=== melody_sequencer ===
melody_sequencer/metal_stack.png
Scale bar: 50 µm.
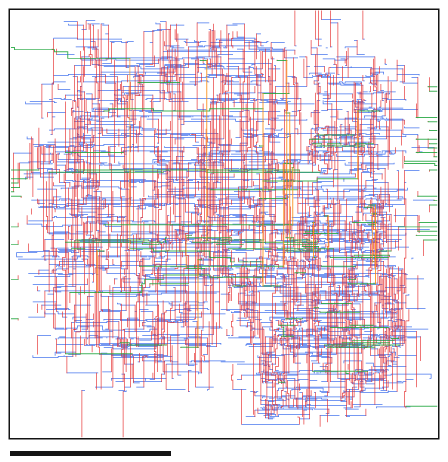

File: src/rtl/melody_sequencer.sv
// Melody sequencer: steps a 16-entry writable note table into the square-wave
// generator's half-period input, holding each note for dur beats plus a fixed gap.
module melody_sequencer #(
   parameter int unsigned BEAT_CYCLES = 750000,
   parameter int unsigned GAP_CYCLES  = 12000
) (
   input  logic        clk,
   input  logic        rst_n,
   input  logic        play,
   input  logic        stop,
   input  logic        loop,
   input  logic        wr_en,
   input  logic [3:0]  wr_addr,
   input  logic [6:0]  wr_data,
   output logic [14:0] half_period,
   output logic [2:0]  note,
   output logic [3:0]  step,
   output logic        busy,
   output logic        song_end
);
   localparam logic [19:0] BEAT_LD = 20'(BEAT_CYCLES);
   localparam logic [19:0] GAP_LD  = 20'(GAP_CYCLES);

   typedef enum logic [1:0] {S_IDLE, S_LOAD, S_NOTE, S_GAP} state_t;
   state_t state, state_nx;

   logic [6:0]  tbl [16];
   logic [3:0]  beat_cnt, beat_nx;
   logic [19:0] cyc_cnt, cyc_nx;
   logic [3:0]  step_nx;
   logic        end_nx, busy_nx;
   logic [14:0] hp_nx;
   logic [2:0]  note_nx;
   logic [2:0]  e_note;
   logic [3:0]  e_dur;

   assign e_note = tbl[step][6:4];
   assign e_dur  = tbl[step][3:0];

   function automatic logic [14:0] note_hp(input logic [2:0] code);
      case (code)
         3'd1:    note_hp = 15'd13636;
         3'd2:    note_hp = 15'd12145;
         3'd3:    note_hp = 15'd11472;
         3'd4:    note_hp = 15'd10221;
         3'd5:    note_hp = 15'd9104;
         3'd6:    note_hp = 15'd8595;
         3'd7:    note_hp = 15'd7662;
         default: note_hp = '0;
      endcase
   endfunction

   always_ff @(posedge clk or negedge rst_n) begin
      if (!rst_n) begin
         state       <= S_IDLE;
         step        <= '0;
         beat_cnt    <= '0;
         cyc_cnt     <= '0;
         half_period <= '0;
         note        <= '0;
         busy        <= 1'b0;
         song_end    <= 1'b0;
         for (int unsigned i = 0; i < 16; i++) tbl[i] <= '0;
      end else begin
         state       <= state_nx;
         step        <= step_nx;
         beat_cnt    <= beat_nx;
         cyc_cnt     <= cyc_nx;
         half_period <= hp_nx;
         note        <= note_nx;
         busy        <= busy_nx;
         song_end    <= end_nx;
         if (wr_en) tbl[wr_addr] <= wr_data;
      end
   end

   // Note length is beats x BEAT_CYCLES: cycle counter reloads once per beat.
   always_comb begin
      state_nx = state;
      step_nx  = step;
      beat_nx  = beat_cnt;
      cyc_nx   = cyc_cnt;
      end_nx   = 1'b0;
      if (stop) begin
         state_nx = S_IDLE;
         step_nx  = '0;
         beat_nx  = '0;
         cyc_nx   = '0;
      end else if (play) begin
         state_nx = S_LOAD;
         step_nx  = '0;
         beat_nx  = '0;
         cyc_nx   = '0;
      end else begin
         case (state)
            S_IDLE: ;
            S_LOAD: begin
               if (e_dur != 4'd0) begin
                  state_nx = S_NOTE;
                  beat_nx  = e_dur;
                  cyc_nx   = BEAT_LD;
               end else if (loop && step != 4'd0) begin
                  step_nx = '0;
               end else begin
                  state_nx = S_IDLE;
                  step_nx  = '0;
                  end_nx   = 1'b1;
               end
            end
            S_NOTE: begin
               if (cyc_cnt <= 20'd1) begin
                  if (beat_cnt <= 4'd1) begin
                     state_nx = S_GAP;
                     beat_nx  = '0;
                     cyc_nx   = GAP_LD;
                  end else begin
                     beat_nx = beat_cnt - 4'd1;
                     cyc_nx  = BEAT_LD;
                  end
               end else begin
                  cyc_nx = cyc_cnt - 20'd1;
               end
            end
            S_GAP: begin
               if (cyc_cnt <= 20'd1) begin
                  cyc_nx = '0;
                  if (step != 4'd15) begin
                     step_nx  = step + 4'd1;
                     state_nx = S_LOAD;
                  end else if (loop) begin
                     step_nx  = '0;
                     state_nx = S_LOAD;
                  end else begin
                     step_nx  = '0;
                     state_nx = S_IDLE;
                     end_nx   = 1'b1;
                  end
               end else begin
                  cyc_nx = cyc_cnt - 20'd1;
               end
            end
            default: state_nx = S_IDLE;
         endcase
      end
   end

   // Tone is latched on LOAD->NOTE so later table writes cannot disturb it.
   always_comb begin
      hp_nx   = '0;
      note_nx = '0;
      busy_nx = (state_nx != S_IDLE);
      if (state_nx == S_NOTE) begin
         if (state == S_LOAD) begin
            hp_nx   = note_hp(e_note);
            note_nx = e_note;
         end else begin
            hp_nx   = half_period;
            note_nx = note;
         end
      end
   end

endmodule

File: config.mk
export PLATFORM = sky130hd
export DESIGN_NAME = melody_sequencer
export DESIGN_NICKNAME = d
export VERILOG_FILES = /design/src/rtl/melody_sequencer.sv
export SDC_FILE = /design/constraint.sdc
export NUM_CORES = 1
export LEC_CHECK = 0
export CAP_MARGIN = 20
export CORE_MARGIN = 2
export CORE_UTILIZATION = 50
export CTS_CLUSTER_SIZE = 40
export DETAILED_ROUTE_END_ITERATION = 10
export GPL_TIMING_DRIVEN = 0
export PLACE_DENSITY = 0.68
export SETUP_SLACK_MARGIN = 0.3
export SYNTH_ARGS = -nofsm -noshare
export SYNTH_HDL_FRONTEND = slang
export SYNTH_SLANG_ARGS = --single-unit
export TNS_END_PERCENT = 30
File: constraint.sdc
create_clock -name clk -period 4.7 [get_ports clk]
set_input_delay 0.705 -clock clk [delete_from_list [all_inputs] [get_ports clk]]
set_output_delay 0.705 -clock clk [all_outputs]
set_load 0.01 [all_outputs]
=== alu_ex_result_stage_flat ===
===== src/rtl/alu_ex_result_stage_if.sv =====
// Handshake/data bundle between the ALU top, the EX result stage and MEM/WB.
// The master drives EX results and out_ready. The slave is the result stage itself.
interface alu_ex_result_stage_if #(
  parameter int W = 32
);
  logic           in_valid;
  logic           in_ready;
  logic [W+1:0]   adder_result;
  logic [W-1:0]   shft_result;
  logic [W-1:0]   arth_log_result;
  logic [W-1:0]   pc_plus4;
  logic [2:0]     res_sel;
  logic           is_branch;
  logic [2:0]     br_cond;
  logic [4:0]     rd_addr;
  logic           rd_we;

  logic           out_valid;
  logic           out_ready;
  logic [W-1:0]   out_result;
  logic [4:0]     out_rd_addr;
  logic           out_rd_we;
  logic           out_br_taken;

  modport master (
    output in_valid, adder_result, shft_result, arth_log_result, pc_plus4,
           res_sel, is_branch, br_cond, rd_addr, rd_we, out_ready,
    input  in_ready, out_valid, out_result, out_rd_addr, out_rd_we, out_br_taken
  );

  modport slave (
    input  in_valid, adder_result, shft_result, arth_log_result, pc_plus4,
           res_sel, is_branch, br_cond, rd_addr, rd_we, out_ready,
    output in_ready, out_valid, out_result, out_rd_addr, out_rd_we, out_br_taken
  );
endinterface


===== src/rtl/alu_ex_result_stage.sv =====
// EX result select, branch resolve and 2-entry skid-buffered register toward MEM/WB.
// Optional macro EX_STALL_CNT_EN adds a saturating stall_cnt output.
module alu_ex_result_stage #(
  parameter int W = 32
) (
  input  logic                 clk,
  input  logic                 rst,
`ifdef EX_STALL_CNT_EN
  output logic [31:0]          stall_cnt,
`endif
  alu_ex_result_stage_if.slave ex
);

  typedef struct packed {
    logic [W-1:0] result;
    logic [4:0]   rd_addr;
    logic         rd_we;
    logic         br_taken;
  } entry_t;

  entry_t       r_main;
  entry_t       r_skid;
  logic         r_main_valid;
  logic         r_skid_valid;
  logic         r_in_ready;

  entry_t       w_entry;
  entry_t       w_main_nxt;
  entry_t       w_skid_nxt;
  logic         w_main_valid_nxt;
  logic         w_skid_valid_nxt;
  logic [W-1:0] w_result;
  logic         w_lt;
  logic         w_eq;
  logic         w_cond;
  logic         w_accept;
  logic         w_xfer;

  // Both compare terms come from the single upstream subtract.
  assign w_lt = ex.adder_result[W+1];
  assign w_eq = (ex.adder_result == '0);

  always_comb begin
    // NOTE: every always_comb output gets a default first so no latch is inferred.
    w_result = '0;
    case (ex.res_sel)
      3'd0:    w_result = ex.arth_log_result;
      3'd1:    w_result = ex.shft_result;
      3'd2:    w_result = {{(W-1){1'b0}}, w_lt};
      3'd3:    w_result = ex.pc_plus4;
      3'd4:    w_result = ex.adder_result[W-1:0];
      default: w_result = '0;
    endcase
  end

  always_comb begin
    w_cond = 1'b0;
    case (ex.br_cond)
      3'b000:  w_cond = w_eq;
      3'b001:  w_cond = !w_eq;
      3'b100:  w_cond = w_lt;
      3'b101:  w_cond = !w_lt;
      3'b110:  w_cond = w_lt;
      3'b111:  w_cond = !w_lt;
      default: w_cond = 1'b0;
    endcase
  end

  always_comb begin
    w_entry.result   = w_result;
    w_entry.rd_addr  = ex.rd_addr;
    w_entry.rd_we    = ex.rd_we & !ex.is_branch;
    w_entry.br_taken = ex.is_branch & w_cond;
  end

  assign w_accept = ex.in_valid & r_in_ready;
  assign w_xfer   = r_main_valid & ex.out_ready;

  always_comb begin
    w_main_nxt       = r_main;
    w_skid_nxt       = r_skid;
    w_main_valid_nxt = r_main_valid;
    w_skid_valid_nxt = r_skid_valid;
    if (r_skid_valid) begin
      // in_ready is low here, so nothing is accepted; only the skid can drain.
      if (w_xfer) begin
        w_main_nxt       = r_skid;
        w_skid_valid_nxt = 1'b0;
      end
    end else if (w_accept) begin
      if (!r_main_valid || w_xfer) begin
        w_main_nxt       = w_entry;
        w_main_valid_nxt = 1'b1;
      end else begin
        w_skid_nxt       = w_entry;
        w_skid_valid_nxt = 1'b1;
      end
    end else if (w_xfer) begin
      w_main_valid_nxt = 1'b0;
    end
  end

  // NOTE: sequential state uses non-blocking assignments only, so every flop samples pre-edge values.
  always_ff @(posedge clk) begin
    if (rst) begin
      r_main       <= '0;
      r_skid       <= '0;
      r_main_valid <= 1'b0;
      r_skid_valid <= 1'b0;
      r_in_ready   <= 1'b1;
    end else begin
      r_main       <= w_main_nxt;
      r_skid       <= w_skid_nxt;
      r_main_valid <= w_main_valid_nxt;
      r_skid_valid <= w_skid_valid_nxt;
      r_in_ready   <= !w_skid_valid_nxt;
    end
  end

  assign ex.in_ready     = r_in_ready;
  assign ex.out_valid    = r_main_valid;
  assign ex.out_result   = r_main.result;
  assign ex.out_rd_addr  = r_main.rd_addr;
  assign ex.out_rd_we    = r_main.rd_we;
  assign ex.out_br_taken = r_main.br_taken;

`ifdef EX_STALL_CNT_EN
  logic [31:0] r_stall_cnt;

  always_ff @(posedge clk) begin
    if (rst) begin
      r_stall_cnt <= '0;
    end else if (r_main_valid && !ex.out_ready && (r_stall_cnt != 32'hFFFF_FFFF)) begin
      r_stall_cnt <= r_stall_cnt + 32'd1;
    end
  end

  assign stall_cnt = r_stall_cnt;
`endif

endmodule


===== src/flat_wrapper.sv =====
// flat-port wrapper written by rule: the top's interface ports become plain ports
module alu_ex_result_stage_flat 
#(
  parameter int W = 32
)
  (clk, rst, ex_in_valid, ex_adder_result, ex_shft_result, ex_arth_log_result, ex_pc_plus4, ex_res_sel, ex_is_branch, ex_br_cond, ex_rd_addr, ex_rd_we, ex_out_ready, ex_in_ready, ex_out_valid, ex_out_result, ex_out_rd_addr, ex_out_rd_we, ex_out_br_taken);
  alu_ex_result_stage_if #(.W(W)) ex_i ();
  input  logic clk;
  input  logic rst;
  input wire logic [$bits(ex_i.in_valid)-1:0] ex_in_valid;
  input wire logic [$bits(ex_i.adder_result)-1:0] ex_adder_result;
  input wire logic [$bits(ex_i.shft_result)-1:0] ex_shft_result;
  input wire logic [$bits(ex_i.arth_log_result)-1:0] ex_arth_log_result;
  input wire logic [$bits(ex_i.pc_plus4)-1:0] ex_pc_plus4;
  input wire logic [$bits(ex_i.res_sel)-1:0] ex_res_sel;
  input wire logic [$bits(ex_i.is_branch)-1:0] ex_is_branch;
  input wire logic [$bits(ex_i.br_cond)-1:0] ex_br_cond;
  input wire logic [$bits(ex_i.rd_addr)-1:0] ex_rd_addr;
  input wire logic [$bits(ex_i.rd_we)-1:0] ex_rd_we;
  input wire logic [$bits(ex_i.out_ready)-1:0] ex_out_ready;
  output wire logic [$bits(ex_i.in_ready)-1:0] ex_in_ready;
  output wire logic [$bits(ex_i.out_valid)-1:0] ex_out_valid;
  output wire logic [$bits(ex_i.out_result)-1:0] ex_out_result;
  output wire logic [$bits(ex_i.out_rd_addr)-1:0] ex_out_rd_addr;
  output wire logic [$bits(ex_i.out_rd_we)-1:0] ex_out_rd_we;
  output wire logic [$bits(ex_i.out_br_taken)-1:0] ex_out_br_taken;
  assign ex_i.in_valid = ex_in_valid;
  assign ex_i.adder_result = ex_adder_result;
  assign ex_i.shft_result = ex_shft_result;
  assign ex_i.arth_log_result = ex_arth_log_result;
  assign ex_i.pc_plus4 = ex_pc_plus4;
  assign ex_i.res_sel = ex_res_sel;
  assign ex_i.is_branch = ex_is_branch;
  assign ex_i.br_cond = ex_br_cond;
  assign ex_i.rd_addr = ex_rd_addr;
  assign ex_i.rd_we = ex_rd_we;
  assign ex_i.out_ready = ex_out_ready;
  assign ex_in_ready = ex_i.in_ready;
  assign ex_out_valid = ex_i.out_valid;
  assign ex_out_result = ex_i.out_result;
  assign ex_out_rd_addr = ex_i.out_rd_addr;
  assign ex_out_rd_we = ex_i.out_rd_we;
  assign ex_out_br_taken = ex_i.out_br_taken;
  alu_ex_result_stage #(.W(W)) u_core (.clk(clk), .rst(rst), .ex(ex_i));
endmodule

===== config.mk =====
export PLATFORM = sky130hd
export DESIGN_NAME = alu_ex_result_stage_flat
export DESIGN_NICKNAME = d
export VERILOG_FILES = /design/src/rtl/alu_ex_result_stage_if.sv /design/src/rtl/alu_ex_result_stage.sv /design/src/flat_wrapper.sv
export SDC_FILE = /design/constraint.sdc
export NUM_CORES = 1
export LEC_CHECK = 0
export CAP_MARGIN = 40
export CORE_MARGIN = 1
export CORE_UTILIZATION = 25
export DETAILED_ROUTE_END_ITERATION = 10
export PLACE_DENSITY = 0.56
export SLEW_MARGIN = 20
export SYNTH_ARGS = -nofsm -noshare
export SYNTH_HDL_FRONTEND = slang
export SYNTH_SLANG_ARGS = --single-unit

===== constraint.sdc =====
create_clock -name clk -period 1.9 [get_ports clk]
set_clock_uncertainty 0.2 [all_clocks]
set_input_delay 0.38 -clock clk [delete_from_list [all_inputs] [get_ports clk]]
set_output_delay 0.38 -clock clk [all_outputs]
set_load 0.02 [all_outputs]

=== multi_alarm_clock ===
<file path="src/rtl/multi_alarm_clock.sv">
// multi_alarm_clock: BCD 24-hour clock with N_ALARM independently programmable alarm channels.
// Each channel can ring for a fixed time, be snoozed and re-ring, or be stopped.
module multi_alarm_clock #(
  parameter int N_ALARM    = 4,
  parameter int RING_MIN   = 10,
  parameter int SNOOZE_MIN = 5
) (
  input  logic               clk,
  input  logic               rst,
  input  logic               tick,
  input  logic               set_time,
  input  logic [12:0]        time_in,
  input  logic               wr_en,
  input  logic [2:0]         wr_idx,
  input  logic [12:0]        wr_time,
  input  logic               wr_enable,
  input  logic               snooze,
  input  logic               stop,
  output logic [12:0]        cur_time,
  output logic [N_ALARM-1:0] ringing,
  output logic               led_on
);
  localparam int DW = $clog2((RING_MIN > SNOOZE_MIN ? RING_MIN : SNOOZE_MIN) + 1);
  typedef enum logic [1:0] {IDLE, RING, SNOOZE} state_t;
  logic [1:0] hr1;
  logic [3:0] hr0, min0;
  logic [2:0] min1;
  logic [12:0] next_time;
  logic c0, c1, c2, wrap, in_valid;
  assign {hr1, hr0, min1, min0} = cur_time;
  assign c0 = min0 == 4'd9;
  assign c1 = c0 && min1 == 3'd5;
  assign c2 = c1 && hr0 == 4'd9;
  assign wrap = c1 && hr1 == 2'd2 && hr0 == 4'd3;
  assign next_time = wrap ? 13'd0 : {c2 ? hr1 + 2'd1 : hr1,
                                     c2 ? 4'd0 : c1 ? hr0 + 4'd1 : hr0,
                                     c1 ? 3'd0 : c0 ? min1 + 3'd1 : min1,
                                     c0 ? 4'd0 : min0 + 4'd1};
  assign in_valid = time_in[12:11] <= 2'd2 && time_in[10:7] <= 4'd9 &&
                    !(time_in[12:11] == 2'd2 && time_in[10:7] > 4'd3) &&
                    time_in[6:4] <= 3'd5 && time_in[3:0] <= 4'd9;
  always_ff @(posedge clk or posedge rst)
    if (rst) cur_time <= '0;
    else if (set_time ? in_valid : tick) cur_time <= set_time ? time_in : next_time;
  for (genvar i = 0; i < N_ALARM; i++) begin : g_ch
    logic [12:0] alarm;
    logic en, hit, match, ring;
    state_t st, nst;
    logic [DW-1:0] dcnt, nd;
    assign hit = wr_en && wr_idx == 3'(i);
    assign match = tick && !set_time && en && next_time == alarm;
    assign ringing[i] = ring;
    // stop discards a same-cycle match even for an idle channel
    always_comb begin
      nst = st;
      nd = dcnt;
      if (hit || stop) begin
        nst = IDLE;
        nd = '0;
      end else if (st == RING && snooze) begin
        nst = SNOOZE;
        nd = '0;
      end else if (match) begin
        nst = RING;
        nd = '0;
      end else if (tick && st != IDLE) begin
        nd = dcnt + 1'b1;
        if (st == RING && nd == DW'(RING_MIN)) begin
          nst = IDLE;
          nd = '0;
        end else if (st == SNOOZE && nd == DW'(SNOOZE_MIN)) begin
          nst = RING;
          nd = '0;
        end
      end
    end
    always_ff @(posedge clk or posedge rst)
      if (rst) begin
        alarm <= '0;
        en <= 1'b0;
        st <= IDLE;
        dcnt <= '0;
        ring <= 1'b0;
      end else begin
        if (hit) begin
          alarm <= wr_time;
          en <= wr_enable;
        end
        st <= nst;
        dcnt <= nd;
        ring <= nst == RING;
      end
  end
  assign led_on = |ringing;
endmodule
</file>
<file path="config.mk">
export PLATFORM = sky130hd
export DESIGN_NAME = multi_alarm_clock
export DESIGN_NICKNAME = d
export VERILOG_FILES = /design/src/rtl/multi_alarm_clock.sv
export SDC_FILE = /design/constraint.sdc
export NUM_CORES = 1
export LEC_CHECK = 0
export CORE_ASPECT_RATIO = 0.5
export CORE_UTILIZATION = 47
export DETAILED_ROUTE_END_ITERATION = 10
export GPL_TIMING_DRIVEN = 0
export HOLD_SLACK_MARGIN = 0.05
export PLACE_DENSITY = 0.67
export SETUP_SLACK_MARGIN = 0.02
export SYNTH_ARGS = -nofsm -noshare
export SYNTH_HDL_FRONTEND = slang
export SYNTH_SLANG_ARGS = --single-unit
</file>
<file path="constraint.sdc">
create_clock -name clk -period 5.3 [get_ports clk]
set_input_delay 1.06 -clock clk [delete_from_list [all_inputs] [get_ports clk]]
set_output_delay 1.06 -clock clk [all_outputs]
set_load 0.02 [all_outputs]
</file>
=== led_pattern_sequencer ===
File: config.mk
export PLATFORM = sky130hd
export DESIGN_NAME = led_pattern_sequencer
export DESIGN_NICKNAME = d
export VERILOG_FILES = /design/src/rtl/led_pattern_sequencer.sv
export SDC_FILE = /design/constraint.sdc
export NUM_CORES = 1
export LEC_CHECK = 0
export CORE_ASPECT_RATIO = 0.9
export CORE_MARGIN = 2
export CORE_UTILIZATION = 40
export DETAILED_ROUTE_END_ITERATION = 10
export HOLD_SLACK_MARGIN = 0.06
export SLEW_MARGIN = 20
export SYNTH_ARGS = -nofsm -noshare
export SYNTH_HDL_FRONTEND = slang
export SYNTH_SLANG_ARGS = --single-unit
File: constraint.sdc
create_clock -name clk -period 5.58 [get_ports clk]
set_input_delay 0.837 -clock clk [delete_from_list [all_inputs] [get_ports clk]]
set_output_delay 0.837 -clock clk [all_outputs]
set_load 0.01 [all_outputs]
File: src/rtl/led_pattern_sequencer.sv
// Four-effect LED pattern scheduler (fill, drain, rotate-pair, blink) paced by a tick prescaler.
// Build option LED_ACTIVE_LOW_EN: led drives the inverted pattern for sink-driven boards.
//
// mode  | meaning
// FILL  | LSB-first fill to all-ones, one LED per step
// DRAIN | all-ones drained from the LSB, one LED per step
// ROT2  | adjacent pair rotating left, one position per step
// BLINK | all-on on even steps, all-off on odd steps
module led_pattern_sequencer #(
   parameter int WIDTH  = 8,
   parameter int DIV    = 4,
   parameter int REPEAT = 2
) (
   input  logic             clk,
   input  logic             rs,
   input  logic             en,
   input  logic             mode_ld,
   input  logic [1:0]       mode_in,
   output logic [WIDTH-1:0] led,
   output logic [1:0]       mode,
   output logic             tick,
   output logic             cycle_done
);

   localparam int SW  = $clog2(WIDTH);
   localparam int PSW = (REPEAT > 1) ? $clog2(REPEAT) : 1;
   localparam int PW  = (DIV > 1) ? $clog2(DIV) : 1;

`ifdef LED_ACTIVE_LOW_EN
   localparam logic [WIDTH-1:0] LED_OFF = '1;
`else
   localparam logic [WIDTH-1:0] LED_OFF = '0;
`endif

   typedef enum logic [1:0] {
      FILL  = 2'd0,
      DRAIN = 2'd1,
      ROT2  = 2'd2,
      BLINK = 2'd3
   } mode_t;

   mode_t            mode_q;
   logic [SW-1:0]    step_q;
   logic [PSW-1:0]   pass_q;
   logic [PW-1:0]    presc_q;
   logic [WIDTH-1:0] led_q;
   logic             tick_q;
   logic             done_q;

   logic tick_ev;
   logic step_last;
   logic pass_last;

   // Pattern shown at step k; rotation wraps by subtraction so no shift goes out of range.
   function automatic logic [WIDTH-1:0] pattern(input mode_t m, input logic [SW-1:0] k);
      logic [WIDTH-1:0] p;
      int kk;
      int r0;
      int r1;
      p  = '0;
      kk = int'(k);
      r0 = (kk + 1 >= WIDTH) ? kk + 1 - WIDTH : kk + 1;
      r1 = (kk + 2 >= WIDTH) ? kk + 2 - WIDTH : kk + 2;
      for (int i = 0; i < WIDTH; i++) begin
         case (m)
            FILL:    p[i] = (i <= kk);
            DRAIN:   p[i] = (i > kk);
            ROT2:    p[i] = (i == r0) || (i == r1);
            BLINK:   p[i] = ~k[0];
            default: p[i] = 1'b0;
         endcase
      end
      return p;
   endfunction

   assign tick_ev   = (presc_q == PW'(DIV - 1));
   assign step_last = (step_q == SW'(WIDTH - 1));
   assign pass_last = (pass_q == PSW'(REPEAT - 1));

   always_ff @(posedge clk) begin
      if (!rs) begin
         mode_q  <= FILL;
         step_q  <= '0;
         pass_q  <= '0;
         presc_q <= '0;
         led_q   <= LED_OFF;
         tick_q  <= 1'b0;
         done_q  <= 1'b0;
      end else if (mode_ld) begin
         mode_q  <= mode_t'(mode_in);
         step_q  <= '0;
         pass_q  <= '0;
         presc_q <= '0;
         led_q   <= LED_OFF;
         tick_q  <= 1'b0;
         done_q  <= 1'b0;
      end else if (!en) begin
         tick_q <= 1'b0;
         done_q <= 1'b0;
      end else begin
         tick_q <= tick_ev;
         done_q <= 1'b0;
         if (tick_ev) begin
            presc_q <= '0;
            led_q   <= pattern(mode_q, step_q) ^ LED_OFF;
            if (step_last) begin
               step_q <= '0;
               if (pass_last) begin
                  // mode advances on the same edge as the final-step led update
                  pass_q <= '0;
                  mode_q <= mode_t'(mode_q + 2'd1);
                  done_q <= (mode_q == BLINK);
               end else begin
                  pass_q <= pass_q + PSW'(1);
               end
            end else begin
               step_q <= step_q + SW'(1);
            end
         end else begin
            presc_q <= presc_q + PW'(1);
         end
      end
   end

   assign led        = led_q;
   assign mode       = mode_q;
   assign tick       = tick_q;
   assign cycle_done = done_q;

endmodule


==> screenshots <==
Metal layers overlaid.
(a)
Scale bar: 50 µm.
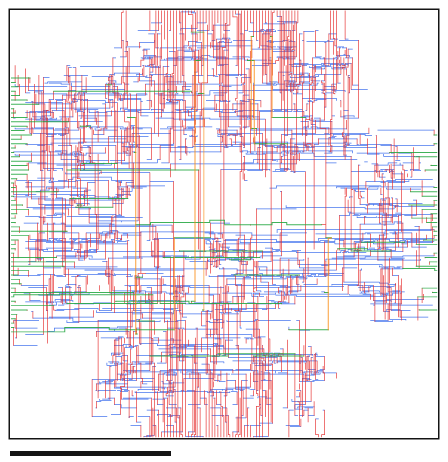
(b)
Scale bar: 20 µm.
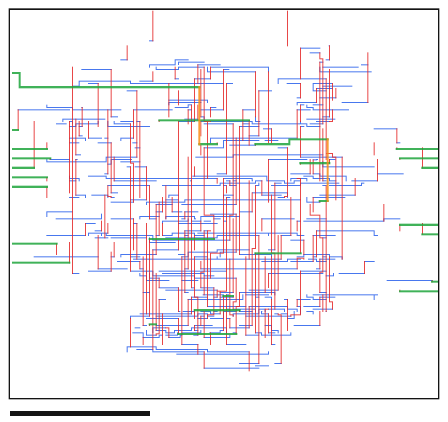
(c)
Scale bar: 50 µm.
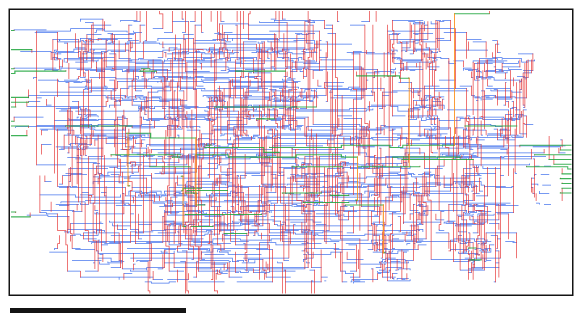
- smallest die: (b)
- least wire: (b)
led_pattern_sequencer: (b)
multi_alarm_clock: (c)
alu_ex_result_stage_flat: (a)

multi_alarm_clock/port_nets.png
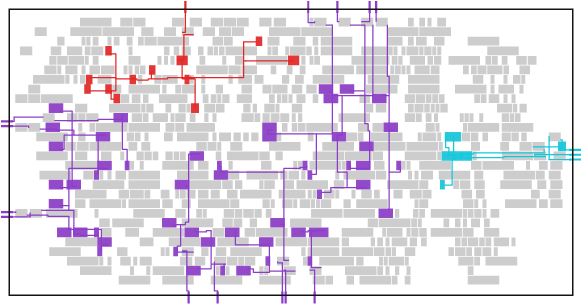
port	colour	direction	edge	end cells	buffers	wire
set_time	red	input	north	13	2	136 µm
wr_time	purple	input	5 south, 4 west, 4 north	52	13	721 µm
wr_idx	cyan	input	east	7	3	119 µm
I/O Buffers: 53
I/O Pins: 55

==> deck_impl_summary.md, multi_alarm_clock <==
Physical Implementation Snapshot

Outcome
  • Status: finished clean

Final layout
  • Largest register FFs: 52
  • Post-route design area: 0.006938 mm²
  • Largest Register: g_ch.alarm
  • Share of layout cells above drive strength 1: 11.48%
  • Post-Layout Cell Count: 853

Critical path
  • Worst reg2reg endpoint: g_ch[0].st[1]$_DFF_PP0_
  • Type of the worst setup path: primary input to flop

Logic synthesis
  • Mux share: 8.986%
  • Post-Syn Instances: 618
  • Logic family by area: simple AND/OR/NAND/NOR gates
  • Yosys cell count: 618

Detailed routing
  • Final wirelength: 14830 µm
  • DRC errors left: 0
  • Max Used Layer: met4
  • DR WL met3: 587 µm

Clock tree
  • H-tree levels: 3

STA
  • Hold_ws: 0.5006 ns
  • Post-layout period usage: 72.91%
  • Layout Skew: 0.009040 ns

GRT
  • Remaining Overflow, GRT: 0

Run
  • Max cap viols: 0
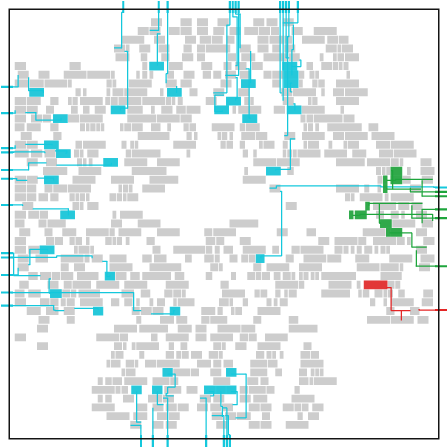
alu_ex_result_stage_flat/port_nets.png
port	colour	direction	edge	end cells	buffers	wire
ex_arth_log_result	cyan	input	12 west, 12 north, 7 south, 1 east	32	32	864 µm
ex_rd_addr	green	input	east	10	5	149 µm
ex_in_ready	red	output	east	1	1	23.2 µm
I/O Pins: 188
I/O Buffers: 187

==> deck_impl_summary.md, alu_ex_result_stage_flat <==
Physical Implementation Snapshot

Outcome
  • Status: finished, violations left
  • Failing checks: negative setup slack

Power
  • Total power: 0.005040 W
  • Clock network power share: 40.6%

Detailed routing
  • Vias per cell: 5.004
  • Final ANT Viol Nets: 0
  • Vias: 4644

STA
  • Total Negative Setup Slacks: -0.02044 ns
  • PnR worst setup slack: -0.02044 ns
  • Setup violators final: 1

Placement
  • GP Congestion: 0.7935

Hold path
  • Worst Hold Depth: 4

Final layout
  • Largest Register: u_core.r_skid

Clock tree
  • CTS tree: built

Die
  • Initial Util: 25.70%
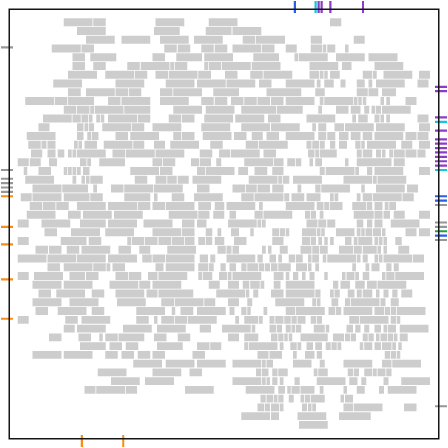
melody_sequencer/pins.png
Pins as bars across the die edge, other pins in grey.
port	colour	pins	direction	edge
half_period	purple	15	output	11 east, 4 north
step	blue	4	output	3 east, 1 north
loop	green	1	input	east
note	cyan	3	output	2 east, 1 north
wr_data	orange	7	input	5 west, 2 south
all pins by edge	22 east, 11 west, 6 north, 2 south

melody_sequencer/clock_map.png
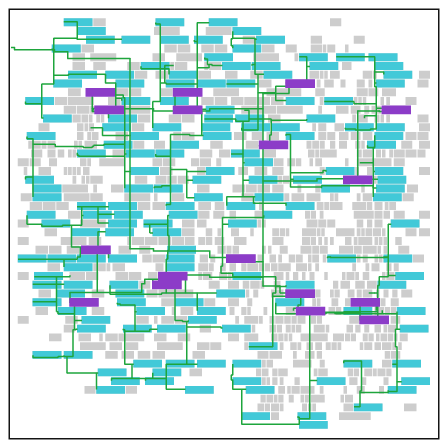
[flip-flops] cyan | count: 160
[cells driving clock nets] purple | count: 17
[clock wires] green | length: 2070 µm
flops lie	all over the die
routed clock nets	18
clk latency late pin: 0.43 ns
P_clk: 0.00149 W
clock network power share: 37.1%
Layout Skew: 0.008128 ns

Notes on melody_sequencer/metal_stack.png above:
layer	colour	wire length
met3	green	1270 µm
met2	red	10100 µm
met4	orange	441 µm
met1	blue	9150 µm

==> deck_impl_summary.md, melody_sequencer <==
Physical Implementation Snapshot

Final layout
  • Logic share of the area: 41.58%
  • Combinational gates: 491
  • Largest register FFs: 112
  • Most instantiated logic cells after routing: dfrtp_1, mux2_2, nor2_1
  • Non-clock buffer count: 88
  • Layout clock area frac: 6.494%
  • Share of layout cells above drive strength 1: 25.22%

GRT
  • M3 GR Usage: 6.360%
  • Global routing usage on met1: 32.66%

Die
  • Initial Util: 50.73%
  • I/O Pins: 41

Logic synthesis
  • Yosys cell count: 719

STA
  • RSZ-0062 raised after global routing: false
  • Setup violators final: 0

Power
  • Pwr dens: 416.7 mW/mm²

Placement
  • I/O Buffers: 38

Detailed routing
  • DR WL met3: 1265 µm

Critical path
  • Worst setup endpoint: cyc_cnt[19]$_DFFE_PN0P_
  • Worst stage delay on the critical path: 0.70 ns

Outcome
  • Status: finished clean
led_pattern_sequencer/final_placement.png
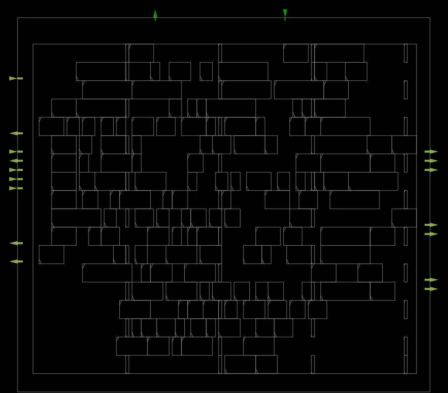
Layout Utilization: 49.60%
TAP cells: 40

led_pattern_sequencer/pins.png
Pins as bars across the die edge, other pins in grey.
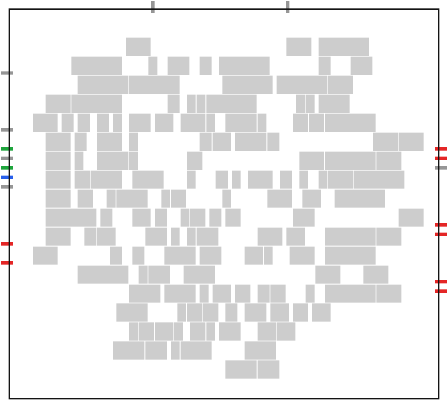
port	colour	pins	direction	edge
led	red	8	output	6 east, 2 west
mode_in	green	2	input	west
mode_ld	blue	1	input	west

==> deck_impl_summary.md, led_pattern_sequencer <==
Physical Implementation Snapshot

Final layout
  • Logic area: 728.2 µm²
  • Largest register FFs: 8
  • Post-Layout Cell Count: 190
  • Sequential cell area: 360.3 µm²
  • Largest cell class by area: multi-input combinational cells
  • Post-route design area: 0.001385 mm²

STA
  • Minimum clock period: 2.259 ns
  • RSZ-0062 raised after global routing: false

Critical path
  • Worst setup endpoint: led[6]$_SDFFE_PP0P_
  • CP required: 5.77 ns

Outcome
  • Status: finished clean

Die
  • Die Y: 55.61 µm
  • Die X: 61.34 µm
  • Initial Util: 42.38%

Detailed routing
  • WL met1: 1180 µm
  • Vias: 1020

Clock tree
  • CTS root buf: clkbuf_4
  • Total CTS buffers: 3
  • Post-CTS Resized: 0

Power
  • Clock network power share: 27.8%

Logic synthesis
  • Xor+xnor area frac: 2.220%

=== cmd_arb_flat ===
cmd_arb_flat/metal_stack.png
Scale bar: 50 µm.
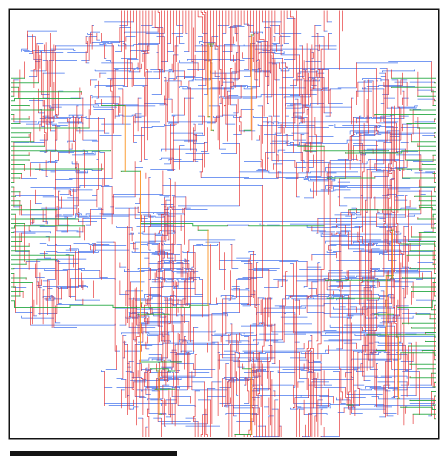

<file path="src/rtl/cmd_arb_pkg.sv">
// Shared types for the two-requester command arbiter: FSM states, word type,
// default timeout response and the round-robin pick rule.
package cmd_arb_pkg;

  localparam int WORD_W = 32;

  typedef logic [WORD_W-1:0] word_t;

  localparam word_t TIMEOUT_RSP_DEF = 32'hDEAD_0000;

  typedef enum logic [1:0] {
    S_IDLE   = 2'd0,
    S_RD_CMD = 2'd1,
    S_EXE    = 2'd2,
    S_WR_RSP = 2'd3
  } state_t;

  // Lone requester wins outright; on a tie the one not served last wins.
  function automatic logic rr_pick(input logic req0, input logic req1, input logic last);
    if (req0 && req1) return !last;
    return req1;
  endfunction

endpackage

</file>
<file path="src/rtl/cmd_arb_if.sv">
// Cmd/rsp FIFO pairs for both requesters plus the executor handshake.
// master = arbiter side, slave = FIFOs/executor side.
interface cmd_arb_if;
  import cmd_arb_pkg::*;

  word_t cmd_data0, cmd_data1;
  logic  cmd_waitreq0, cmd_waitreq1;
  logic  cmd_rdreq0, cmd_rdreq1;
  word_t rsp_data0, rsp_data1;
  logic  rsp_waitreq0, rsp_waitreq1;
  logic  rsp_wrreq0, rsp_wrreq1;
  logic  exe_run;
  word_t exe_cmd;
  word_t exe_rsp;
  logic  exe_done;

  modport master (
    input  cmd_data0, cmd_data1, cmd_waitreq0, cmd_waitreq1,
    input  rsp_waitreq0, rsp_waitreq1, exe_rsp, exe_done,
    output cmd_rdreq0, cmd_rdreq1, rsp_data0, rsp_data1,
    output rsp_wrreq0, rsp_wrreq1, exe_run, exe_cmd
  );

  modport slave (
    output cmd_data0, cmd_data1, cmd_waitreq0, cmd_waitreq1,
    output rsp_waitreq0, rsp_waitreq1, exe_rsp, exe_done,
    input  cmd_rdreq0, cmd_rdreq1, rsp_data0, rsp_data1,
    input  rsp_wrreq0, rsp_wrreq1, exe_run, exe_cmd
  );

endinterface

</file>
<file path="src/rtl/cmd_arb_exe_timer.sv">
// Cycle timer for the executor stay: cleared before a run, counts while enabled,
// flags expire on its last permitted cycle (TIMEOUT_CYC-1) and holds there.
module cmd_arb_exe_timer #(
  parameter int TIMEOUT_CYC = 1024
) (
  input  logic clk,
  input  logic rst_n,
  input  logic clr,
  input  logic en,
  output logic expire
);

  localparam int TW = $clog2(TIMEOUT_CYC);
  localparam logic [TW-1:0] LAST = TW'(TIMEOUT_CYC - 1);

  logic [TW-1:0] cnt_q, cnt_d;

  always_comb begin
    cnt_d = cnt_q;
    if (clr)                cnt_d = '0;
    else if (en && !expire) cnt_d = cnt_q + TW'(1);
  end

  always_ff @(posedge clk or negedge rst_n) begin
    if (!rst_n) cnt_q <= '0;
    else        cnt_q <= cnt_d;
  end

  assign expire = (cnt_q == LAST);

endmodule

</file>
<file path="src/rtl/cmd_arb.sv">
// Round-robin arbiter sharing one command executor between two cmd/rsp FIFO pairs;
// one command in flight, responses to a full rsp FIFO are dropped and counted.
module cmd_arb
  import cmd_arb_pkg::*;
#(
  parameter int    TIMEOUT_CYC = 1024,
  parameter int    CNT_W       = 8,
  parameter word_t TIMEOUT_RSP = TIMEOUT_RSP_DEF
) (
  input  logic             clk,
  input  logic             rst_n,
  cmd_arb_if.master        bus,
  output logic             gnt_id,
  output logic             busy,
  output logic [CNT_W-1:0] drop_cnt,
  output logic [CNT_W-1:0] tmo_cnt
);

  localparam logic [CNT_W-1:0] CNT_MAX = '1;

  state_t           state_q, state_d;
  logic             gnt_q, gnt_d;
  logic             last_q, last_d;
  word_t            cmd_q, cmd_d;
  word_t            rsp_q, rsp_d;
  logic [CNT_W-1:0] drop_q, drop_d;
  logic [CNT_W-1:0] tmo_q, tmo_d;

  logic  req0, req1, rsp_full;
  logic  tmr_clr, tmr_en, tmr_expire;
  logic  rdreq0, rdreq1, wrreq0, wrreq1, run;
  word_t rsp_dat0, rsp_dat1;

  assign req0     = !bus.cmd_waitreq0;
  assign req1     = !bus.cmd_waitreq1;
  assign rsp_full = gnt_q ? bus.rsp_waitreq1 : bus.rsp_waitreq0;

  cmd_arb_exe_timer #(.TIMEOUT_CYC(TIMEOUT_CYC)) u_timer (
    .clk    (clk),
    .rst_n  (rst_n),
    .clr    (tmr_clr),
    .en     (tmr_en),
    .expire (tmr_expire)
  );

  always_comb begin
    state_d  = state_q;
    gnt_d    = gnt_q;
    last_d   = last_q;
    cmd_d    = cmd_q;
    rsp_d    = rsp_q;
    drop_d   = drop_q;
    tmo_d    = tmo_q;
    tmr_clr  = 1'b0;
    tmr_en   = 1'b0;
    rdreq0   = 1'b0;
    rdreq1   = 1'b0;
    wrreq0   = 1'b0;
    wrreq1   = 1'b0;
    run      = 1'b0;
    rsp_dat0 = '0;
    rsp_dat1 = '0;
    case (state_q)
      S_IDLE: begin
        if (req0 || req1) begin
          gnt_d   = rr_pick(req0, req1, last_q);
          state_d = S_RD_CMD;
        end
      end
      S_RD_CMD: begin
        rdreq0  = !gnt_q;
        rdreq1  = gnt_q;
        cmd_d   = gnt_q ? bus.cmd_data1 : bus.cmd_data0;
        tmr_clr = 1'b1;
        state_d = S_EXE;
      end
      S_EXE: begin
        run    = 1'b1;
        tmr_en = 1'b1;
        // A done on the expiry cycle still delivers the real response.
        if (bus.exe_done) begin
          rsp_d   = bus.exe_rsp;
          state_d = S_WR_RSP;
        end else if (tmr_expire) begin
          rsp_d   = TIMEOUT_RSP;
          if (tmo_q != CNT_MAX) tmo_d = tmo_q + CNT_W'(1);
          state_d = S_WR_RSP;
        end
      end
      S_WR_RSP: begin
        rsp_dat0 = gnt_q ? '0 : rsp_q;
        rsp_dat1 = gnt_q ? rsp_q : '0;
        // Never stall on a full rsp FIFO: drop the word so the executor stays free.
        if (!rsp_full) begin
          wrreq0 = !gnt_q;
          wrreq1 = gnt_q;
        end else if (drop_q != CNT_MAX) begin
          drop_d = drop_q + CNT_W'(1);
        end
        last_d  = gnt_q;
        state_d = S_IDLE;
      end
      default: state_d = S_IDLE;
    endcase
  end

  always_ff @(posedge clk or negedge rst_n) begin
    if (!rst_n) begin
      state_q <= S_IDLE;
      gnt_q   <= 1'b0;
      last_q  <= 1'b1;
      cmd_q   <= '0;
      rsp_q   <= '0;
      drop_q  <= '0;
      tmo_q   <= '0;
    end else begin
      state_q <= state_d;
      gnt_q   <= gnt_d;
      last_q  <= last_d;
      cmd_q   <= cmd_d;
      rsp_q   <= rsp_d;
      drop_q  <= drop_d;
      tmo_q   <= tmo_d;
    end
  end

  assign bus.cmd_rdreq0 = rdreq0;
  assign bus.cmd_rdreq1 = rdreq1;
  assign bus.rsp_wrreq0 = wrreq0;
  assign bus.rsp_wrreq1 = wrreq1;
  assign bus.rsp_data0  = rsp_dat0;
  assign bus.rsp_data1  = rsp_dat1;
  assign bus.exe_run    = run;
  assign bus.exe_cmd    = cmd_q;

  assign gnt_id   = gnt_q;
  assign busy     = (state_q != S_IDLE);
  assign drop_cnt = drop_q;
  assign tmo_cnt  = tmo_q;

endmodule

</file>
<file path="src/flat_wrapper.sv">
// flat-port wrapper written by rule: the top's interface ports become plain ports
module cmd_arb_flat import cmd_arb_pkg::*;
#(
  parameter int    TIMEOUT_CYC = 1024,
  parameter int    CNT_W       = 8,
  parameter word_t TIMEOUT_RSP = TIMEOUT_RSP_DEF
)
  (clk, rst_n, gnt_id, busy, drop_cnt, tmo_cnt, bus_cmd_data0, bus_cmd_data1, bus_cmd_waitreq0, bus_cmd_waitreq1, bus_rsp_waitreq0, bus_rsp_waitreq1, bus_exe_rsp, bus_exe_done, bus_cmd_rdreq0, bus_cmd_rdreq1, bus_rsp_data0, bus_rsp_data1, bus_rsp_wrreq0, bus_rsp_wrreq1, bus_exe_run, bus_exe_cmd);
  cmd_arb_if bus_i ();
  input  logic clk;
  input  logic rst_n;
  output logic gnt_id;
  output logic busy;
  output logic [CNT_W-1:0] drop_cnt;
  output logic [CNT_W-1:0] tmo_cnt;
  input wire logic [$bits(bus_i.cmd_data0)-1:0] bus_cmd_data0;
  input wire logic [$bits(bus_i.cmd_data1)-1:0] bus_cmd_data1;
  input wire logic [$bits(bus_i.cmd_waitreq0)-1:0] bus_cmd_waitreq0;
  input wire logic [$bits(bus_i.cmd_waitreq1)-1:0] bus_cmd_waitreq1;
  input wire logic [$bits(bus_i.rsp_waitreq0)-1:0] bus_rsp_waitreq0;
  input wire logic [$bits(bus_i.rsp_waitreq1)-1:0] bus_rsp_waitreq1;
  input wire logic [$bits(bus_i.exe_rsp)-1:0] bus_exe_rsp;
  input wire logic [$bits(bus_i.exe_done)-1:0] bus_exe_done;
  output wire logic [$bits(bus_i.cmd_rdreq0)-1:0] bus_cmd_rdreq0;
  output wire logic [$bits(bus_i.cmd_rdreq1)-1:0] bus_cmd_rdreq1;
  output wire logic [$bits(bus_i.rsp_data0)-1:0] bus_rsp_data0;
  output wire logic [$bits(bus_i.rsp_data1)-1:0] bus_rsp_data1;
  output wire logic [$bits(bus_i.rsp_wrreq0)-1:0] bus_rsp_wrreq0;
  output wire logic [$bits(bus_i.rsp_wrreq1)-1:0] bus_rsp_wrreq1;
  output wire logic [$bits(bus_i.exe_run)-1:0] bus_exe_run;
  output wire logic [$bits(bus_i.exe_cmd)-1:0] bus_exe_cmd;
  assign bus_i.cmd_data0 = bus_cmd_data0;
  assign bus_i.cmd_data1 = bus_cmd_data1;
  assign bus_i.cmd_waitreq0 = bus_cmd_waitreq0;
  assign bus_i.cmd_waitreq1 = bus_cmd_waitreq1;
  assign bus_i.rsp_waitreq0 = bus_rsp_waitreq0;
  assign bus_i.rsp_waitreq1 = bus_rsp_waitreq1;
  assign bus_i.exe_rsp = bus_exe_rsp;
  assign bus_i.exe_done = bus_exe_done;
  assign bus_cmd_rdreq0 = bus_i.cmd_rdreq0;
  assign bus_cmd_rdreq1 = bus_i.cmd_rdreq1;
  assign bus_rsp_data0 = bus_i.rsp_data0;
  assign bus_rsp_data1 = bus_i.rsp_data1;
  assign bus_rsp_wrreq0 = bus_i.rsp_wrreq0;
  assign bus_rsp_wrreq1 = bus_i.rsp_wrreq1;
  assign bus_exe_run = bus_i.exe_run;
  assign bus_exe_cmd = bus_i.exe_cmd;
  cmd_arb #(.TIMEOUT_CYC(TIMEOUT_CYC), .CNT_W(CNT_W), .TIMEOUT_RSP(TIMEOUT_RSP)) u_core (.clk(clk), .rst_n(rst_n), .bus(bus_i), .gnt_id(gnt_id), .busy(busy), .drop_cnt(drop_cnt), .tmo_cnt(tmo_cnt));
endmodule
</file>
<file path="config.mk">
export PLATFORM = sky130hd
export DESIGN_NAME = cmd_arb_flat
export DESIGN_NICKNAME = d
export VERILOG_FILES = /design/src/rtl/cmd_arb_pkg.sv /design/src/rtl/cmd_arb_if.sv /design/src/rtl/cmd_arb_exe_timer.sv /design/src/rtl/cmd_arb.sv /design/src/flat_wrapper.sv
export SDC_FILE = /design/constraint.sdc
export NUM_CORES = 1
export LEC_CHECK = 0
export ABC_CLOCK_PERIOD_IN_PS = 2040
export CAP_MARGIN = 20
export CELL_PAD_IN_SITES_DETAIL_PLACEMENT = 1
export CELL_PAD_IN_SITES_GLOBAL_PLACEMENT = 1
export CORE_MARGIN = 2
export CORE_UTILIZATION = 30
export DETAILED_ROUTE_END_ITERATION = 7
export PLACE_DENSITY = 0.79
export SYNTH_ARGS = -nofsm -noshare
export SYNTH_HDL_FRONTEND = slang
export SYNTH_SLANG_ARGS = --single-unit
</file>
<file path="constraint.sdc">
create_clock -name clk -period 2.04 [get_ports clk]
set_input_delay 0.408 -clock clk [delete_from_list [all_inputs] [get_ports clk]]
set_output_delay 0.408 -clock clk [all_outputs]
set_load 0.01 [all_outputs]
</file>
=== tsmac_rx_frame_drain ===
$ cat config.mk
export PLATFORM = sky130hd
export DESIGN_NAME = tsmac_rx_frame_drain
export DESIGN_NICKNAME = d
export VERILOG_FILES = /design/src/rtl/tsmac_rx_frame_drain.sv
export SDC_FILE = /design/constraint.sdc
export NUM_CORES = 1
export LEC_CHECK = 0
export CORE_UTILIZATION = 35
export DETAILED_ROUTE_END_ITERATION = 10
export SETUP_SLACK_MARGIN = 0.4
export SLEW_MARGIN = 20
export SYNTH_ARGS = -nofsm -noshare
export SYNTH_HDL_FRONTEND = slang
export SYNTH_SLANG_ARGS = --single-unit
$ cat constraint.sdc
create_clock -name rd_clk -period 2.45 [get_ports rd_clk]
set_clock_uncertainty 0.2 [all_clocks]
set_input_delay 0.3675 -clock rd_clk [delete_from_list [all_inputs] [get_ports rd_clk]]
set_output_delay 0.3675 -clock rd_clk [all_outputs]
set_load 0.02 [all_outputs]
$ cat src/rtl/tsmac_rx_frame_drain.sv
// Read-side drain for the TSMAC RX prefetch FIFO: strips preamble/SFD, delimits frames
// onto a valid/ready byte stream and keeps saturating good/bad frame counters.
module tsmac_rx_frame_drain #(
    parameter int MIN_LEN = 64,
    parameter int MAX_LEN = 1518,
    parameter int CNT_W   = 16
) (
    input  logic             rd_clk,
    input  logic             rd_rst_n,
    input  logic             en,
    input  logic             cnt_clr,
    output logic             fifo_rd_en,
    input  logic             fifo_rd_vld,
    input  logic [9:0]       fifo_rd_data,
    output logic             m_valid,
    input  logic             m_ready,
    output logic [7:0]       m_data,
    output logic             m_sop,
    output logic             m_eop,
    output logic             m_err,
    output logic [CNT_W-1:0] frame_cnt,
    output logic [CNT_W-1:0] err_cnt
);

    localparam int LEN_W = ($clog2(MAX_LEN + 2) > 11) ? $clog2(MAX_LEN + 2) : 11;
    localparam logic [LEN_W-1:0] MAX_LEN_W = LEN_W'(MAX_LEN);
    localparam logic [LEN_W-1:0] MIN_LEN_W = LEN_W'(MIN_LEN);
    localparam logic [7:0]       PRE_BYTE  = 8'h55;
    localparam logic [7:0]       SFD_BYTE  = 8'hD5;

    typedef enum logic [1:0] {
        ST_IDLE = 2'd0,
        ST_PRE  = 2'd1,
        ST_DATA = 2'd2,
        ST_DROP = 2'd3
    } state_e;

    function automatic logic [CNT_W-1:0] sat_cnt(
        input logic [CNT_W-1:0] cnt,
        input logic             inc,
        input logic             clr
    );
        logic [CNT_W-1:0] res;
        if (clr) begin
            res = {CNT_W{1'b0}};
        end else if (inc && (cnt != {CNT_W{1'b1}})) begin
            res = cnt + CNT_W'(1);
        end else begin
            res = cnt;
        end
        return res;
    endfunction

    state_e           state_q, state_d;
    logic             run_q;
    logic             hold_vld_q, hold_vld_d;
    logic [7:0]       hold_byte_q, hold_byte_d;
    logic             hold_sop_q, hold_sop_d;
    logic [LEN_W-1:0] len_q, len_d;
    logic             sticky_q, sticky_d;
    logic             m_valid_q, m_valid_d;
    logic [7:0]       m_data_q, m_data_d;
    logic             m_sop_q, m_sop_d;
    logic             m_eop_q, m_eop_d;
    logic             m_err_q, m_err_d;
    logic [CNT_W-1:0] frame_cnt_q, frame_cnt_d;
    logic [CNT_W-1:0] err_cnt_q, err_cnt_d;

    logic       word_er_s;
    logic       word_dv_s;
    logic [7:0] word_byte_s;
    logic       out_free_s;
    logic       rd_req_s;
    logic       pop_s;
    logic       frame_bad_s;
    logic       emit_s;
    logic       emit_eop_s;
    logic       emit_err_s;
    logic       frame_inc_s;
    logic       err_inc_s;

    assign word_er_s   = fifo_rd_data[9];
    assign word_dv_s   = fifo_rd_data[8];
    assign word_byte_s = fifo_rd_data[7:0];
    assign out_free_s  = !m_valid_q || m_ready;
    assign frame_bad_s = sticky_q || (len_q < MIN_LEN_W);

    // run_q keeps the pop request low while reset is asserted and for one cycle after
    assign fifo_rd_en  = run_q && rd_req_s && fifo_rd_vld;
    assign pop_s       = fifo_rd_en;

    // Per-state willingness to pop the FIFO head
    always_comb begin
        rd_req_s = 1'b0;
        case (state_q)
            ST_IDLE: rd_req_s = en;
            ST_PRE:  rd_req_s = 1'b1;
            ST_DATA: rd_req_s = out_free_s;
            ST_DROP: rd_req_s = 1'b1;
            default: rd_req_s = 1'b0;
        endcase
    end

    // Frame parser: next state, hold register, length/error tracking and emit requests
    always_comb begin
        state_d     = state_q;
        hold_vld_d  = hold_vld_q;
        hold_byte_d = hold_byte_q;
        hold_sop_d  = hold_sop_q;
        len_d       = len_q;
        sticky_d    = sticky_q;
        emit_s      = 1'b0;
        emit_eop_s  = 1'b0;
        emit_err_s  = 1'b0;
        frame_inc_s = 1'b0;
        err_inc_s   = 1'b0;
        if (pop_s) begin
            case (state_q)
                ST_IDLE: begin
                    if (!word_dv_s) begin
                        state_d = ST_IDLE;
                    end else if (word_byte_s == PRE_BYTE) begin
                        state_d = ST_PRE;
                    end else begin
                        state_d   = ST_DROP;
                        err_inc_s = 1'b1;
                    end
                end
                ST_PRE: begin
                    if (!word_dv_s) begin
                        state_d   = ST_IDLE;
                        err_inc_s = 1'b1;
                    end else if (word_byte_s == PRE_BYTE) begin
                        state_d = ST_PRE;
                    end else if (word_byte_s == SFD_BYTE) begin
                        state_d    = ST_DATA;
                        len_d      = {LEN_W{1'b0}};
                        sticky_d   = 1'b0;
                        hold_vld_d = 1'b0;
                    end else begin
                        state_d   = ST_DROP;
                        err_inc_s = 1'b1;
                    end
                end
                ST_DATA: begin
                    if (word_dv_s) begin
                        if (len_q == MAX_LEN_W) begin
                            // Oversize: the new byte is discarded and the held one closes the frame
                            emit_s     = 1'b1;
                            emit_eop_s = 1'b1;
                            emit_err_s = 1'b1;
                            err_inc_s  = 1'b1;
                            hold_vld_d = 1'b0;
                            state_d    = ST_DROP;
                        end else begin
                            emit_s      = hold_vld_q;
                            hold_vld_d  = 1'b1;
                            hold_byte_d = word_byte_s;
                            hold_sop_d  = !hold_vld_q;
                            len_d       = len_q + LEN_W'(1);
                            sticky_d    = sticky_q || word_er_s;
                        end
                    end else begin
                        if (hold_vld_q) begin
                            emit_s      = 1'b1;
                            emit_eop_s  = 1'b1;
                            emit_err_s  = frame_bad_s;
                            frame_inc_s = !frame_bad_s;
                            err_inc_s   = frame_bad_s;
                        end else begin
                            err_inc_s = 1'b1;
                        end
                        hold_vld_d = 1'b0;
                        state_d    = ST_IDLE;
                    end
                end
                ST_DROP: begin
                    if (!word_dv_s) begin
                        state_d = ST_IDLE;
                    end else begin
                        state_d = ST_DROP;
                    end
                end
                default: begin
                    state_d    = ST_IDLE;
                    hold_vld_d = 1'b0;
                end
            endcase
        end else begin
            state_d = state_q;
        end
    end

    // Output register and statistics counters
    always_comb begin
        m_valid_d = m_valid_q;
        m_data_d  = m_data_q;
        m_sop_d   = m_sop_q;
        m_eop_d   = m_eop_q;
        m_err_d   = m_err_q;
        if (emit_s) begin
            m_valid_d = 1'b1;
            m_data_d  = hold_byte_q;
            m_sop_d   = hold_sop_q;
            m_eop_d   = emit_eop_s;
            m_err_d   = emit_err_s;
        end else if (m_ready) begin
            m_valid_d = 1'b0;
        end else begin
            m_valid_d = m_valid_q;
        end
        frame_cnt_d = sat_cnt(frame_cnt_q, frame_inc_s, cnt_clr);
        err_cnt_d   = sat_cnt(err_cnt_q, err_inc_s, cnt_clr);
    end

    // State and datapath registers
    always_ff @(posedge rd_clk or negedge rd_rst_n) begin
        if (!rd_rst_n) begin
            state_q     <= ST_IDLE;
            run_q       <= 1'b0;
            hold_vld_q  <= 1'b0;
            hold_byte_q <= 8'h00;
            hold_sop_q  <= 1'b0;
            len_q       <= {LEN_W{1'b0}};
            sticky_q    <= 1'b0;
            m_valid_q   <= 1'b0;
            m_data_q    <= 8'h00;
            m_sop_q     <= 1'b0;
            m_eop_q     <= 1'b0;
            m_err_q     <= 1'b0;
            frame_cnt_q <= {CNT_W{1'b0}};
            err_cnt_q   <= {CNT_W{1'b0}};
        end else begin
            state_q     <= state_d;
            run_q       <= 1'b1;
            hold_vld_q  <= hold_vld_d;
            hold_byte_q <= hold_byte_d;
            hold_sop_q  <= hold_sop_d;
            len_q       <= len_d;
            sticky_q    <= sticky_d;
            m_valid_q   <= m_valid_d;
            m_data_q    <= m_data_d;
            m_sop_q     <= m_sop_d;
            m_eop_q     <= m_eop_d;
            m_err_q     <= m_err_d;
            frame_cnt_q <= frame_cnt_d;
            err_cnt_q   <= err_cnt_d;
        end
    end

    assign m_valid   = m_valid_q;
    assign m_data    = m_data_q;
    assign m_sop     = m_sop_q;
    assign m_eop     = m_eop_q;
    assign m_err     = m_err_q;
    assign frame_cnt = frame_cnt_q;
    assign err_cnt   = err_cnt_q;

endmodule

=== controlador_memoria ===
## src/rtl/controlador_memoria.sv

```systemverilog
// Load/store sequencer for the 8-bit data memory port: runs single-word or burst
// requests, drives registered memory strobes/address and hands data to/from the datapath.
module controlador_memoria #(
  parameter int LARG_QTD = 5
) (
  input  logic                Clock_i,
  input  logic                Reset_i,
  input  logic                Inicio_i,
  input  logic                Escrita_i,
  input  logic [7:0]          EnderecoBase_i,
  input  logic [LARG_QTD-1:0] Quantidade_i,
  input  logic [7:0]          DadoEntrada_i,
  input  logic                DadoEntradaValido_i,
  output logic                DadoEntradaAceito_o,
  output logic [7:0]          DadoSaida_o,
  output logic                DadoSaidaValido_o,
  output logic                Ocupado_o,
  output logic                Concluido_o,
  output logic [7:0]          Endereco_o,
  output logic [7:0]          DadoEscritoMem_o,
  output logic                EscMem_o,
  output logic                LerMem_o,
  input  logic [7:0]          DadoLidoMem_i
);

  typedef enum logic [2:0] {
    OCIOSO,
    LEITURA,
    ESPERA_DADO,
    ESCRITA,
    FIM
  } estado_t;

  localparam logic [LARG_QTD-1:0] QTD_UM = LARG_QTD'(1);

  estado_t             estado_q, estado_d;
  logic [7:0]          addr_q, addr_d;
  logic [LARG_QTD-1:0] rest_q, rest_d;
  logic [7:0]          endereco_q, endereco_d;
  logic [7:0]          dado_esc_q, dado_esc_d;
  logic                esc_mem_q, esc_mem_d;
  logic                ler_mem_q, ler_mem_d;
  logic [7:0]          dado_saida_q, dado_saida_d;
  logic                saida_valido_q, saida_valido_d;

  always_ff @(posedge Clock_i) begin
    if (Reset_i) begin
      estado_q       <= OCIOSO;
      addr_q         <= 8'h00;
      rest_q         <= '0;
      endereco_q     <= 8'h00;
      dado_esc_q     <= 8'h00;
      esc_mem_q      <= 1'b0;
      ler_mem_q      <= 1'b0;
      dado_saida_q   <= 8'h00;
      saida_valido_q <= 1'b0;
    end else begin
      estado_q       <= estado_d;
      addr_q         <= addr_d;
      rest_q         <= rest_d;
      endereco_q     <= endereco_d;
      dado_esc_q     <= dado_esc_d;
      esc_mem_q      <= esc_mem_d;
      ler_mem_q      <= ler_mem_d;
      dado_saida_q   <= dado_saida_d;
      saida_valido_q <= saida_valido_d;
    end
  end

  // Strobes are registered, so they are decided one cycle ahead of the state they belong to.
  always_comb begin
    estado_d       = estado_q;
    addr_d         = addr_q;
    rest_d         = rest_q;
    endereco_d     = endereco_q;
    dado_esc_d     = dado_esc_q;
    esc_mem_d      = 1'b0;
    ler_mem_d      = 1'b0;
    dado_saida_d   = dado_saida_q;
    saida_valido_d = 1'b0;
    case (estado_q)
      OCIOSO: begin
        if (Inicio_i) begin
          addr_d = EnderecoBase_i;
          rest_d = Quantidade_i;
          if (Quantidade_i == '0) begin
            estado_d = FIM;
          end else if (!Escrita_i) begin
            estado_d   = LEITURA;
            ler_mem_d  = 1'b1;
            endereco_d = EnderecoBase_i;
          end else begin
            estado_d = ESPERA_DADO;
          end
        end
      end
      LEITURA: begin
        // Memory updated DadoLidoMem on the falling edge of this cycle.
        dado_saida_d   = DadoLidoMem_i;
        saida_valido_d = 1'b1;
        addr_d         = addr_q + 8'd1;
        rest_d         = rest_q - QTD_UM;
        if (rest_q == QTD_UM) begin
          estado_d = FIM;
        end else begin
          ler_mem_d  = 1'b1;
          endereco_d = addr_q + 8'd1;
        end
      end
      ESPERA_DADO: begin
        if (DadoEntradaValido_i) begin
          dado_esc_d = DadoEntrada_i;
          endereco_d = addr_q;
          esc_mem_d  = 1'b1;
          estado_d   = ESCRITA;
        end
      end
      ESCRITA: begin
        addr_d = addr_q + 8'd1;
        rest_d = rest_q - QTD_UM;
        if (rest_q == QTD_UM) begin
          estado_d = FIM;
        end else begin
          estado_d = ESPERA_DADO;
        end
      end
      FIM: begin
        estado_d = OCIOSO;
      end
      default: begin
        estado_d = OCIOSO;
      end
    endcase
  end

  assign DadoEntradaAceito_o = (estado_q == ESPERA_DADO);
  assign Ocupado_o           = (estado_q != OCIOSO);
  assign Concluido_o         = (estado_q == FIM);
  assign DadoSaida_o         = dado_saida_q;
  assign DadoSaidaValido_o   = saida_valido_q;
  assign Endereco_o          = endereco_q;
  assign DadoEscritoMem_o    = dado_esc_q;
  assign EscMem_o            = esc_mem_q;
  assign LerMem_o            = ler_mem_q;

endmodule

```

## config.mk

```make
export PLATFORM = sky130hd
export DESIGN_NAME = controlador_memoria
export DESIGN_NICKNAME = d
export VERILOG_FILES = /design/src/rtl/controlador_memoria.sv
export SDC_FILE = /design/constraint.sdc
export NUM_CORES = 1
export LEC_CHECK = 0
export ABC_CLOCK_PERIOD_IN_PS = 1810
export CAP_MARGIN = 25
export CORE_ASPECT_RATIO = 0.6
export CORE_UTILIZATION = 35
export CTS_CLUSTER_DIAMETER = 100
export DETAILED_ROUTE_END_ITERATION = 8
export PLACE_DENSITY = 0.65
export REMOVE_ABC_BUFFERS = 1
export SLEW_MARGIN = 10
export SYNTH_ARGS = -nofsm -noshare
export SYNTH_HDL_FRONTEND = slang
export SYNTH_SLANG_ARGS = --single-unit
```

## constraint.sdc

```tcl
create_clock -name Clock_i -period 1.81 [get_ports Clock_i]
set_input_delay 0.362 -clock Clock_i [delete_from_list [all_inputs] [get_ports Clock_i]]
set_output_delay 0.362 -clock Clock_i [all_outputs]
set_load 0.05 [all_outputs]
```

controlador_memoria/clock_map.png
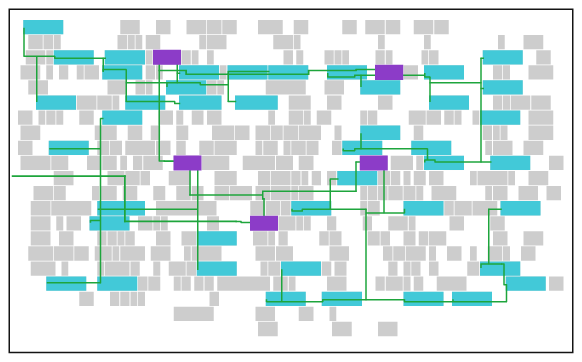
[clock wires] green | length: 560 µm
[cells driving clock nets] purple | count: 5
[flip-flops] cyan | count: 43
routed clock nets	6
flops lie	all over the die

==> deck_impl_summary.md, controlador_memoria <==
Physical Implementation Snapshot

Outcome
  • Status: finished clean

Logic synthesis
  • Logic family by area: simple AND/OR/NAND/NOR gates
  • Count leader, synth: dfxtp_1
  • Ys async rst share: 0%
  • Simple share: 26.72%
  • Post-synth seq share: 41.60%
  • Count of library flops with an enable pin: 0
  • Yosys stat area: 0.002069 mm²

Placement
  • GP Congestion: 0.7664
  • Post-DP Area: 0.002939 mm²

STA
  • Pins Over Slew Limit: 0
  • Post-layout period usage: 98.83%
  • PnR worst setup slack: 0.02122 ns

Final layout
  • Sequential cell area: 867.1 µm²
  • Registers: 43
  • Layout Utilization: 56.54%
  • Layout clock area frac: 3.227%
  • Largest cell class by area: multi-input combinational cells
  • N_diodes: 0
  • Non-clk buf share: 28.85%

Critical path
  • Worst stage delay on the critical path: 0.56 ns
  • Stages on the worst setup path: 5

Power
  • Comb power frac: 38.5%

Clock tree
  • Clock buffer depth: 2

Detailed routing
  • Vias: 2207
  • Metal2 WL: 2344 µm
  • Final wirelength: 6070 µm

GRT
  • Number of global-route vias before repair: 1816
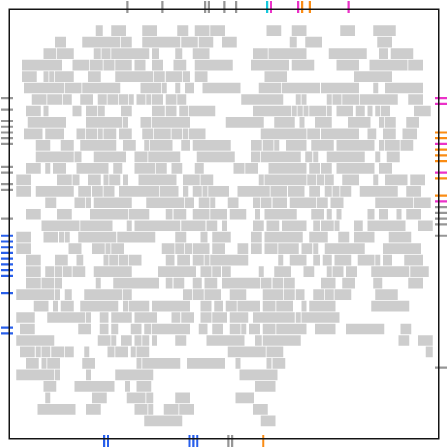
tsmac_rx_frame_drain/pins.png
Pins as bars across the die edge, other pins in grey.
port	colour	pins	direction	edge
m_data	magenta	8	output	5 east, 3 north
fifo_rd_data	orange	10	input	7 east, 2 north, 1 south
frame_cnt	blue	16	output	11 west, 5 south
m_eop	cyan	1	output	north
Die X: 101.5 µm
I/O Buffers: 60
Die Y: 101.5 µm

==> deck_impl_summary.md, tsmac_rx_frame_drain <==
Physical Implementation Snapshot

Outcome
  • Status: finished, violations left
  • Failing checks: negative setup slack

Power
  • Comb power frac: 35.2%
  • Worst vdd ir: 0.3816 mV

Hold path
  • Worst Hold Depth: 3
  • WHS Endpoint: hold_byte_q[3]$_DFFE_PN0P_

Logic synthesis
  • Ao+oa area frac: 10.55%
  • Max-area cell share: 49.87%
  • Yosys cell count: 352

Final layout
  • Flop share of the area: 30.97%
  • Non-clk buf share: 22.99%
  • N_diodes: 0
  • Area Growth Syn to Fin: 61.62%
  • Most instantiated logic cell after routing: dfrtp_1

STA
  • Minimum clock period: 2.590 ns
  • Setup violators final: 6
  • Post-layout period usage: 105.7%
  • PnR worst setup slack: -0.1403 ns
  • Total Negative Setup Slacks: -0.3131 ns

Critical path
  • Critical path arrival: 2.67 ns
  • Max Fanout on Critical Path: 5

Detailed routing
  • Max Used Layer: met4
cmd_arb_flat/pins.png
Pins as bars across the die edge, other pins in grey.
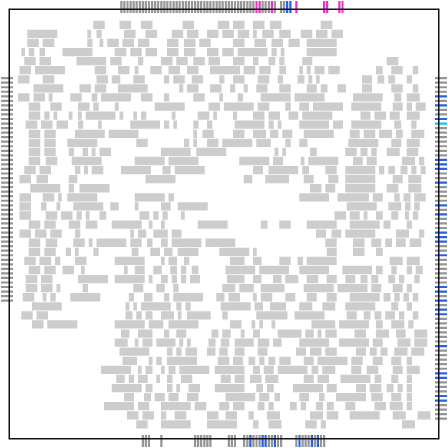
port	colour	pins	direction	edge
bus_rsp_data1	blue	32	output	23 east, 7 south, 2 north
bus_rsp_waitreq0	cyan	1	input	east
drop_cnt	magenta	8	output	north
all pins by edge	76 east, 60 north, 50 west, 36 south
I/O Buffers: 221
Die Y: 128.2 µm

cmd_arb_flat/clock_map.png
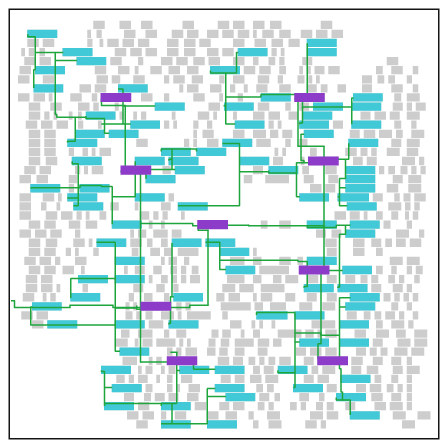
[flip-flops] cyan | count: 94
[cells driving clock nets] purple | count: 9
[clock wires] green | length: 1240 µm
routed clock nets	10
flops lie	all over the die
clk latency late pin: 0.34 ns
Layout Skew: 0.004189 ns

About cmd_arb_flat/metal_stack.png:
layer	colour	wire length
met4	orange	263 µm
met3	green	1070 µm
met1	blue	6290 µm
met2	red	8230 µm

==> deck_impl_summary.md, cmd_arb_flat <==
Physical Implementation Snapshot

Outcome
  • Status: finished, violations left
  • Failing checks: negative setup slack

GRT
  • GRT met2 Usage: 34.79%
  • Number of global-route vias before repair: 4626

Power
  • Total power: 0.009481 W
  • P_clk: 0.00149 W
  • Sw Pwr: 0.003545 W
  • Sequential share of power: 33.9%

Placement
  • Post-DP Area: 0.007187 mm²
  • Placement Setup Slack: -0.04976 ns

Logic synthesis
  • Post-Syn Instances: 446
  • Yosys cell count: 446
  • Yosys adder share: 2.163%
  • Syn nets: 557
  • Max-area cell share: 50.30%

STA
  • PnR worst setup slack: -0.009592 ns
  • Setup violators final: 3

Critical path
  • CP Buf/Inv Count: 3
  • CP cell instances: ha_4, nor2b_4, buf_6, buf_6, and2_4, buf_6
  • Flop-to-flop setup slack: 0.08 ns
  • Critical-path top delay cell: dfrtp_1

Final layout
  • Post-route design area: 0.007480 mm²
  • Most instantiated logic cells after routing: clkdlybuf4s50_1, dfrtp_1, nor2_1
  • Non-clock buffer count: 255

Die
  • TAP cells: 188

Detailed routing
  • Wirelength per Cell: 18.12 µm

Clock tree
  • Total CTS buffers: 9
  • Post-CTS Resized: 253

==> notes/layouts.md <==
Pictures saved along the way, in no particular order.

Cell placement.
shot_01.png
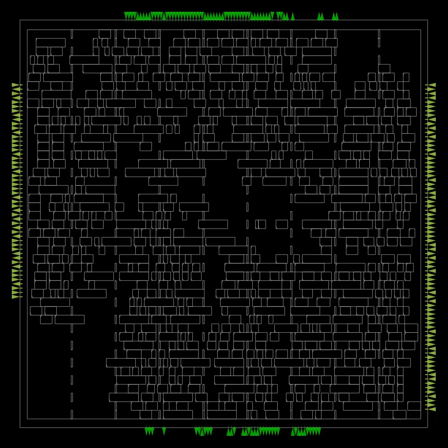
shot_02.png
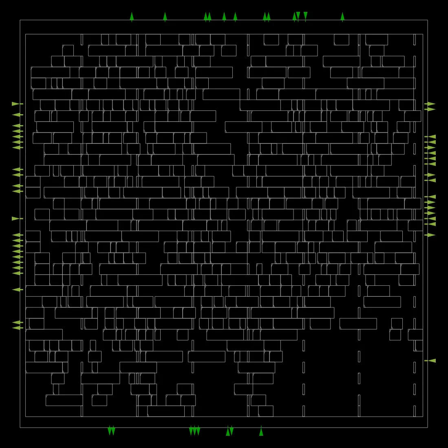
shot_03.png
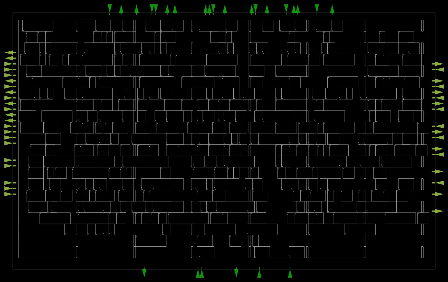
controlador_memoria -> shot_03.png
tsmac_rx_frame_drain -> shot_02.png
cmd_arb_flat -> shot_01.png
The one with the fewest cells is shot_03.png.


=== noc_traffic_pe ===
noc_traffic_pe/final_placement.png
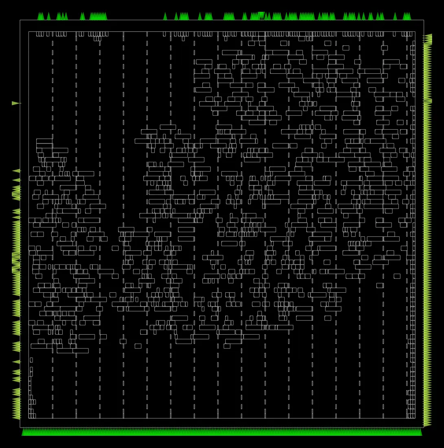

$ cat src/rtl/noc_tb_pkg.sv
// Shared definitions for the NoC traffic processing element: mode codes, FSM
// states, LFSR feedback taps and packet field offset helpers.
package noc_tb_pkg;

    typedef enum logic [2:0] {
        MODE_RANDOM    = 3'd0,
        MODE_SELF      = 3'd1,
        MODE_RIGHT     = 3'd2,
        MODE_TOP       = 3'd3,
        MODE_MIXED     = 3'd4,
        MODE_TRANSPOSE = 3'd5
    } mode_e;

    typedef enum logic [1:0] {
        ST_IDLE,
        ST_GAP,
        ST_SEND,
        ST_DONE
    } state_e;

    // Taps 16,14,13,11 expressed as bit positions 15,13,12,10.
    localparam logic [15:0] LFSR_TAPS = 16'hB400;

    function automatic int dest_y_lsb(input int dest_x);
        return dest_x;
    endfunction

    function automatic int src_x_lsb(input int dest_x, input int dest_y);
        return dest_x + dest_y;
    endfunction

    function automatic int src_y_lsb(input int dest_x, input int dest_y, input int source_x);
        return dest_x + dest_y + source_x;
    endfunction

    function automatic int payload_lsb(input int dest_x, input int dest_y,
                                       input int source_x, input int source_y);
        return dest_x + dest_y + source_x + source_y;
    endfunction

endpackage

$ cat src/rtl/noc_lfsr16.sv
// 16-bit Fibonacci LFSR; reset reloads the seed, one shift per advance pulse.
module noc_lfsr16
    import noc_tb_pkg::*;
(
    input  logic        clk,
    input  logic        rstn,
    input  logic [15:0] seed,
    input  logic        advance,
    output logic [15:0] value
);

    always_ff @(posedge clk or negedge rstn) begin
        if (!rstn)
            value <= seed;
        else if (advance)
            value <= {value[14:0], ^(value & LFSR_TAPS)};
    end

endmodule

$ cat src/rtl/noc_traffic_pe.sv
// Traffic-generating mesh PE: emits NUM_OF_PCKTS packets per enable session at
// most one every RATE cycles, and counts/validates packets it receives.
module noc_traffic_pe
    import noc_tb_pkg::*;
#(
    parameter int XCORD        = 0,
    parameter int YCORD        = 0,
    parameter int X            = 4,
    parameter int Y            = 4,
    parameter int DEST_X       = 2,
    parameter int DEST_Y       = 2,
    parameter int SOURCE_X     = 8,
    parameter int SOURCE_Y     = 8,
    parameter int DATA_WIDTH   = 240,
    parameter int NUM_OF_PCKTS = 3,
    parameter int RATE         = 1,
    localparam int TOTAL_WIDTH = DEST_X + DEST_Y + SOURCE_X + SOURCE_Y + DATA_WIDTH
) (
    input  logic                   clk,
    input  logic                   rstn,
    input  logic [2:0]             i_mode,
    input  logic                   i_enable,
    output logic [TOTAL_WIDTH-1:0] o_data,
    output logic                   o_valid,
    input  logic                   i_ready,
    input  logic [TOTAL_WIDTH-1:0] i_data,
    input  logic                   i_valid,
    output logic                   o_done,
    output logic [31:0]            o_tx_count,
    output logic [31:0]            o_rx_count,
    output logic                   o_rx_err
);

    localparam int DY_LSB = dest_y_lsb(DEST_X);
    localparam int SX_LSB = src_x_lsb(DEST_X, DEST_Y);
    localparam int SY_LSB = src_y_lsb(DEST_X, DEST_Y, SOURCE_X);
    localparam int PL_LSB = payload_lsb(DEST_X, DEST_Y, SOURCE_X, SOURCE_Y);

    localparam logic [15:0]       SEED    = 16'(YCORD * X + XCORD + 1);
    localparam logic [DEST_X-1:0] OWN_X   = DEST_X'(XCORD);
    localparam logic [DEST_Y-1:0] OWN_Y   = DEST_Y'(YCORD);
    localparam logic [DEST_X-1:0] RIGHT_X = DEST_X'((XCORD + 1) % X);
    localparam logic [DEST_Y-1:0] TOP_Y   = DEST_Y'((YCORD + 1) % Y);

    state_e                  state, state_nxt;
    logic [31:0]             gap_cnt, gap_nxt, seq, pkt_seq;
    logic                    accept, build, tx_last, tx_clr;
    logic [15:0]             lfsr_val;
    logic [DEST_X-1:0]       dx;
    logic [DEST_Y-1:0]       dy;
    logic [TOTAL_WIDTH-1:0]  pkt;
    logic                    unused_bits;

    assign o_valid     = (state == ST_SEND);
    assign o_done      = (state == ST_DONE);
    assign accept      = o_valid && i_ready;
    assign tx_last     = ({1'b0, o_tx_count} + 33'd1) >= 33'(NUM_OF_PCKTS);
    assign unused_bits = ^{i_data[TOTAL_WIDTH-1:SX_LSB], lfsr_val};

    noc_lfsr16 u_lfsr (
        .clk    (clk),
        .rstn   (rstn),
        .seed   (SEED),
        .advance(build),
        .value  (lfsr_val)
    );

    always_comb begin
        state_nxt = state;
        gap_nxt   = gap_cnt;
        build     = 1'b0;
        tx_clr    = 1'b0;
        case (state)
            ST_IDLE: if (i_enable) begin
                state_nxt = ST_GAP;
                gap_nxt   = 32'(RATE - 1);
            end
            ST_GAP: begin
                if (!i_enable)
                    state_nxt = ST_IDLE;
                else if (gap_cnt == '0) begin
                    build     = 1'b1;
                    state_nxt = ST_SEND;
                end else
                    gap_nxt = gap_cnt - 32'd1;
            end
            ST_SEND: if (i_ready) begin
                if (tx_last)
                    state_nxt = ST_DONE;
                else if (!i_enable)
                    state_nxt = ST_IDLE;
                else if (RATE == 1)
                    build = 1'b1;
                else begin
                    // The acceptance cycle counts as one of the RATE cycles.
                    state_nxt = ST_GAP;
                    gap_nxt   = 32'(RATE > 1 ? RATE - 2 : 0);
                end
            end
            ST_DONE: if (!i_enable) begin
                state_nxt = ST_IDLE;
                tx_clr    = 1'b1;
            end
            default: state_nxt = ST_IDLE;
        endcase
    end

    always_comb begin
        dx = OWN_X;
        dy = OWN_Y;
        case (i_mode)
            MODE_RANDOM: begin
                dx = lfsr_val[DEST_X-1:0];
                dy = lfsr_val[DY_LSB +: DEST_Y];
            end
            MODE_RIGHT: dx = RIGHT_X;
            MODE_TOP:   dy = TOP_Y;
            MODE_MIXED: if (lfsr_val[DEST_X+DEST_Y]) dy = TOP_Y;
                        else dx = RIGHT_X;
            MODE_TRANSPOSE: begin
                dx = DEST_X'(YCORD);
                dy = DEST_Y'(XCORD);
            end
            default: ;
        endcase
        // A back-to-back packet is built in the cycle its predecessor is accepted.
        pkt_seq = accept ? seq + 32'd1 : seq;
        pkt = '0;
        pkt[DEST_X-1:0]          = dx;
        pkt[DY_LSB +: DEST_Y]    = dy;
        pkt[SX_LSB +: SOURCE_X]  = SOURCE_X'(XCORD);
        pkt[SY_LSB +: SOURCE_Y]  = SOURCE_Y'(YCORD);
        pkt[PL_LSB +: DATA_WIDTH] = DATA_WIDTH'(pkt_seq);
    end

    always_ff @(posedge clk or negedge rstn) begin
        if (!rstn) begin
            state      <= ST_IDLE;
            gap_cnt    <= '0;
            seq        <= '0;
            o_data     <= '0;
            o_tx_count <= '0;
            o_rx_count <= '0;
            o_rx_err   <= 1'b0;
        end else begin
            state   <= state_nxt;
            gap_cnt <= gap_nxt;
            if (build)
                o_data <= pkt;
            if (accept)
                seq <= seq + 32'd1;
            if (tx_clr)
                o_tx_count <= '0;
            else if (accept && o_tx_count != '1)
                o_tx_count <= o_tx_count + 32'd1;
            if (i_valid && o_rx_count != '1)
                o_rx_count <= o_rx_count + 32'd1;
            if (i_valid && (i_data[DEST_X-1:0] != OWN_X || i_data[DY_LSB +: DEST_Y] != OWN_Y))
                o_rx_err <= 1'b1;
        end
    end

endmodule

$ cat config.mk
export PLATFORM = sky130hd
export DESIGN_NAME = noc_traffic_pe
export DESIGN_NICKNAME = d
export VERILOG_FILES = /design/src/rtl/noc_tb_pkg.sv /design/src/rtl/noc_lfsr16.sv /design/src/rtl/noc_traffic_pe.sv
export SDC_FILE = /design/constraint.sdc
export NUM_CORES = 1
export LEC_CHECK = 0
export CORE_AREA = 5 5 231 233
export CTS_BUF_LIST = sky130_fd_sc_hd__clkbuf_8
export DETAILED_ROUTE_END_ITERATION = 8
export DIE_AREA = 0 0 236 238
export PLACE_DENSITY_LB_ADDON = 0.15
export SKIP_LAST_GASP = 1
export SYNTH_ARGS = -nofsm -noshare
export SYNTH_HDL_FRONTEND = slang
export SYNTH_SLANG_ARGS = --single-unit
$ cat constraint.sdc
create_clock -name clk -period 3.9 [get_ports clk]
set_input_delay 0.78 -clock clk [delete_from_list [all_inputs] [get_ports clk]]
set_output_delay 0.78 -clock clk [all_outputs]
set_load 0.03 [all_outputs]
=== keypad_matrix_scanner ===
===== config.mk =====
export PLATFORM = sky130hd
export DESIGN_NAME = keypad_matrix_scanner
export DESIGN_NICKNAME = d
export VERILOG_FILES = /design/src/rtl/keypad_matrix_scanner.sv
export SDC_FILE = /design/constraint.sdc
export NUM_CORES = 1
export LEC_CHECK = 0
export CAP_MARGIN = 10
export CORE_AREA = 2 2 103 105
export CTS_CLUSTER_DIAMETER = 40
export DETAILED_ROUTE_END_ITERATION = 8
export DIE_AREA = 0 0 105 107
export MAX_ROUTING_LAYER = met4
export PLACE_DENSITY = 0.69
export RECOVER_POWER = 25
export SLEW_MARGIN = 10
export SYNTH_ARGS = -nofsm -noshare
export SYNTH_HDL_FRONTEND = slang
export SYNTH_SLANG_ARGS = --single-unit

===== constraint.sdc =====
create_clock -name clk -period 6.2 [get_ports clk]
set_clock_uncertainty 0.05 [all_clocks]
set_input_delay 0.93 -clock clk [delete_from_list [all_inputs] [get_ports clk]]
set_output_delay 0.93 -clock clk [all_outputs]
set_load 0.005 [all_outputs]

===== src/rtl/keypad_matrix_scanner.sv =====
// keypad_matrix_scanner
//   Scans a 4x4 active-low key matrix one row at a time. It senses the
//   columns, debounces whole 16-bit frames and reports single key presses
//   as a 4-bit code with a one-cycle strobe.
//
// Ports
//   clk        system clock
//   rst        asynchronous active-low reset
//   clr        synchronous active-low clear (same effect as rst, on the edge)
//   col_in     column sense, active-low, asynchronous to clk
//   row_out    row drive, active-low one-hot (1110, 1101, 1011, 0111, ...)
//   key_code   code (row*4+col) of the last accepted key
//   key_valid  one-cycle pulse when a new single key is accepted
//   key_held   high while the accepted key stays debounced-pressed
//   multi_err  high while the debounced frame has two or more keys pressed
module keypad_matrix_scanner #(
   parameter int SCAN_DIV = 24000,
   parameter int DEBOUNCE = 8
) (
   input  logic       clk,
   input  logic       rst,
   input  logic       clr,
   input  logic [3:0] col_in,
   output logic [3:0] row_out,
   output logic [3:0] key_code,
   output logic       key_valid,
   output logic       key_held,
   output logic       multi_err
);

   localparam int               CNT_W      = $clog2(SCAN_DIV);
   localparam logic [CNT_W-1:0] CNT_LAST   = CNT_W'(SCAN_DIV - 1);
   localparam logic [3:0]       STABLE_MAX = 4'(DEBOUNCE);

   typedef enum logic [1:0] {S_IDLE, S_PRESSED, S_BLOCKED} state_t;

   function automatic logic [4:0] popcount16(input logic [15:0] v);
      logic [4:0] n;
      n = '0;
      for (int i = 0; i < 16; i++) n = n + {4'd0, v[i]};
      return n;
   endfunction

   // Lowest set bit wins; only called when exactly one bit is set.
   function automatic logic [3:0] lowest_set(input logic [15:0] v);
      logic [3:0] idx;
      idx = '0;
      for (int i = 15; i >= 0; i--) if (v[i]) idx = 4'(i);
      return idx;
   endfunction

   logic [3:0]       col_meta_q, col_meta_d, col_s_q, col_s_d;
   logic [CNT_W-1:0] cnt_q, cnt_d;
   logic [1:0]       row_q, row_d;
   logic [3:0]       row_out_q, row_out_d;
   logic [15:0]      snap_q, snap_d;
   logic [15:0]      frame_cur_q, frame_cur_d;
   logic [15:0]      frame_prev_q, frame_prev_d;
   logic             frame_end_q, frame_end_d;
   logic [3:0]       stable_q, stable_d;
   logic             accept_q, accept_d;
   state_t           state_q, state_d;
   logic [3:0]       key_code_q, key_code_d;
   logic             key_valid_q, key_valid_d;
   logic             key_held_q, key_held_d;
   logic             multi_err_q, multi_err_d;
   logic             tick;
   logic [4:0]       pc;

   always_comb begin
      col_meta_d   = col_in;
      col_s_d      = col_meta_q;
      cnt_d        = cnt_q;
      row_d        = row_q;
      snap_d       = snap_q;
      frame_cur_d  = frame_cur_q;
      frame_end_d  = 1'b0;
      frame_prev_d = frame_prev_q;
      stable_d     = stable_q;
      accept_d     = 1'b0;
      state_d      = state_q;
      key_code_d   = key_code_q;
      key_valid_d  = 1'b0;
      pc           = popcount16(frame_prev_q);
      tick         = (cnt_q == CNT_LAST);

      // Sample the driven row at the end of its step, then move on.
      if (tick) begin
         cnt_d = '0;
         snap_d[{row_q, 2'b00} +: 4] = ~col_s_q;
         row_d = row_q + 2'd1;
         // Latch the frame including the row-3 bits sampled on this same edge.
         if (row_q == 2'd3) begin
            frame_cur_d = snap_d;
            frame_end_d = 1'b1;
         end
      end else begin
         cnt_d = cnt_q + CNT_W'(1);
      end

      // Debounce one edge after frame end; accept only on reaching DEBOUNCE.
      if (frame_end_q) begin
         frame_prev_d = frame_cur_q;
         if (frame_cur_q == frame_prev_q) begin
            if (stable_q != STABLE_MAX) begin
               stable_d = stable_q + 4'd1;
               accept_d = (stable_q == STABLE_MAX - 4'd1);
            end
         end else begin
            stable_d = '0;
         end
      end

      // frame_prev now holds the accepted frame.
      if (accept_q) begin
         case (state_q)
            S_IDLE: begin
               if (pc == 5'd1) begin
                  state_d     = S_PRESSED;
                  key_code_d  = lowest_set(frame_prev_q);
                  key_valid_d = 1'b1;
               end else if (pc >= 5'd2) begin
                  state_d = S_BLOCKED;
               end
            end
            // A different single key without a release is roll-over, not a press.
            S_PRESSED: begin
               if (pc == 5'd0)      state_d = S_IDLE;
               else if (pc >= 5'd2) state_d = S_BLOCKED;
            end
            S_BLOCKED: begin
               if (pc == 5'd0) state_d = S_IDLE;
            end
            default: state_d = S_IDLE;
         endcase
      end

      row_out_d   = ~(4'b0001 << row_d);
      key_held_d  = (state_d == S_PRESSED);
      multi_err_d = (state_d == S_BLOCKED);

      if (!clr) begin
         col_meta_d   = 4'hF;
         col_s_d      = 4'hF;
         cnt_d        = '0;
         row_d        = 2'd0;
         row_out_d    = 4'b1110;
         snap_d       = '0;
         frame_cur_d  = '0;
         frame_end_d  = 1'b0;
         frame_prev_d = '0;
         stable_d     = '0;
         accept_d     = 1'b0;
         state_d      = S_IDLE;
         key_code_d   = '0;
         key_valid_d  = 1'b0;
         key_held_d   = 1'b0;
         multi_err_d  = 1'b0;
      end
   end

   always_ff @(posedge clk or negedge rst) begin
      if (!rst) begin
         col_meta_q   <= 4'hF;
         col_s_q      <= 4'hF;
         cnt_q        <= '0;
         row_q        <= 2'd0;
         row_out_q    <= 4'b1110;
         snap_q       <= '0;
         frame_cur_q  <= '0;
         frame_end_q  <= 1'b0;
         frame_prev_q <= '0;
         stable_q     <= '0;
         accept_q     <= 1'b0;
         state_q      <= S_IDLE;
         key_code_q   <= '0;
         key_valid_q  <= 1'b0;
         key_held_q   <= 1'b0;
         multi_err_q  <= 1'b0;
      end else begin
         col_meta_q   <= col_meta_d;
         col_s_q      <= col_s_d;
         cnt_q        <= cnt_d;
         row_q        <= row_d;
         row_out_q    <= row_out_d;
         snap_q       <= snap_d;
         frame_cur_q  <= frame_cur_d;
         frame_end_q  <= frame_end_d;
         frame_prev_q <= frame_prev_d;
         stable_q     <= stable_d;
         accept_q     <= accept_d;
         state_q      <= state_d;
         key_code_q   <= key_code_d;
         key_valid_q  <= key_valid_d;
         key_held_q   <= key_held_d;
         multi_err_q  <= multi_err_d;
      end
   end

   assign row_out   = row_out_q;
   assign key_code  = key_code_q;
   assign key_valid = key_valid_q;
   assign key_held  = key_held_q;
   assign multi_err = multi_err_q;

endmodule


=== reorder_buffer ===
===== config.mk =====
export PLATFORM = sky130hd
export DESIGN_NAME = reorder_buffer
export DESIGN_NICKNAME = d
export VERILOG_FILES = /design/src/rtl/reorder_buffer.sv
export SDC_FILE = /design/constraint.sdc
export NUM_CORES = 1
export LEC_CHECK = 0
export ABC_AREA = 1
export CORE_MARGIN = 10
export CORE_UTILIZATION = 35
export CTS_BUF_LIST = sky130_fd_sc_hd__clkbuf_4
export CTS_CLUSTER_SIZE = 25
export DETAILED_ROUTE_END_ITERATION = 7
export GPL_TIMING_DRIVEN = 0
export PLACE_DENSITY_LB_ADDON = 0.1
export SYNTH_ARGS = -nofsm -noshare
export SYNTH_HDL_FRONTEND = slang
export SYNTH_SLANG_ARGS = --single-unit

===== constraint.sdc =====
create_clock -name clk -period 4.68 [get_ports clk]
set_input_delay 1.404 -clock clk [delete_from_list [all_inputs] [get_ports clk]]
set_output_delay 1.404 -clock clk [all_outputs]
set_load 0.02 [all_outputs]

===== src/rtl/reorder_buffer.sv =====
// rtl/reorder_buffer.sv - in-order commit buffer, one alloc and two retires per cycle
module reorder_buffer #(
  parameter int NUM_REG       = 32,
  parameter int NUM_REG_LOG2  = $clog2(NUM_REG),
  parameter int NUM_TAGS      = 64,
  parameter int NUM_TAGS_LOG2 = $clog2(NUM_TAGS),
  parameter int ROB_DEPTH     = 16,
  parameter int ROB_IDX_W     = $clog2(ROB_DEPTH)
) (
  input  logic                               clk,
  input  logic                               rst_n,
  input  logic                               alloc_valid,
  input  logic [NUM_TAGS_LOG2-1:0]           alloc_tag,
  input  logic [NUM_REG_LOG2-1:0]            alloc_reg,
  output logic                               alloc_ready,
  output logic [ROB_IDX_W-1:0]               alloc_idx,
  input  logic [1:0]                         complete_valid,
  input  logic [1:0][ROB_IDX_W-1:0]          complete_idx,
  output logic [1:0]                         retire_valid,
  output logic [1:0][NUM_TAGS_LOG2-1:0]      retire_tag,
  output logic [1:0][NUM_REG_LOG2-1:0]       retire_reg,
  output logic [ROB_IDX_W:0]                 count,
  output logic                               empty
);

  localparam int PTR_W = ROB_IDX_W + 1;
  localparam logic [PTR_W-1:0] DEPTH_C = PTR_W'(ROB_DEPTH);

  logic [ROB_DEPTH-1:0]                      valid_q, valid_d;
  logic [ROB_DEPTH-1:0]                      done_q, done_d;
  logic [ROB_DEPTH-1:0][NUM_TAGS_LOG2-1:0]   tag_q, tag_d;
  logic [ROB_DEPTH-1:0][NUM_REG_LOG2-1:0]    reg_q, reg_d;
  logic [PTR_W-1:0]                          head_q, head_d;
  logic [PTR_W-1:0]                          tail_q, tail_d;
  logic [PTR_W-1:0]                          count_q, count_d;
  logic [1:0]                                retire_valid_q, retire_valid_d;
  logic [1:0][NUM_TAGS_LOG2-1:0]             retire_tag_q, retire_tag_d;
  logic [1:0][NUM_REG_LOG2-1:0]              retire_reg_q, retire_reg_d;

  logic [ROB_IDX_W-1:0] head_idx, head1_idx, tail_idx;
  logic                 r0, r1, alloc_fire;

  assign head_idx    = head_q[ROB_IDX_W-1:0];
  assign head1_idx   = head_idx + ROB_IDX_W'(1);
  assign tail_idx    = tail_q[ROB_IDX_W-1:0];

  // Retire selection looks only at registered state; lane 1 never passes an unfinished lane 0
  assign r0          = valid_q[head_idx] & done_q[head_idx];
  assign r1          = r0 & valid_q[head1_idx] & done_q[head1_idx];

  // Room is judged from the registered count so a same-cycle retire cannot open a slot
  assign alloc_ready = (count_q < DEPTH_C);
  assign alloc_fire  = alloc_valid & alloc_ready;
  assign alloc_idx   = tail_idx;

  assign retire_valid = retire_valid_q;
  assign retire_tag   = retire_tag_q;
  assign retire_reg   = retire_reg_q;
  assign count        = count_q;
  assign empty        = (count_q == '0);

  // Next state: completions mark done, retires free the head, allocation fills the tail
  always_comb begin
    valid_d        = valid_q;
    done_d         = done_q;
    tag_d          = tag_q;
    reg_d          = reg_q;
    retire_valid_d = 2'b00;
    retire_tag_d   = '0;
    retire_reg_d   = '0;

    // Only entries already resident may complete; an entry being written this cycle is not yet valid
    for (int i = 0; i < 2; i++) begin
      if (complete_valid[i] && valid_q[complete_idx[i]]) begin
        done_d[complete_idx[i]] = 1'b1;
      end
    end

    if (r0) begin
      retire_valid_d[0] = 1'b1;
      retire_tag_d[0]   = tag_q[head_idx];
      retire_reg_d[0]   = reg_q[head_idx];
      valid_d[head_idx] = 1'b0;
      done_d[head_idx]  = 1'b0;
      tag_d[head_idx]   = '0;
      reg_d[head_idx]   = '0;
    end

    if (r1) begin
      retire_valid_d[1]  = 1'b1;
      retire_tag_d[1]    = tag_q[head1_idx];
      retire_reg_d[1]    = reg_q[head1_idx];
      valid_d[head1_idx] = 1'b0;
      done_d[head1_idx]  = 1'b0;
      tag_d[head1_idx]   = '0;
      reg_d[head1_idx]   = '0;
    end

    // Tail slot is never the retiring head here: alloc is blocked whenever the buffer is full
    if (alloc_fire) begin
      valid_d[tail_idx] = 1'b1;
      done_d[tail_idx]  = 1'b0;
      tag_d[tail_idx]   = alloc_tag;
      reg_d[tail_idx]   = alloc_reg;
    end

    head_d  = head_q + PTR_W'(r0) + PTR_W'(r1);
    tail_d  = tail_q + PTR_W'(alloc_fire);
    count_d = count_q + PTR_W'(alloc_fire) - PTR_W'(r0) - PTR_W'(r1);
  end

  // State register; reset discards every entry at once
  always_ff @(posedge clk or negedge rst_n) begin
    if (!rst_n) begin
      valid_q        <= '0;
      done_q         <= '0;
      tag_q          <= '0;
      reg_q          <= '0;
      head_q         <= '0;
      tail_q         <= '0;
      count_q        <= '0;
      retire_valid_q <= 2'b00;
      retire_tag_q   <= '0;
      retire_reg_q   <= '0;
    end else begin
      valid_q        <= valid_d;
      done_q         <= done_d;
      tag_q          <= tag_d;
      reg_q          <= reg_d;
      head_q         <= head_d;
      tail_q         <= tail_d;
      count_q        <= count_d;
      retire_valid_q <= retire_valid_d;
      retire_tag_q   <= retire_tag_d;
      retire_reg_q   <= retire_reg_d;
    end
  end

endmodule


=== lsu_req_ctrl ===
### config.mk
export PLATFORM = sky130hd
export DESIGN_NAME = lsu_req_ctrl
export DESIGN_NICKNAME = d
export VERILOG_FILES = /design/src/rtl/lsu_req_ctrl.sv
export SDC_FILE = /design/constraint.sdc
export NUM_CORES = 1
export LEC_CHECK = 0
export ABC_CLOCK_PERIOD_IN_PS = 4400
export CORE_MARGIN = 5
export CORE_UTILIZATION = 50
export DETAILED_ROUTE_END_ITERATION = 10
export GPL_ROUTABILITY_DRIVEN = 0
export GPL_TIMING_DRIVEN = 0
export HOLD_SLACK_MARGIN = 0.06
export PLACE_DENSITY = 0.79
export SYNTH_ARGS = -nofsm -noshare
export SYNTH_HDL_FRONTEND = slang
export SYNTH_SLANG_ARGS = --single-unit
### constraint.sdc
create_clock -name clk -period 4.4 [get_ports clk]
set_input_delay 1.32 -clock clk [delete_from_list [all_inputs] [get_ports clk]]
set_output_delay 1.32 -clock clk [all_outputs]
set_load 0.01 [all_outputs]
### src/rtl/lsu_req_ctrl.sv
// Load/store request sequencer: buffers core requests in an in-order queue, issues them
// one at a time on the lsu single-cycle port and returns one tagged response per request.
module lsu_req_ctrl #(
    parameter int unsigned DEPTH = 2,
    parameter int unsigned TAG_W = 3
) (
    input  logic             clk,
    input  logic             reset,
    input  logic             req_valid,
    output logic             req_ready,
    input  logic             req_write,
    input  logic [15:0]      req_addr,
    input  logic [15:0]      req_wdata,
    input  logic [TAG_W-1:0] req_tag,
    output logic             rsp_valid,
    input  logic             rsp_ready,
    output logic             rsp_write,
    output logic             rsp_err,
    output logic [15:0]      rsp_rdata,
    output logic [TAG_W-1:0] rsp_tag,
    output logic             lsu_enable,
    output logic             lsu_mem_write,
    output logic [15:0]      lsu_addr,
    output logic [15:0]      lsu_wdata,
    input  logic [15:0]      lsu_rdata,
    output logic             busy
);

    localparam int unsigned CNT_W = $clog2(DEPTH + 1);
    localparam int unsigned PTR_W = (DEPTH > 1) ? $clog2(DEPTH) : 1;

    typedef struct packed {
        logic             write;
        logic [15:0]      addr;
        logic [15:0]      wdata;
        logic [TAG_W-1:0] tag;
    } req_t;

    typedef enum logic [1:0] {
        IDLE  = 2'd0,
        ISSUE = 2'd1,
        RESP  = 2'd2
    } state_t;

    state_t             state, state_d;
    req_t               q [DEPTH];
    logic [PTR_W-1:0]   rd_ptr, wr_ptr;
    logic [CNT_W-1:0]   count, count_d;
    req_t               req_in, head, issue_ent;
    logic               push, pop, head_ok, issue_ok;

    function automatic logic [PTR_W-1:0] ptr_inc(input logic [PTR_W-1:0] p);
        return (p == PTR_W'(DEPTH - 1)) ? '0 : p + PTR_W'(1);
    endfunction

    assign req_in   = {req_write, req_addr, req_wdata, req_tag};
    assign head     = q[rd_ptr];
    assign push     = req_valid && req_ready;
    assign pop      = (state == ISSUE);
    assign count_d  = count + CNT_W'(push) - CNT_W'(pop);
    assign head_ok  = (head.addr[15:8] == 8'h00);
    assign issue_ok = (issue_ent.addr[15:8] == 8'h00);

    // Next state; issue_ent is the entry that will sit at the queue head during the next ISSUE
    always_comb begin
        state_d   = state;
        issue_ent = head;
        case (state)
            IDLE:  if (count != '0) state_d = ISSUE;
            ISSUE: state_d = RESP;
            RESP: begin
                if (rsp_ready) begin
                    state_d = (count_d != '0) ? ISSUE : IDLE;
                    if (count == '0) issue_ent = req_in;
                end
            end
            default: state_d = IDLE;
        endcase
    end

    // Queue storage carries no reset; validity is tracked by count
    always_ff @(posedge clk) begin
        if (push) q[wr_ptr] <= req_in;
    end

    always_ff @(posedge clk or posedge reset) begin
        if (reset) begin
            rd_ptr <= '0;
            wr_ptr <= '0;
            count  <= '0;
        end else begin
            if (push) wr_ptr <= ptr_inc(wr_ptr);
            if (pop)  rd_ptr <= ptr_inc(rd_ptr);
            count <= count_d;
        end
    end

    // State register and registered outputs
    always_ff @(posedge clk or posedge reset) begin
        if (reset) begin
            state         <= IDLE;
            req_ready     <= 1'b1;
            busy          <= 1'b0;
            rsp_valid     <= 1'b0;
            rsp_write     <= 1'b0;
            rsp_err       <= 1'b0;
            rsp_rdata     <= '0;
            rsp_tag       <= '0;
            lsu_enable    <= 1'b0;
            lsu_mem_write <= 1'b0;
            lsu_addr      <= '0;
            lsu_wdata     <= '0;
        end else begin
            state         <= state_d;
            req_ready     <= (count_d != CNT_W'(DEPTH));
            busy          <= (count_d != '0) || (state_d != IDLE);
            rsp_valid     <= (state_d == RESP);
            lsu_enable    <= 1'b0;
            lsu_mem_write <= 1'b0;
            lsu_addr      <= '0;
            lsu_wdata     <= '0;
            if (state_d == ISSUE && issue_ok) begin
                lsu_enable    <= 1'b1;
                lsu_mem_write <= issue_ent.write;
                lsu_addr      <= issue_ent.addr;
                lsu_wdata     <= issue_ent.wdata;
            end
            if (state == ISSUE) begin
                rsp_write <= head.write;
                rsp_err   <= !head_ok;
                rsp_rdata <= (head_ok && !head.write) ? lsu_rdata : 16'h0000;
                rsp_tag   <= head.tag;
            end
        end
    end

endmodule


## Gallery

Nets reached from selected ports.
panel A
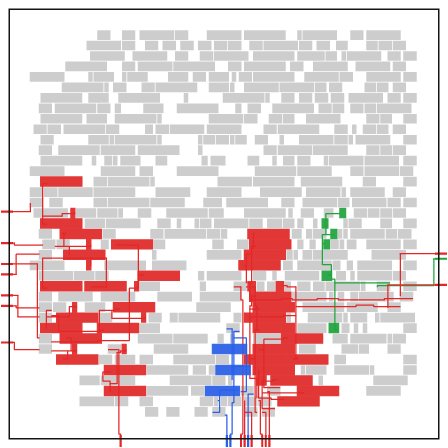
panel B
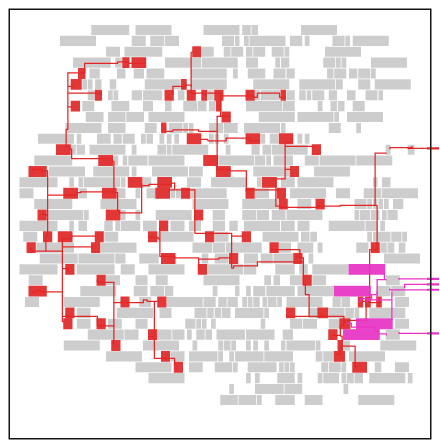
panel C
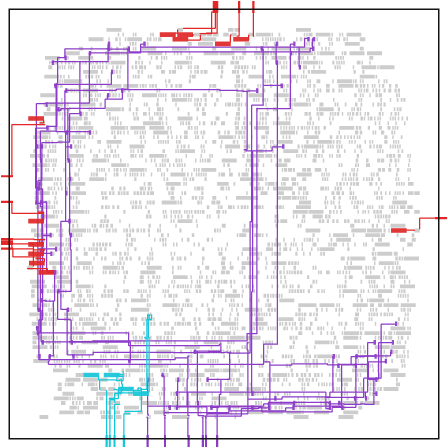
panel D
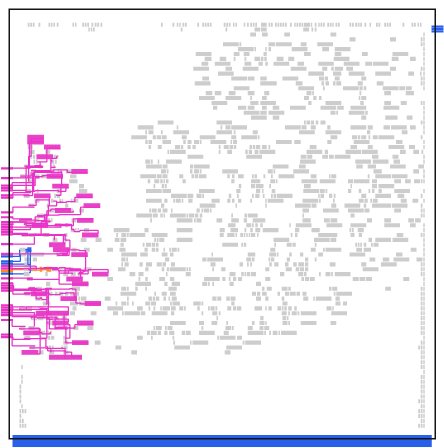
The one with the most cells is panel C.
keypad_matrix_scanner: panel B
lsu_req_ctrl: panel A
reorder_buffer: panel C
noc_traffic_pe: panel D

lsu_req_ctrl/metal_stack.png
Scale bar: 20 µm.
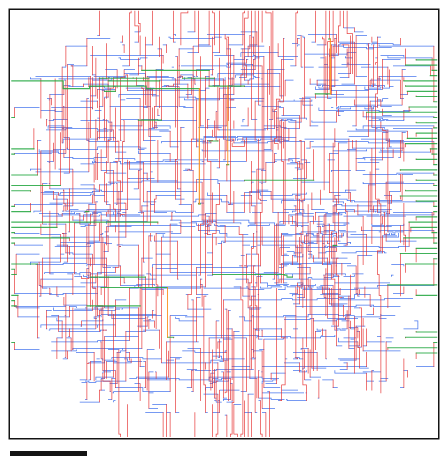
layer	colour	wire length
met2	red	5510 µm
met1	blue	4590 µm
met4	orange	77.5 µm
met3	green	584 µm

==> deck_impl_summary.md, lsu_req_ctrl <==
Physical Implementation Snapshot

Outcome
  • Status: finished clean

STA
  • Hold Vio Cnt, Final: 0
  • Pins Over Slew Limit: 0

Hold path
  • HP Class: flop to flop
  • HP Start: rsp_tag[0]$_DFFE_PP0N_

Logic synthesis
  • Post-synth top cells: edfxtp_1, dfrtp_1, nand2_1, mux2i_1, a221oi_2
  • Mux share: 5.665%
  • Count leader, synth: edfxtp_1

GRT
  • Total track usage: 18.37%
  • Remaining Overflow, GRT: 0

Power
  • Worst vdd ir: 0.2971 mV
  • Switch share: 28.81%

Clock tree
  • H-tree levels: 4

Die
  • I/O Pins: 114
  • Die X: 111.2 µm

Critical path
  • Worst setup endpoint: lsu_wdata[10]$_DFF_PP0_
  • Startpoint Class: primary input

Final layout
  • Clk_buf instances: 19
  • Layout clock area frac: 8.183%
keypad_matrix_scanner/pins.png
Pins as bars across the die edge, other pins in grey.
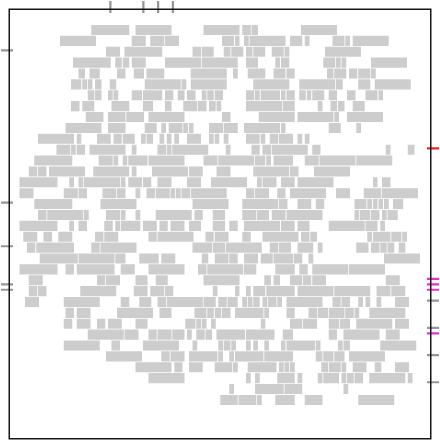
port	colour	pins	direction	edge
clr	red	1	input	east
key_code	magenta	4	output	east
all pins by edge	9 east, 5 west, 4 north
Die X: 105 µm
I/O Buffers: 17
Die Y: 107 µm

keypad_matrix_scanner/clock_map.png
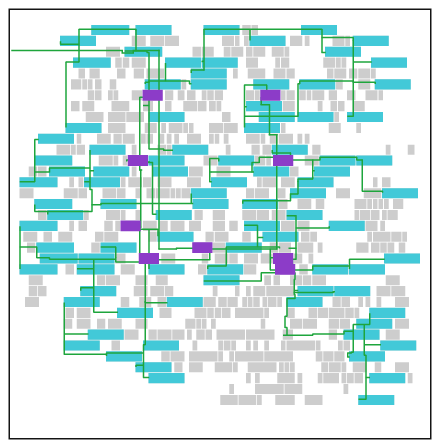
[clock wires] green | length: 1090 µm
[cells driving clock nets] purple | count: 9
[flip-flops] cyan | count: 92
routed clock nets	10
clock network power share: 34.9%
P_clk: 0.000367 W
clk latency late pin: 0.35 ns

==> deck_impl_summary.md, keypad_matrix_scanner <==
Physical Implementation Snapshot

Outcome
  • Status: finished, violations left
  • Failing checks: max-capacitance violations, max-slew violations

Logic synthesis
  • Ao+oa area frac: 9.897%
  • Syn nets: 514
  • Largest area contributor in the netlist: dfrtp_1
  • Synth Cell Area: 0.004969 mm²
  • Yosys cell count: 483
  • Post-synth top cells: dfrtp_1, inv_1, nand2_1, mux2i_1, nor2b_1

Detailed routing
  • Final ANT Viol Nets: 0
  • Metal2 WL: 4314 µm
  • WL met1: 4516 µm
  • Drt pass-1 iters: 4

Run
  • Max cap viols: 2

Placement
  • Post-DP Area: 0.005223 mm²

Critical path
  • RR Startpoint: frame_prev_q[5]$_DFFE_PN0P_
  • Critical-path top delay cell: or4_4

Power
  • Total power: 0.001052 W

GRT
  • Global routing usage on met1: 25.10%
  • Initial antenna violation count: 0

Die
  • Floorplan row count: 37
  • Die Area: 0.01124 mm²

STA
  • Post-layout period usage: 80.31%
  • Pins Over Slew Limit: 131
  • Max Clock Freq: 0.2008 GHz

Clock tree
  • H-tree levels: 3
  • Total CTS buffers: 9

Final layout
  • Sequential cell area: 0.002316 mm²
  • Logic area: 0.002401 mm²
  • Layout Nets: 522
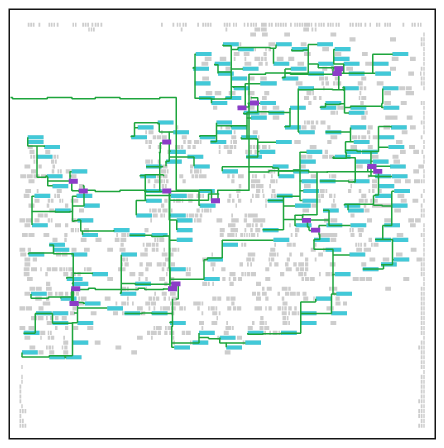
noc_traffic_pe/clock_map.png
[cells driving clock nets] purple | count: 17
[clock wires] green | length: 2860 µm
[flip-flops] cyan | count: 183
routed clock nets	18
clk latency late pin: 0.50 ns
Layout Skew: 0.02138 ns

noc_traffic_pe/pins.png
Pins as bars across the die edge, other pins in grey.
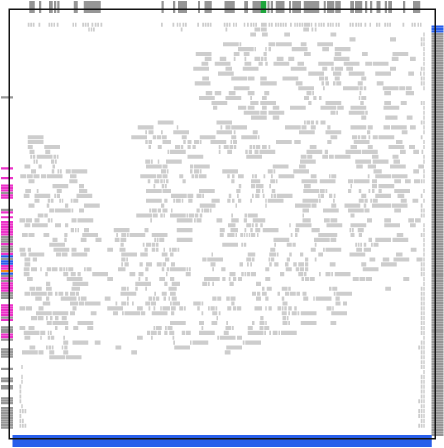
port	colour	pins	direction	edge
i_valid	orange	1	input	west
o_rx_count	magenta	32	output	west
i_mode	green	3	input	north
i_data	blue	260	input	253 south, 4 west, 3 east
all pins by edge	253 south, 168 east, 96 north, 78 west

About noc_traffic_pe/final_placement.png:
TAP cells: 680
filler cell count: 5499
Post-Layout Cell Count: 1886
registers: 183
floorplan row count: 83

==> deck_impl_summary.md, noc_traffic_pe <==
Physical Implementation Snapshot

Outcome
  • Status: finished clean

Final layout
  • Largest Register: o_data
  • Sequential cell area: 0.004581 mm²

Critical path
  • Worst setup endpoint: u_lfsr.value[15]$_DFFE_PN0P_
  • CP dominant cell by count: nor4_2
  • Worst Reg-to-Reg Cells: 11
  • Max Fanout on Critical Path: 50
  • Critical-path top delay cell: or4_1

Detailed routing
  • DR WL met3: 3040 µm
  • Metal2 WL: 10050 µm

STA
  • RSZ-0062 raised after global routing: false
  • Hold Vio Cnt, Final: 0
  • Post-layout period usage: 92.61%

Power
  • P_clk: 0.00133 W
  • Int Pwr: 0.003193 W
  • Main power group: registers
  • Switch share: 38.62%
  • Pleak: 5.746 nW

GRT
  • Global-route wire length before repair: 40250 µm

Logic synthesis
  • Yosys stat area: 0.01061 mm²
  • Simple share: 17.52%
  • Top_reg_cell synth: dfrtp_1
  • Ys flops: 183

Die
  • Die X: 236 µm

Clock tree
  • Total CTS buffers: 17
reorder_buffer/pins.png
Pins as bars across the die edge, other pins in grey.
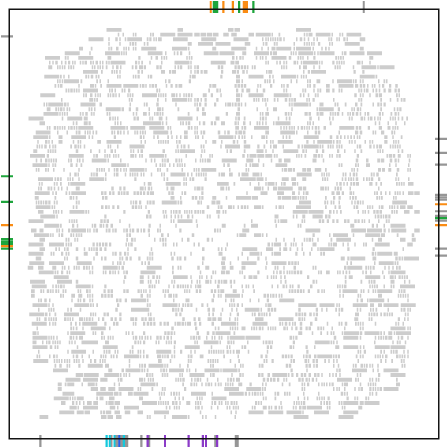
port	colour	pins	direction	edge
alloc_idx	cyan	4	output	south
alloc_tag	purple	6	input	south
retire_tag	green	12	output	6 west, 5 north, 1 east
retire_reg	orange	10	output	6 north, 2 east, 2 west
empty	blue	1	output	south
all pins by edge	24 south, 14 east, 12 north, 9 west
Die Y: 249.6 µm
I/O Buffers: 44
Die X: 249.6 µm

reorder_buffer/final_placement.png
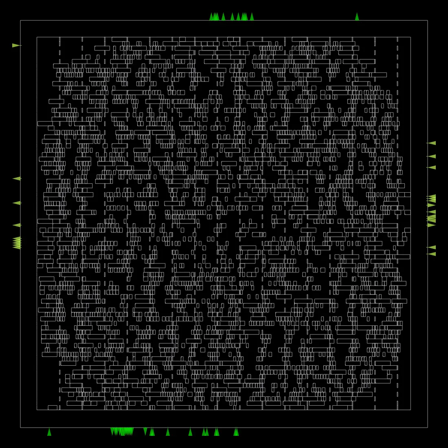
Post-Layout Cell Count: 3966
filler cell count: 5727
TAP cells: 688

==> deck_impl_summary.md, reorder_buffer <==
Physical Implementation Snapshot

Final layout
  • Clk_buf instances: 99
  • N_diodes: 5
  • Top Registers: tag_q x96, reg_q x80
  • Layout Nets: 3271

Logic synthesis
  • Ao+oa area frac: 11.02%
  • Cell Type Count: 31

Run
  • Tool warnings: 36

Detailed routing
  • Vias per cell: 5.339
  • Final ANT Viol Nets: 0
  • Metal2 WL: 39850 µm

Outcome
  • Status: finished clean

Hold path
  • HP Class: primary input to asynchronous set/reset pin

Critical path
  • Flop-to-flop setup slack: 0.22 ns
  • Worst setup endpoint: count[3]$_DFF_PN0_

STA
  • Layout Skew: 0.07140 ns
  • Worst-Margin Slew: 1.484 ns


## Gallery

Nets reached from selected ports.
Plate I
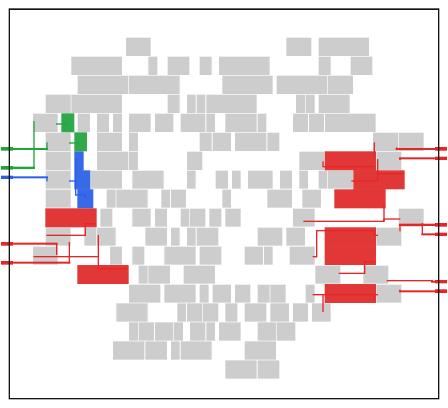
Plate II
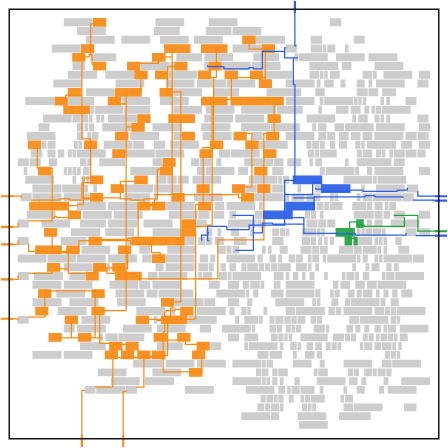
Plate III
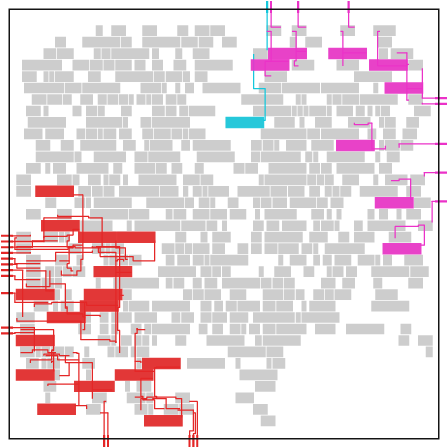
Plate IV
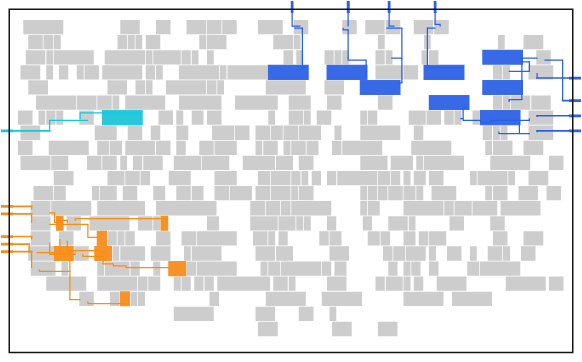
Plate V
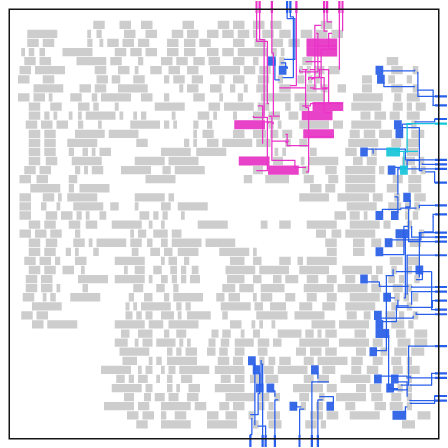
| from | picture |
|---|---|
| controlador_memoria | Plate IV |
| led_pattern_sequencer | Plate I |
| tsmac_rx_frame_drain | Plate III |
| cmd_arb_flat | Plate V |
| melody_sequencer | Plate II |
The one with the fewest cells is Plate I.
The one with the most cells is Plate II.


==> notes/layouts.md <==
Pictures saved along the way, in no particular order.

Cell placement.
picture 1
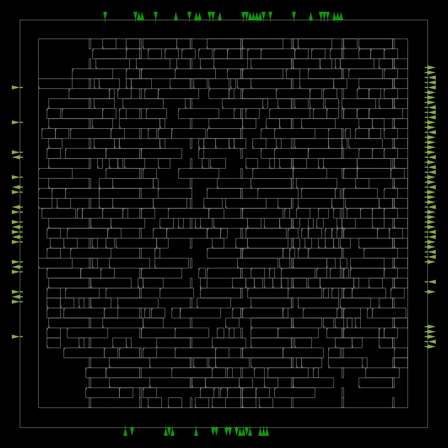
picture 2
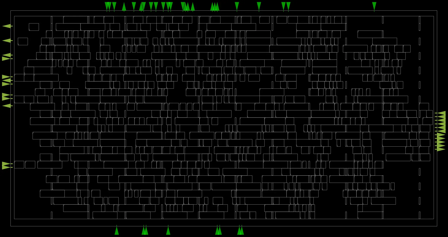
picture 3
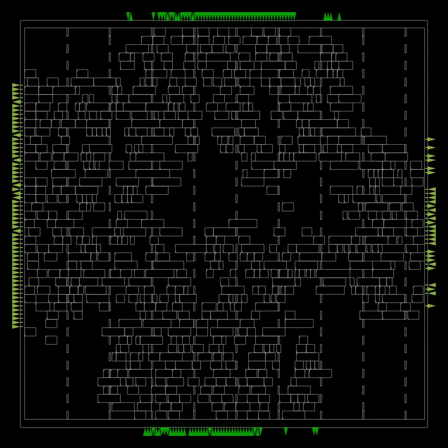
picture 4
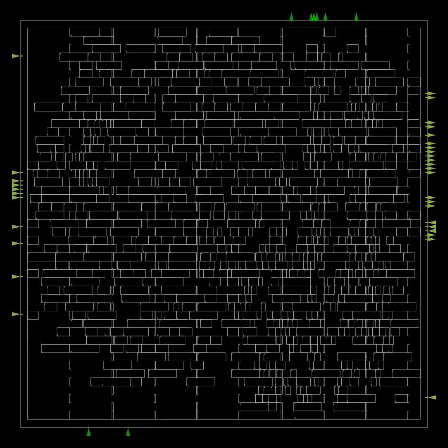
picture 5
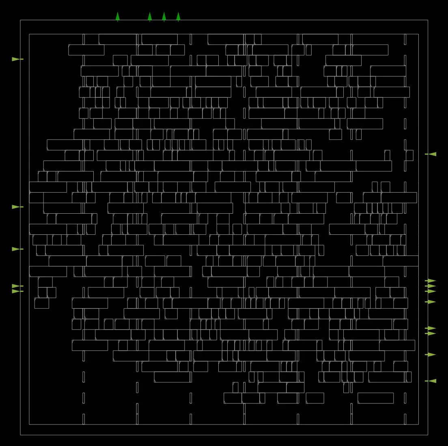
- most sequential cells: picture 4
- highest utilization: picture 1
| picture | from |
|---|---|
| picture 3 | alu_ex_result_stage_flat |
| picture 2 | multi_alarm_clock |
| picture 5 | keypad_matrix_scanner |
| picture 1 | lsu_req_ctrl |
| picture 4 | melody_sequencer |

Power and IR drop assume default switching activity.
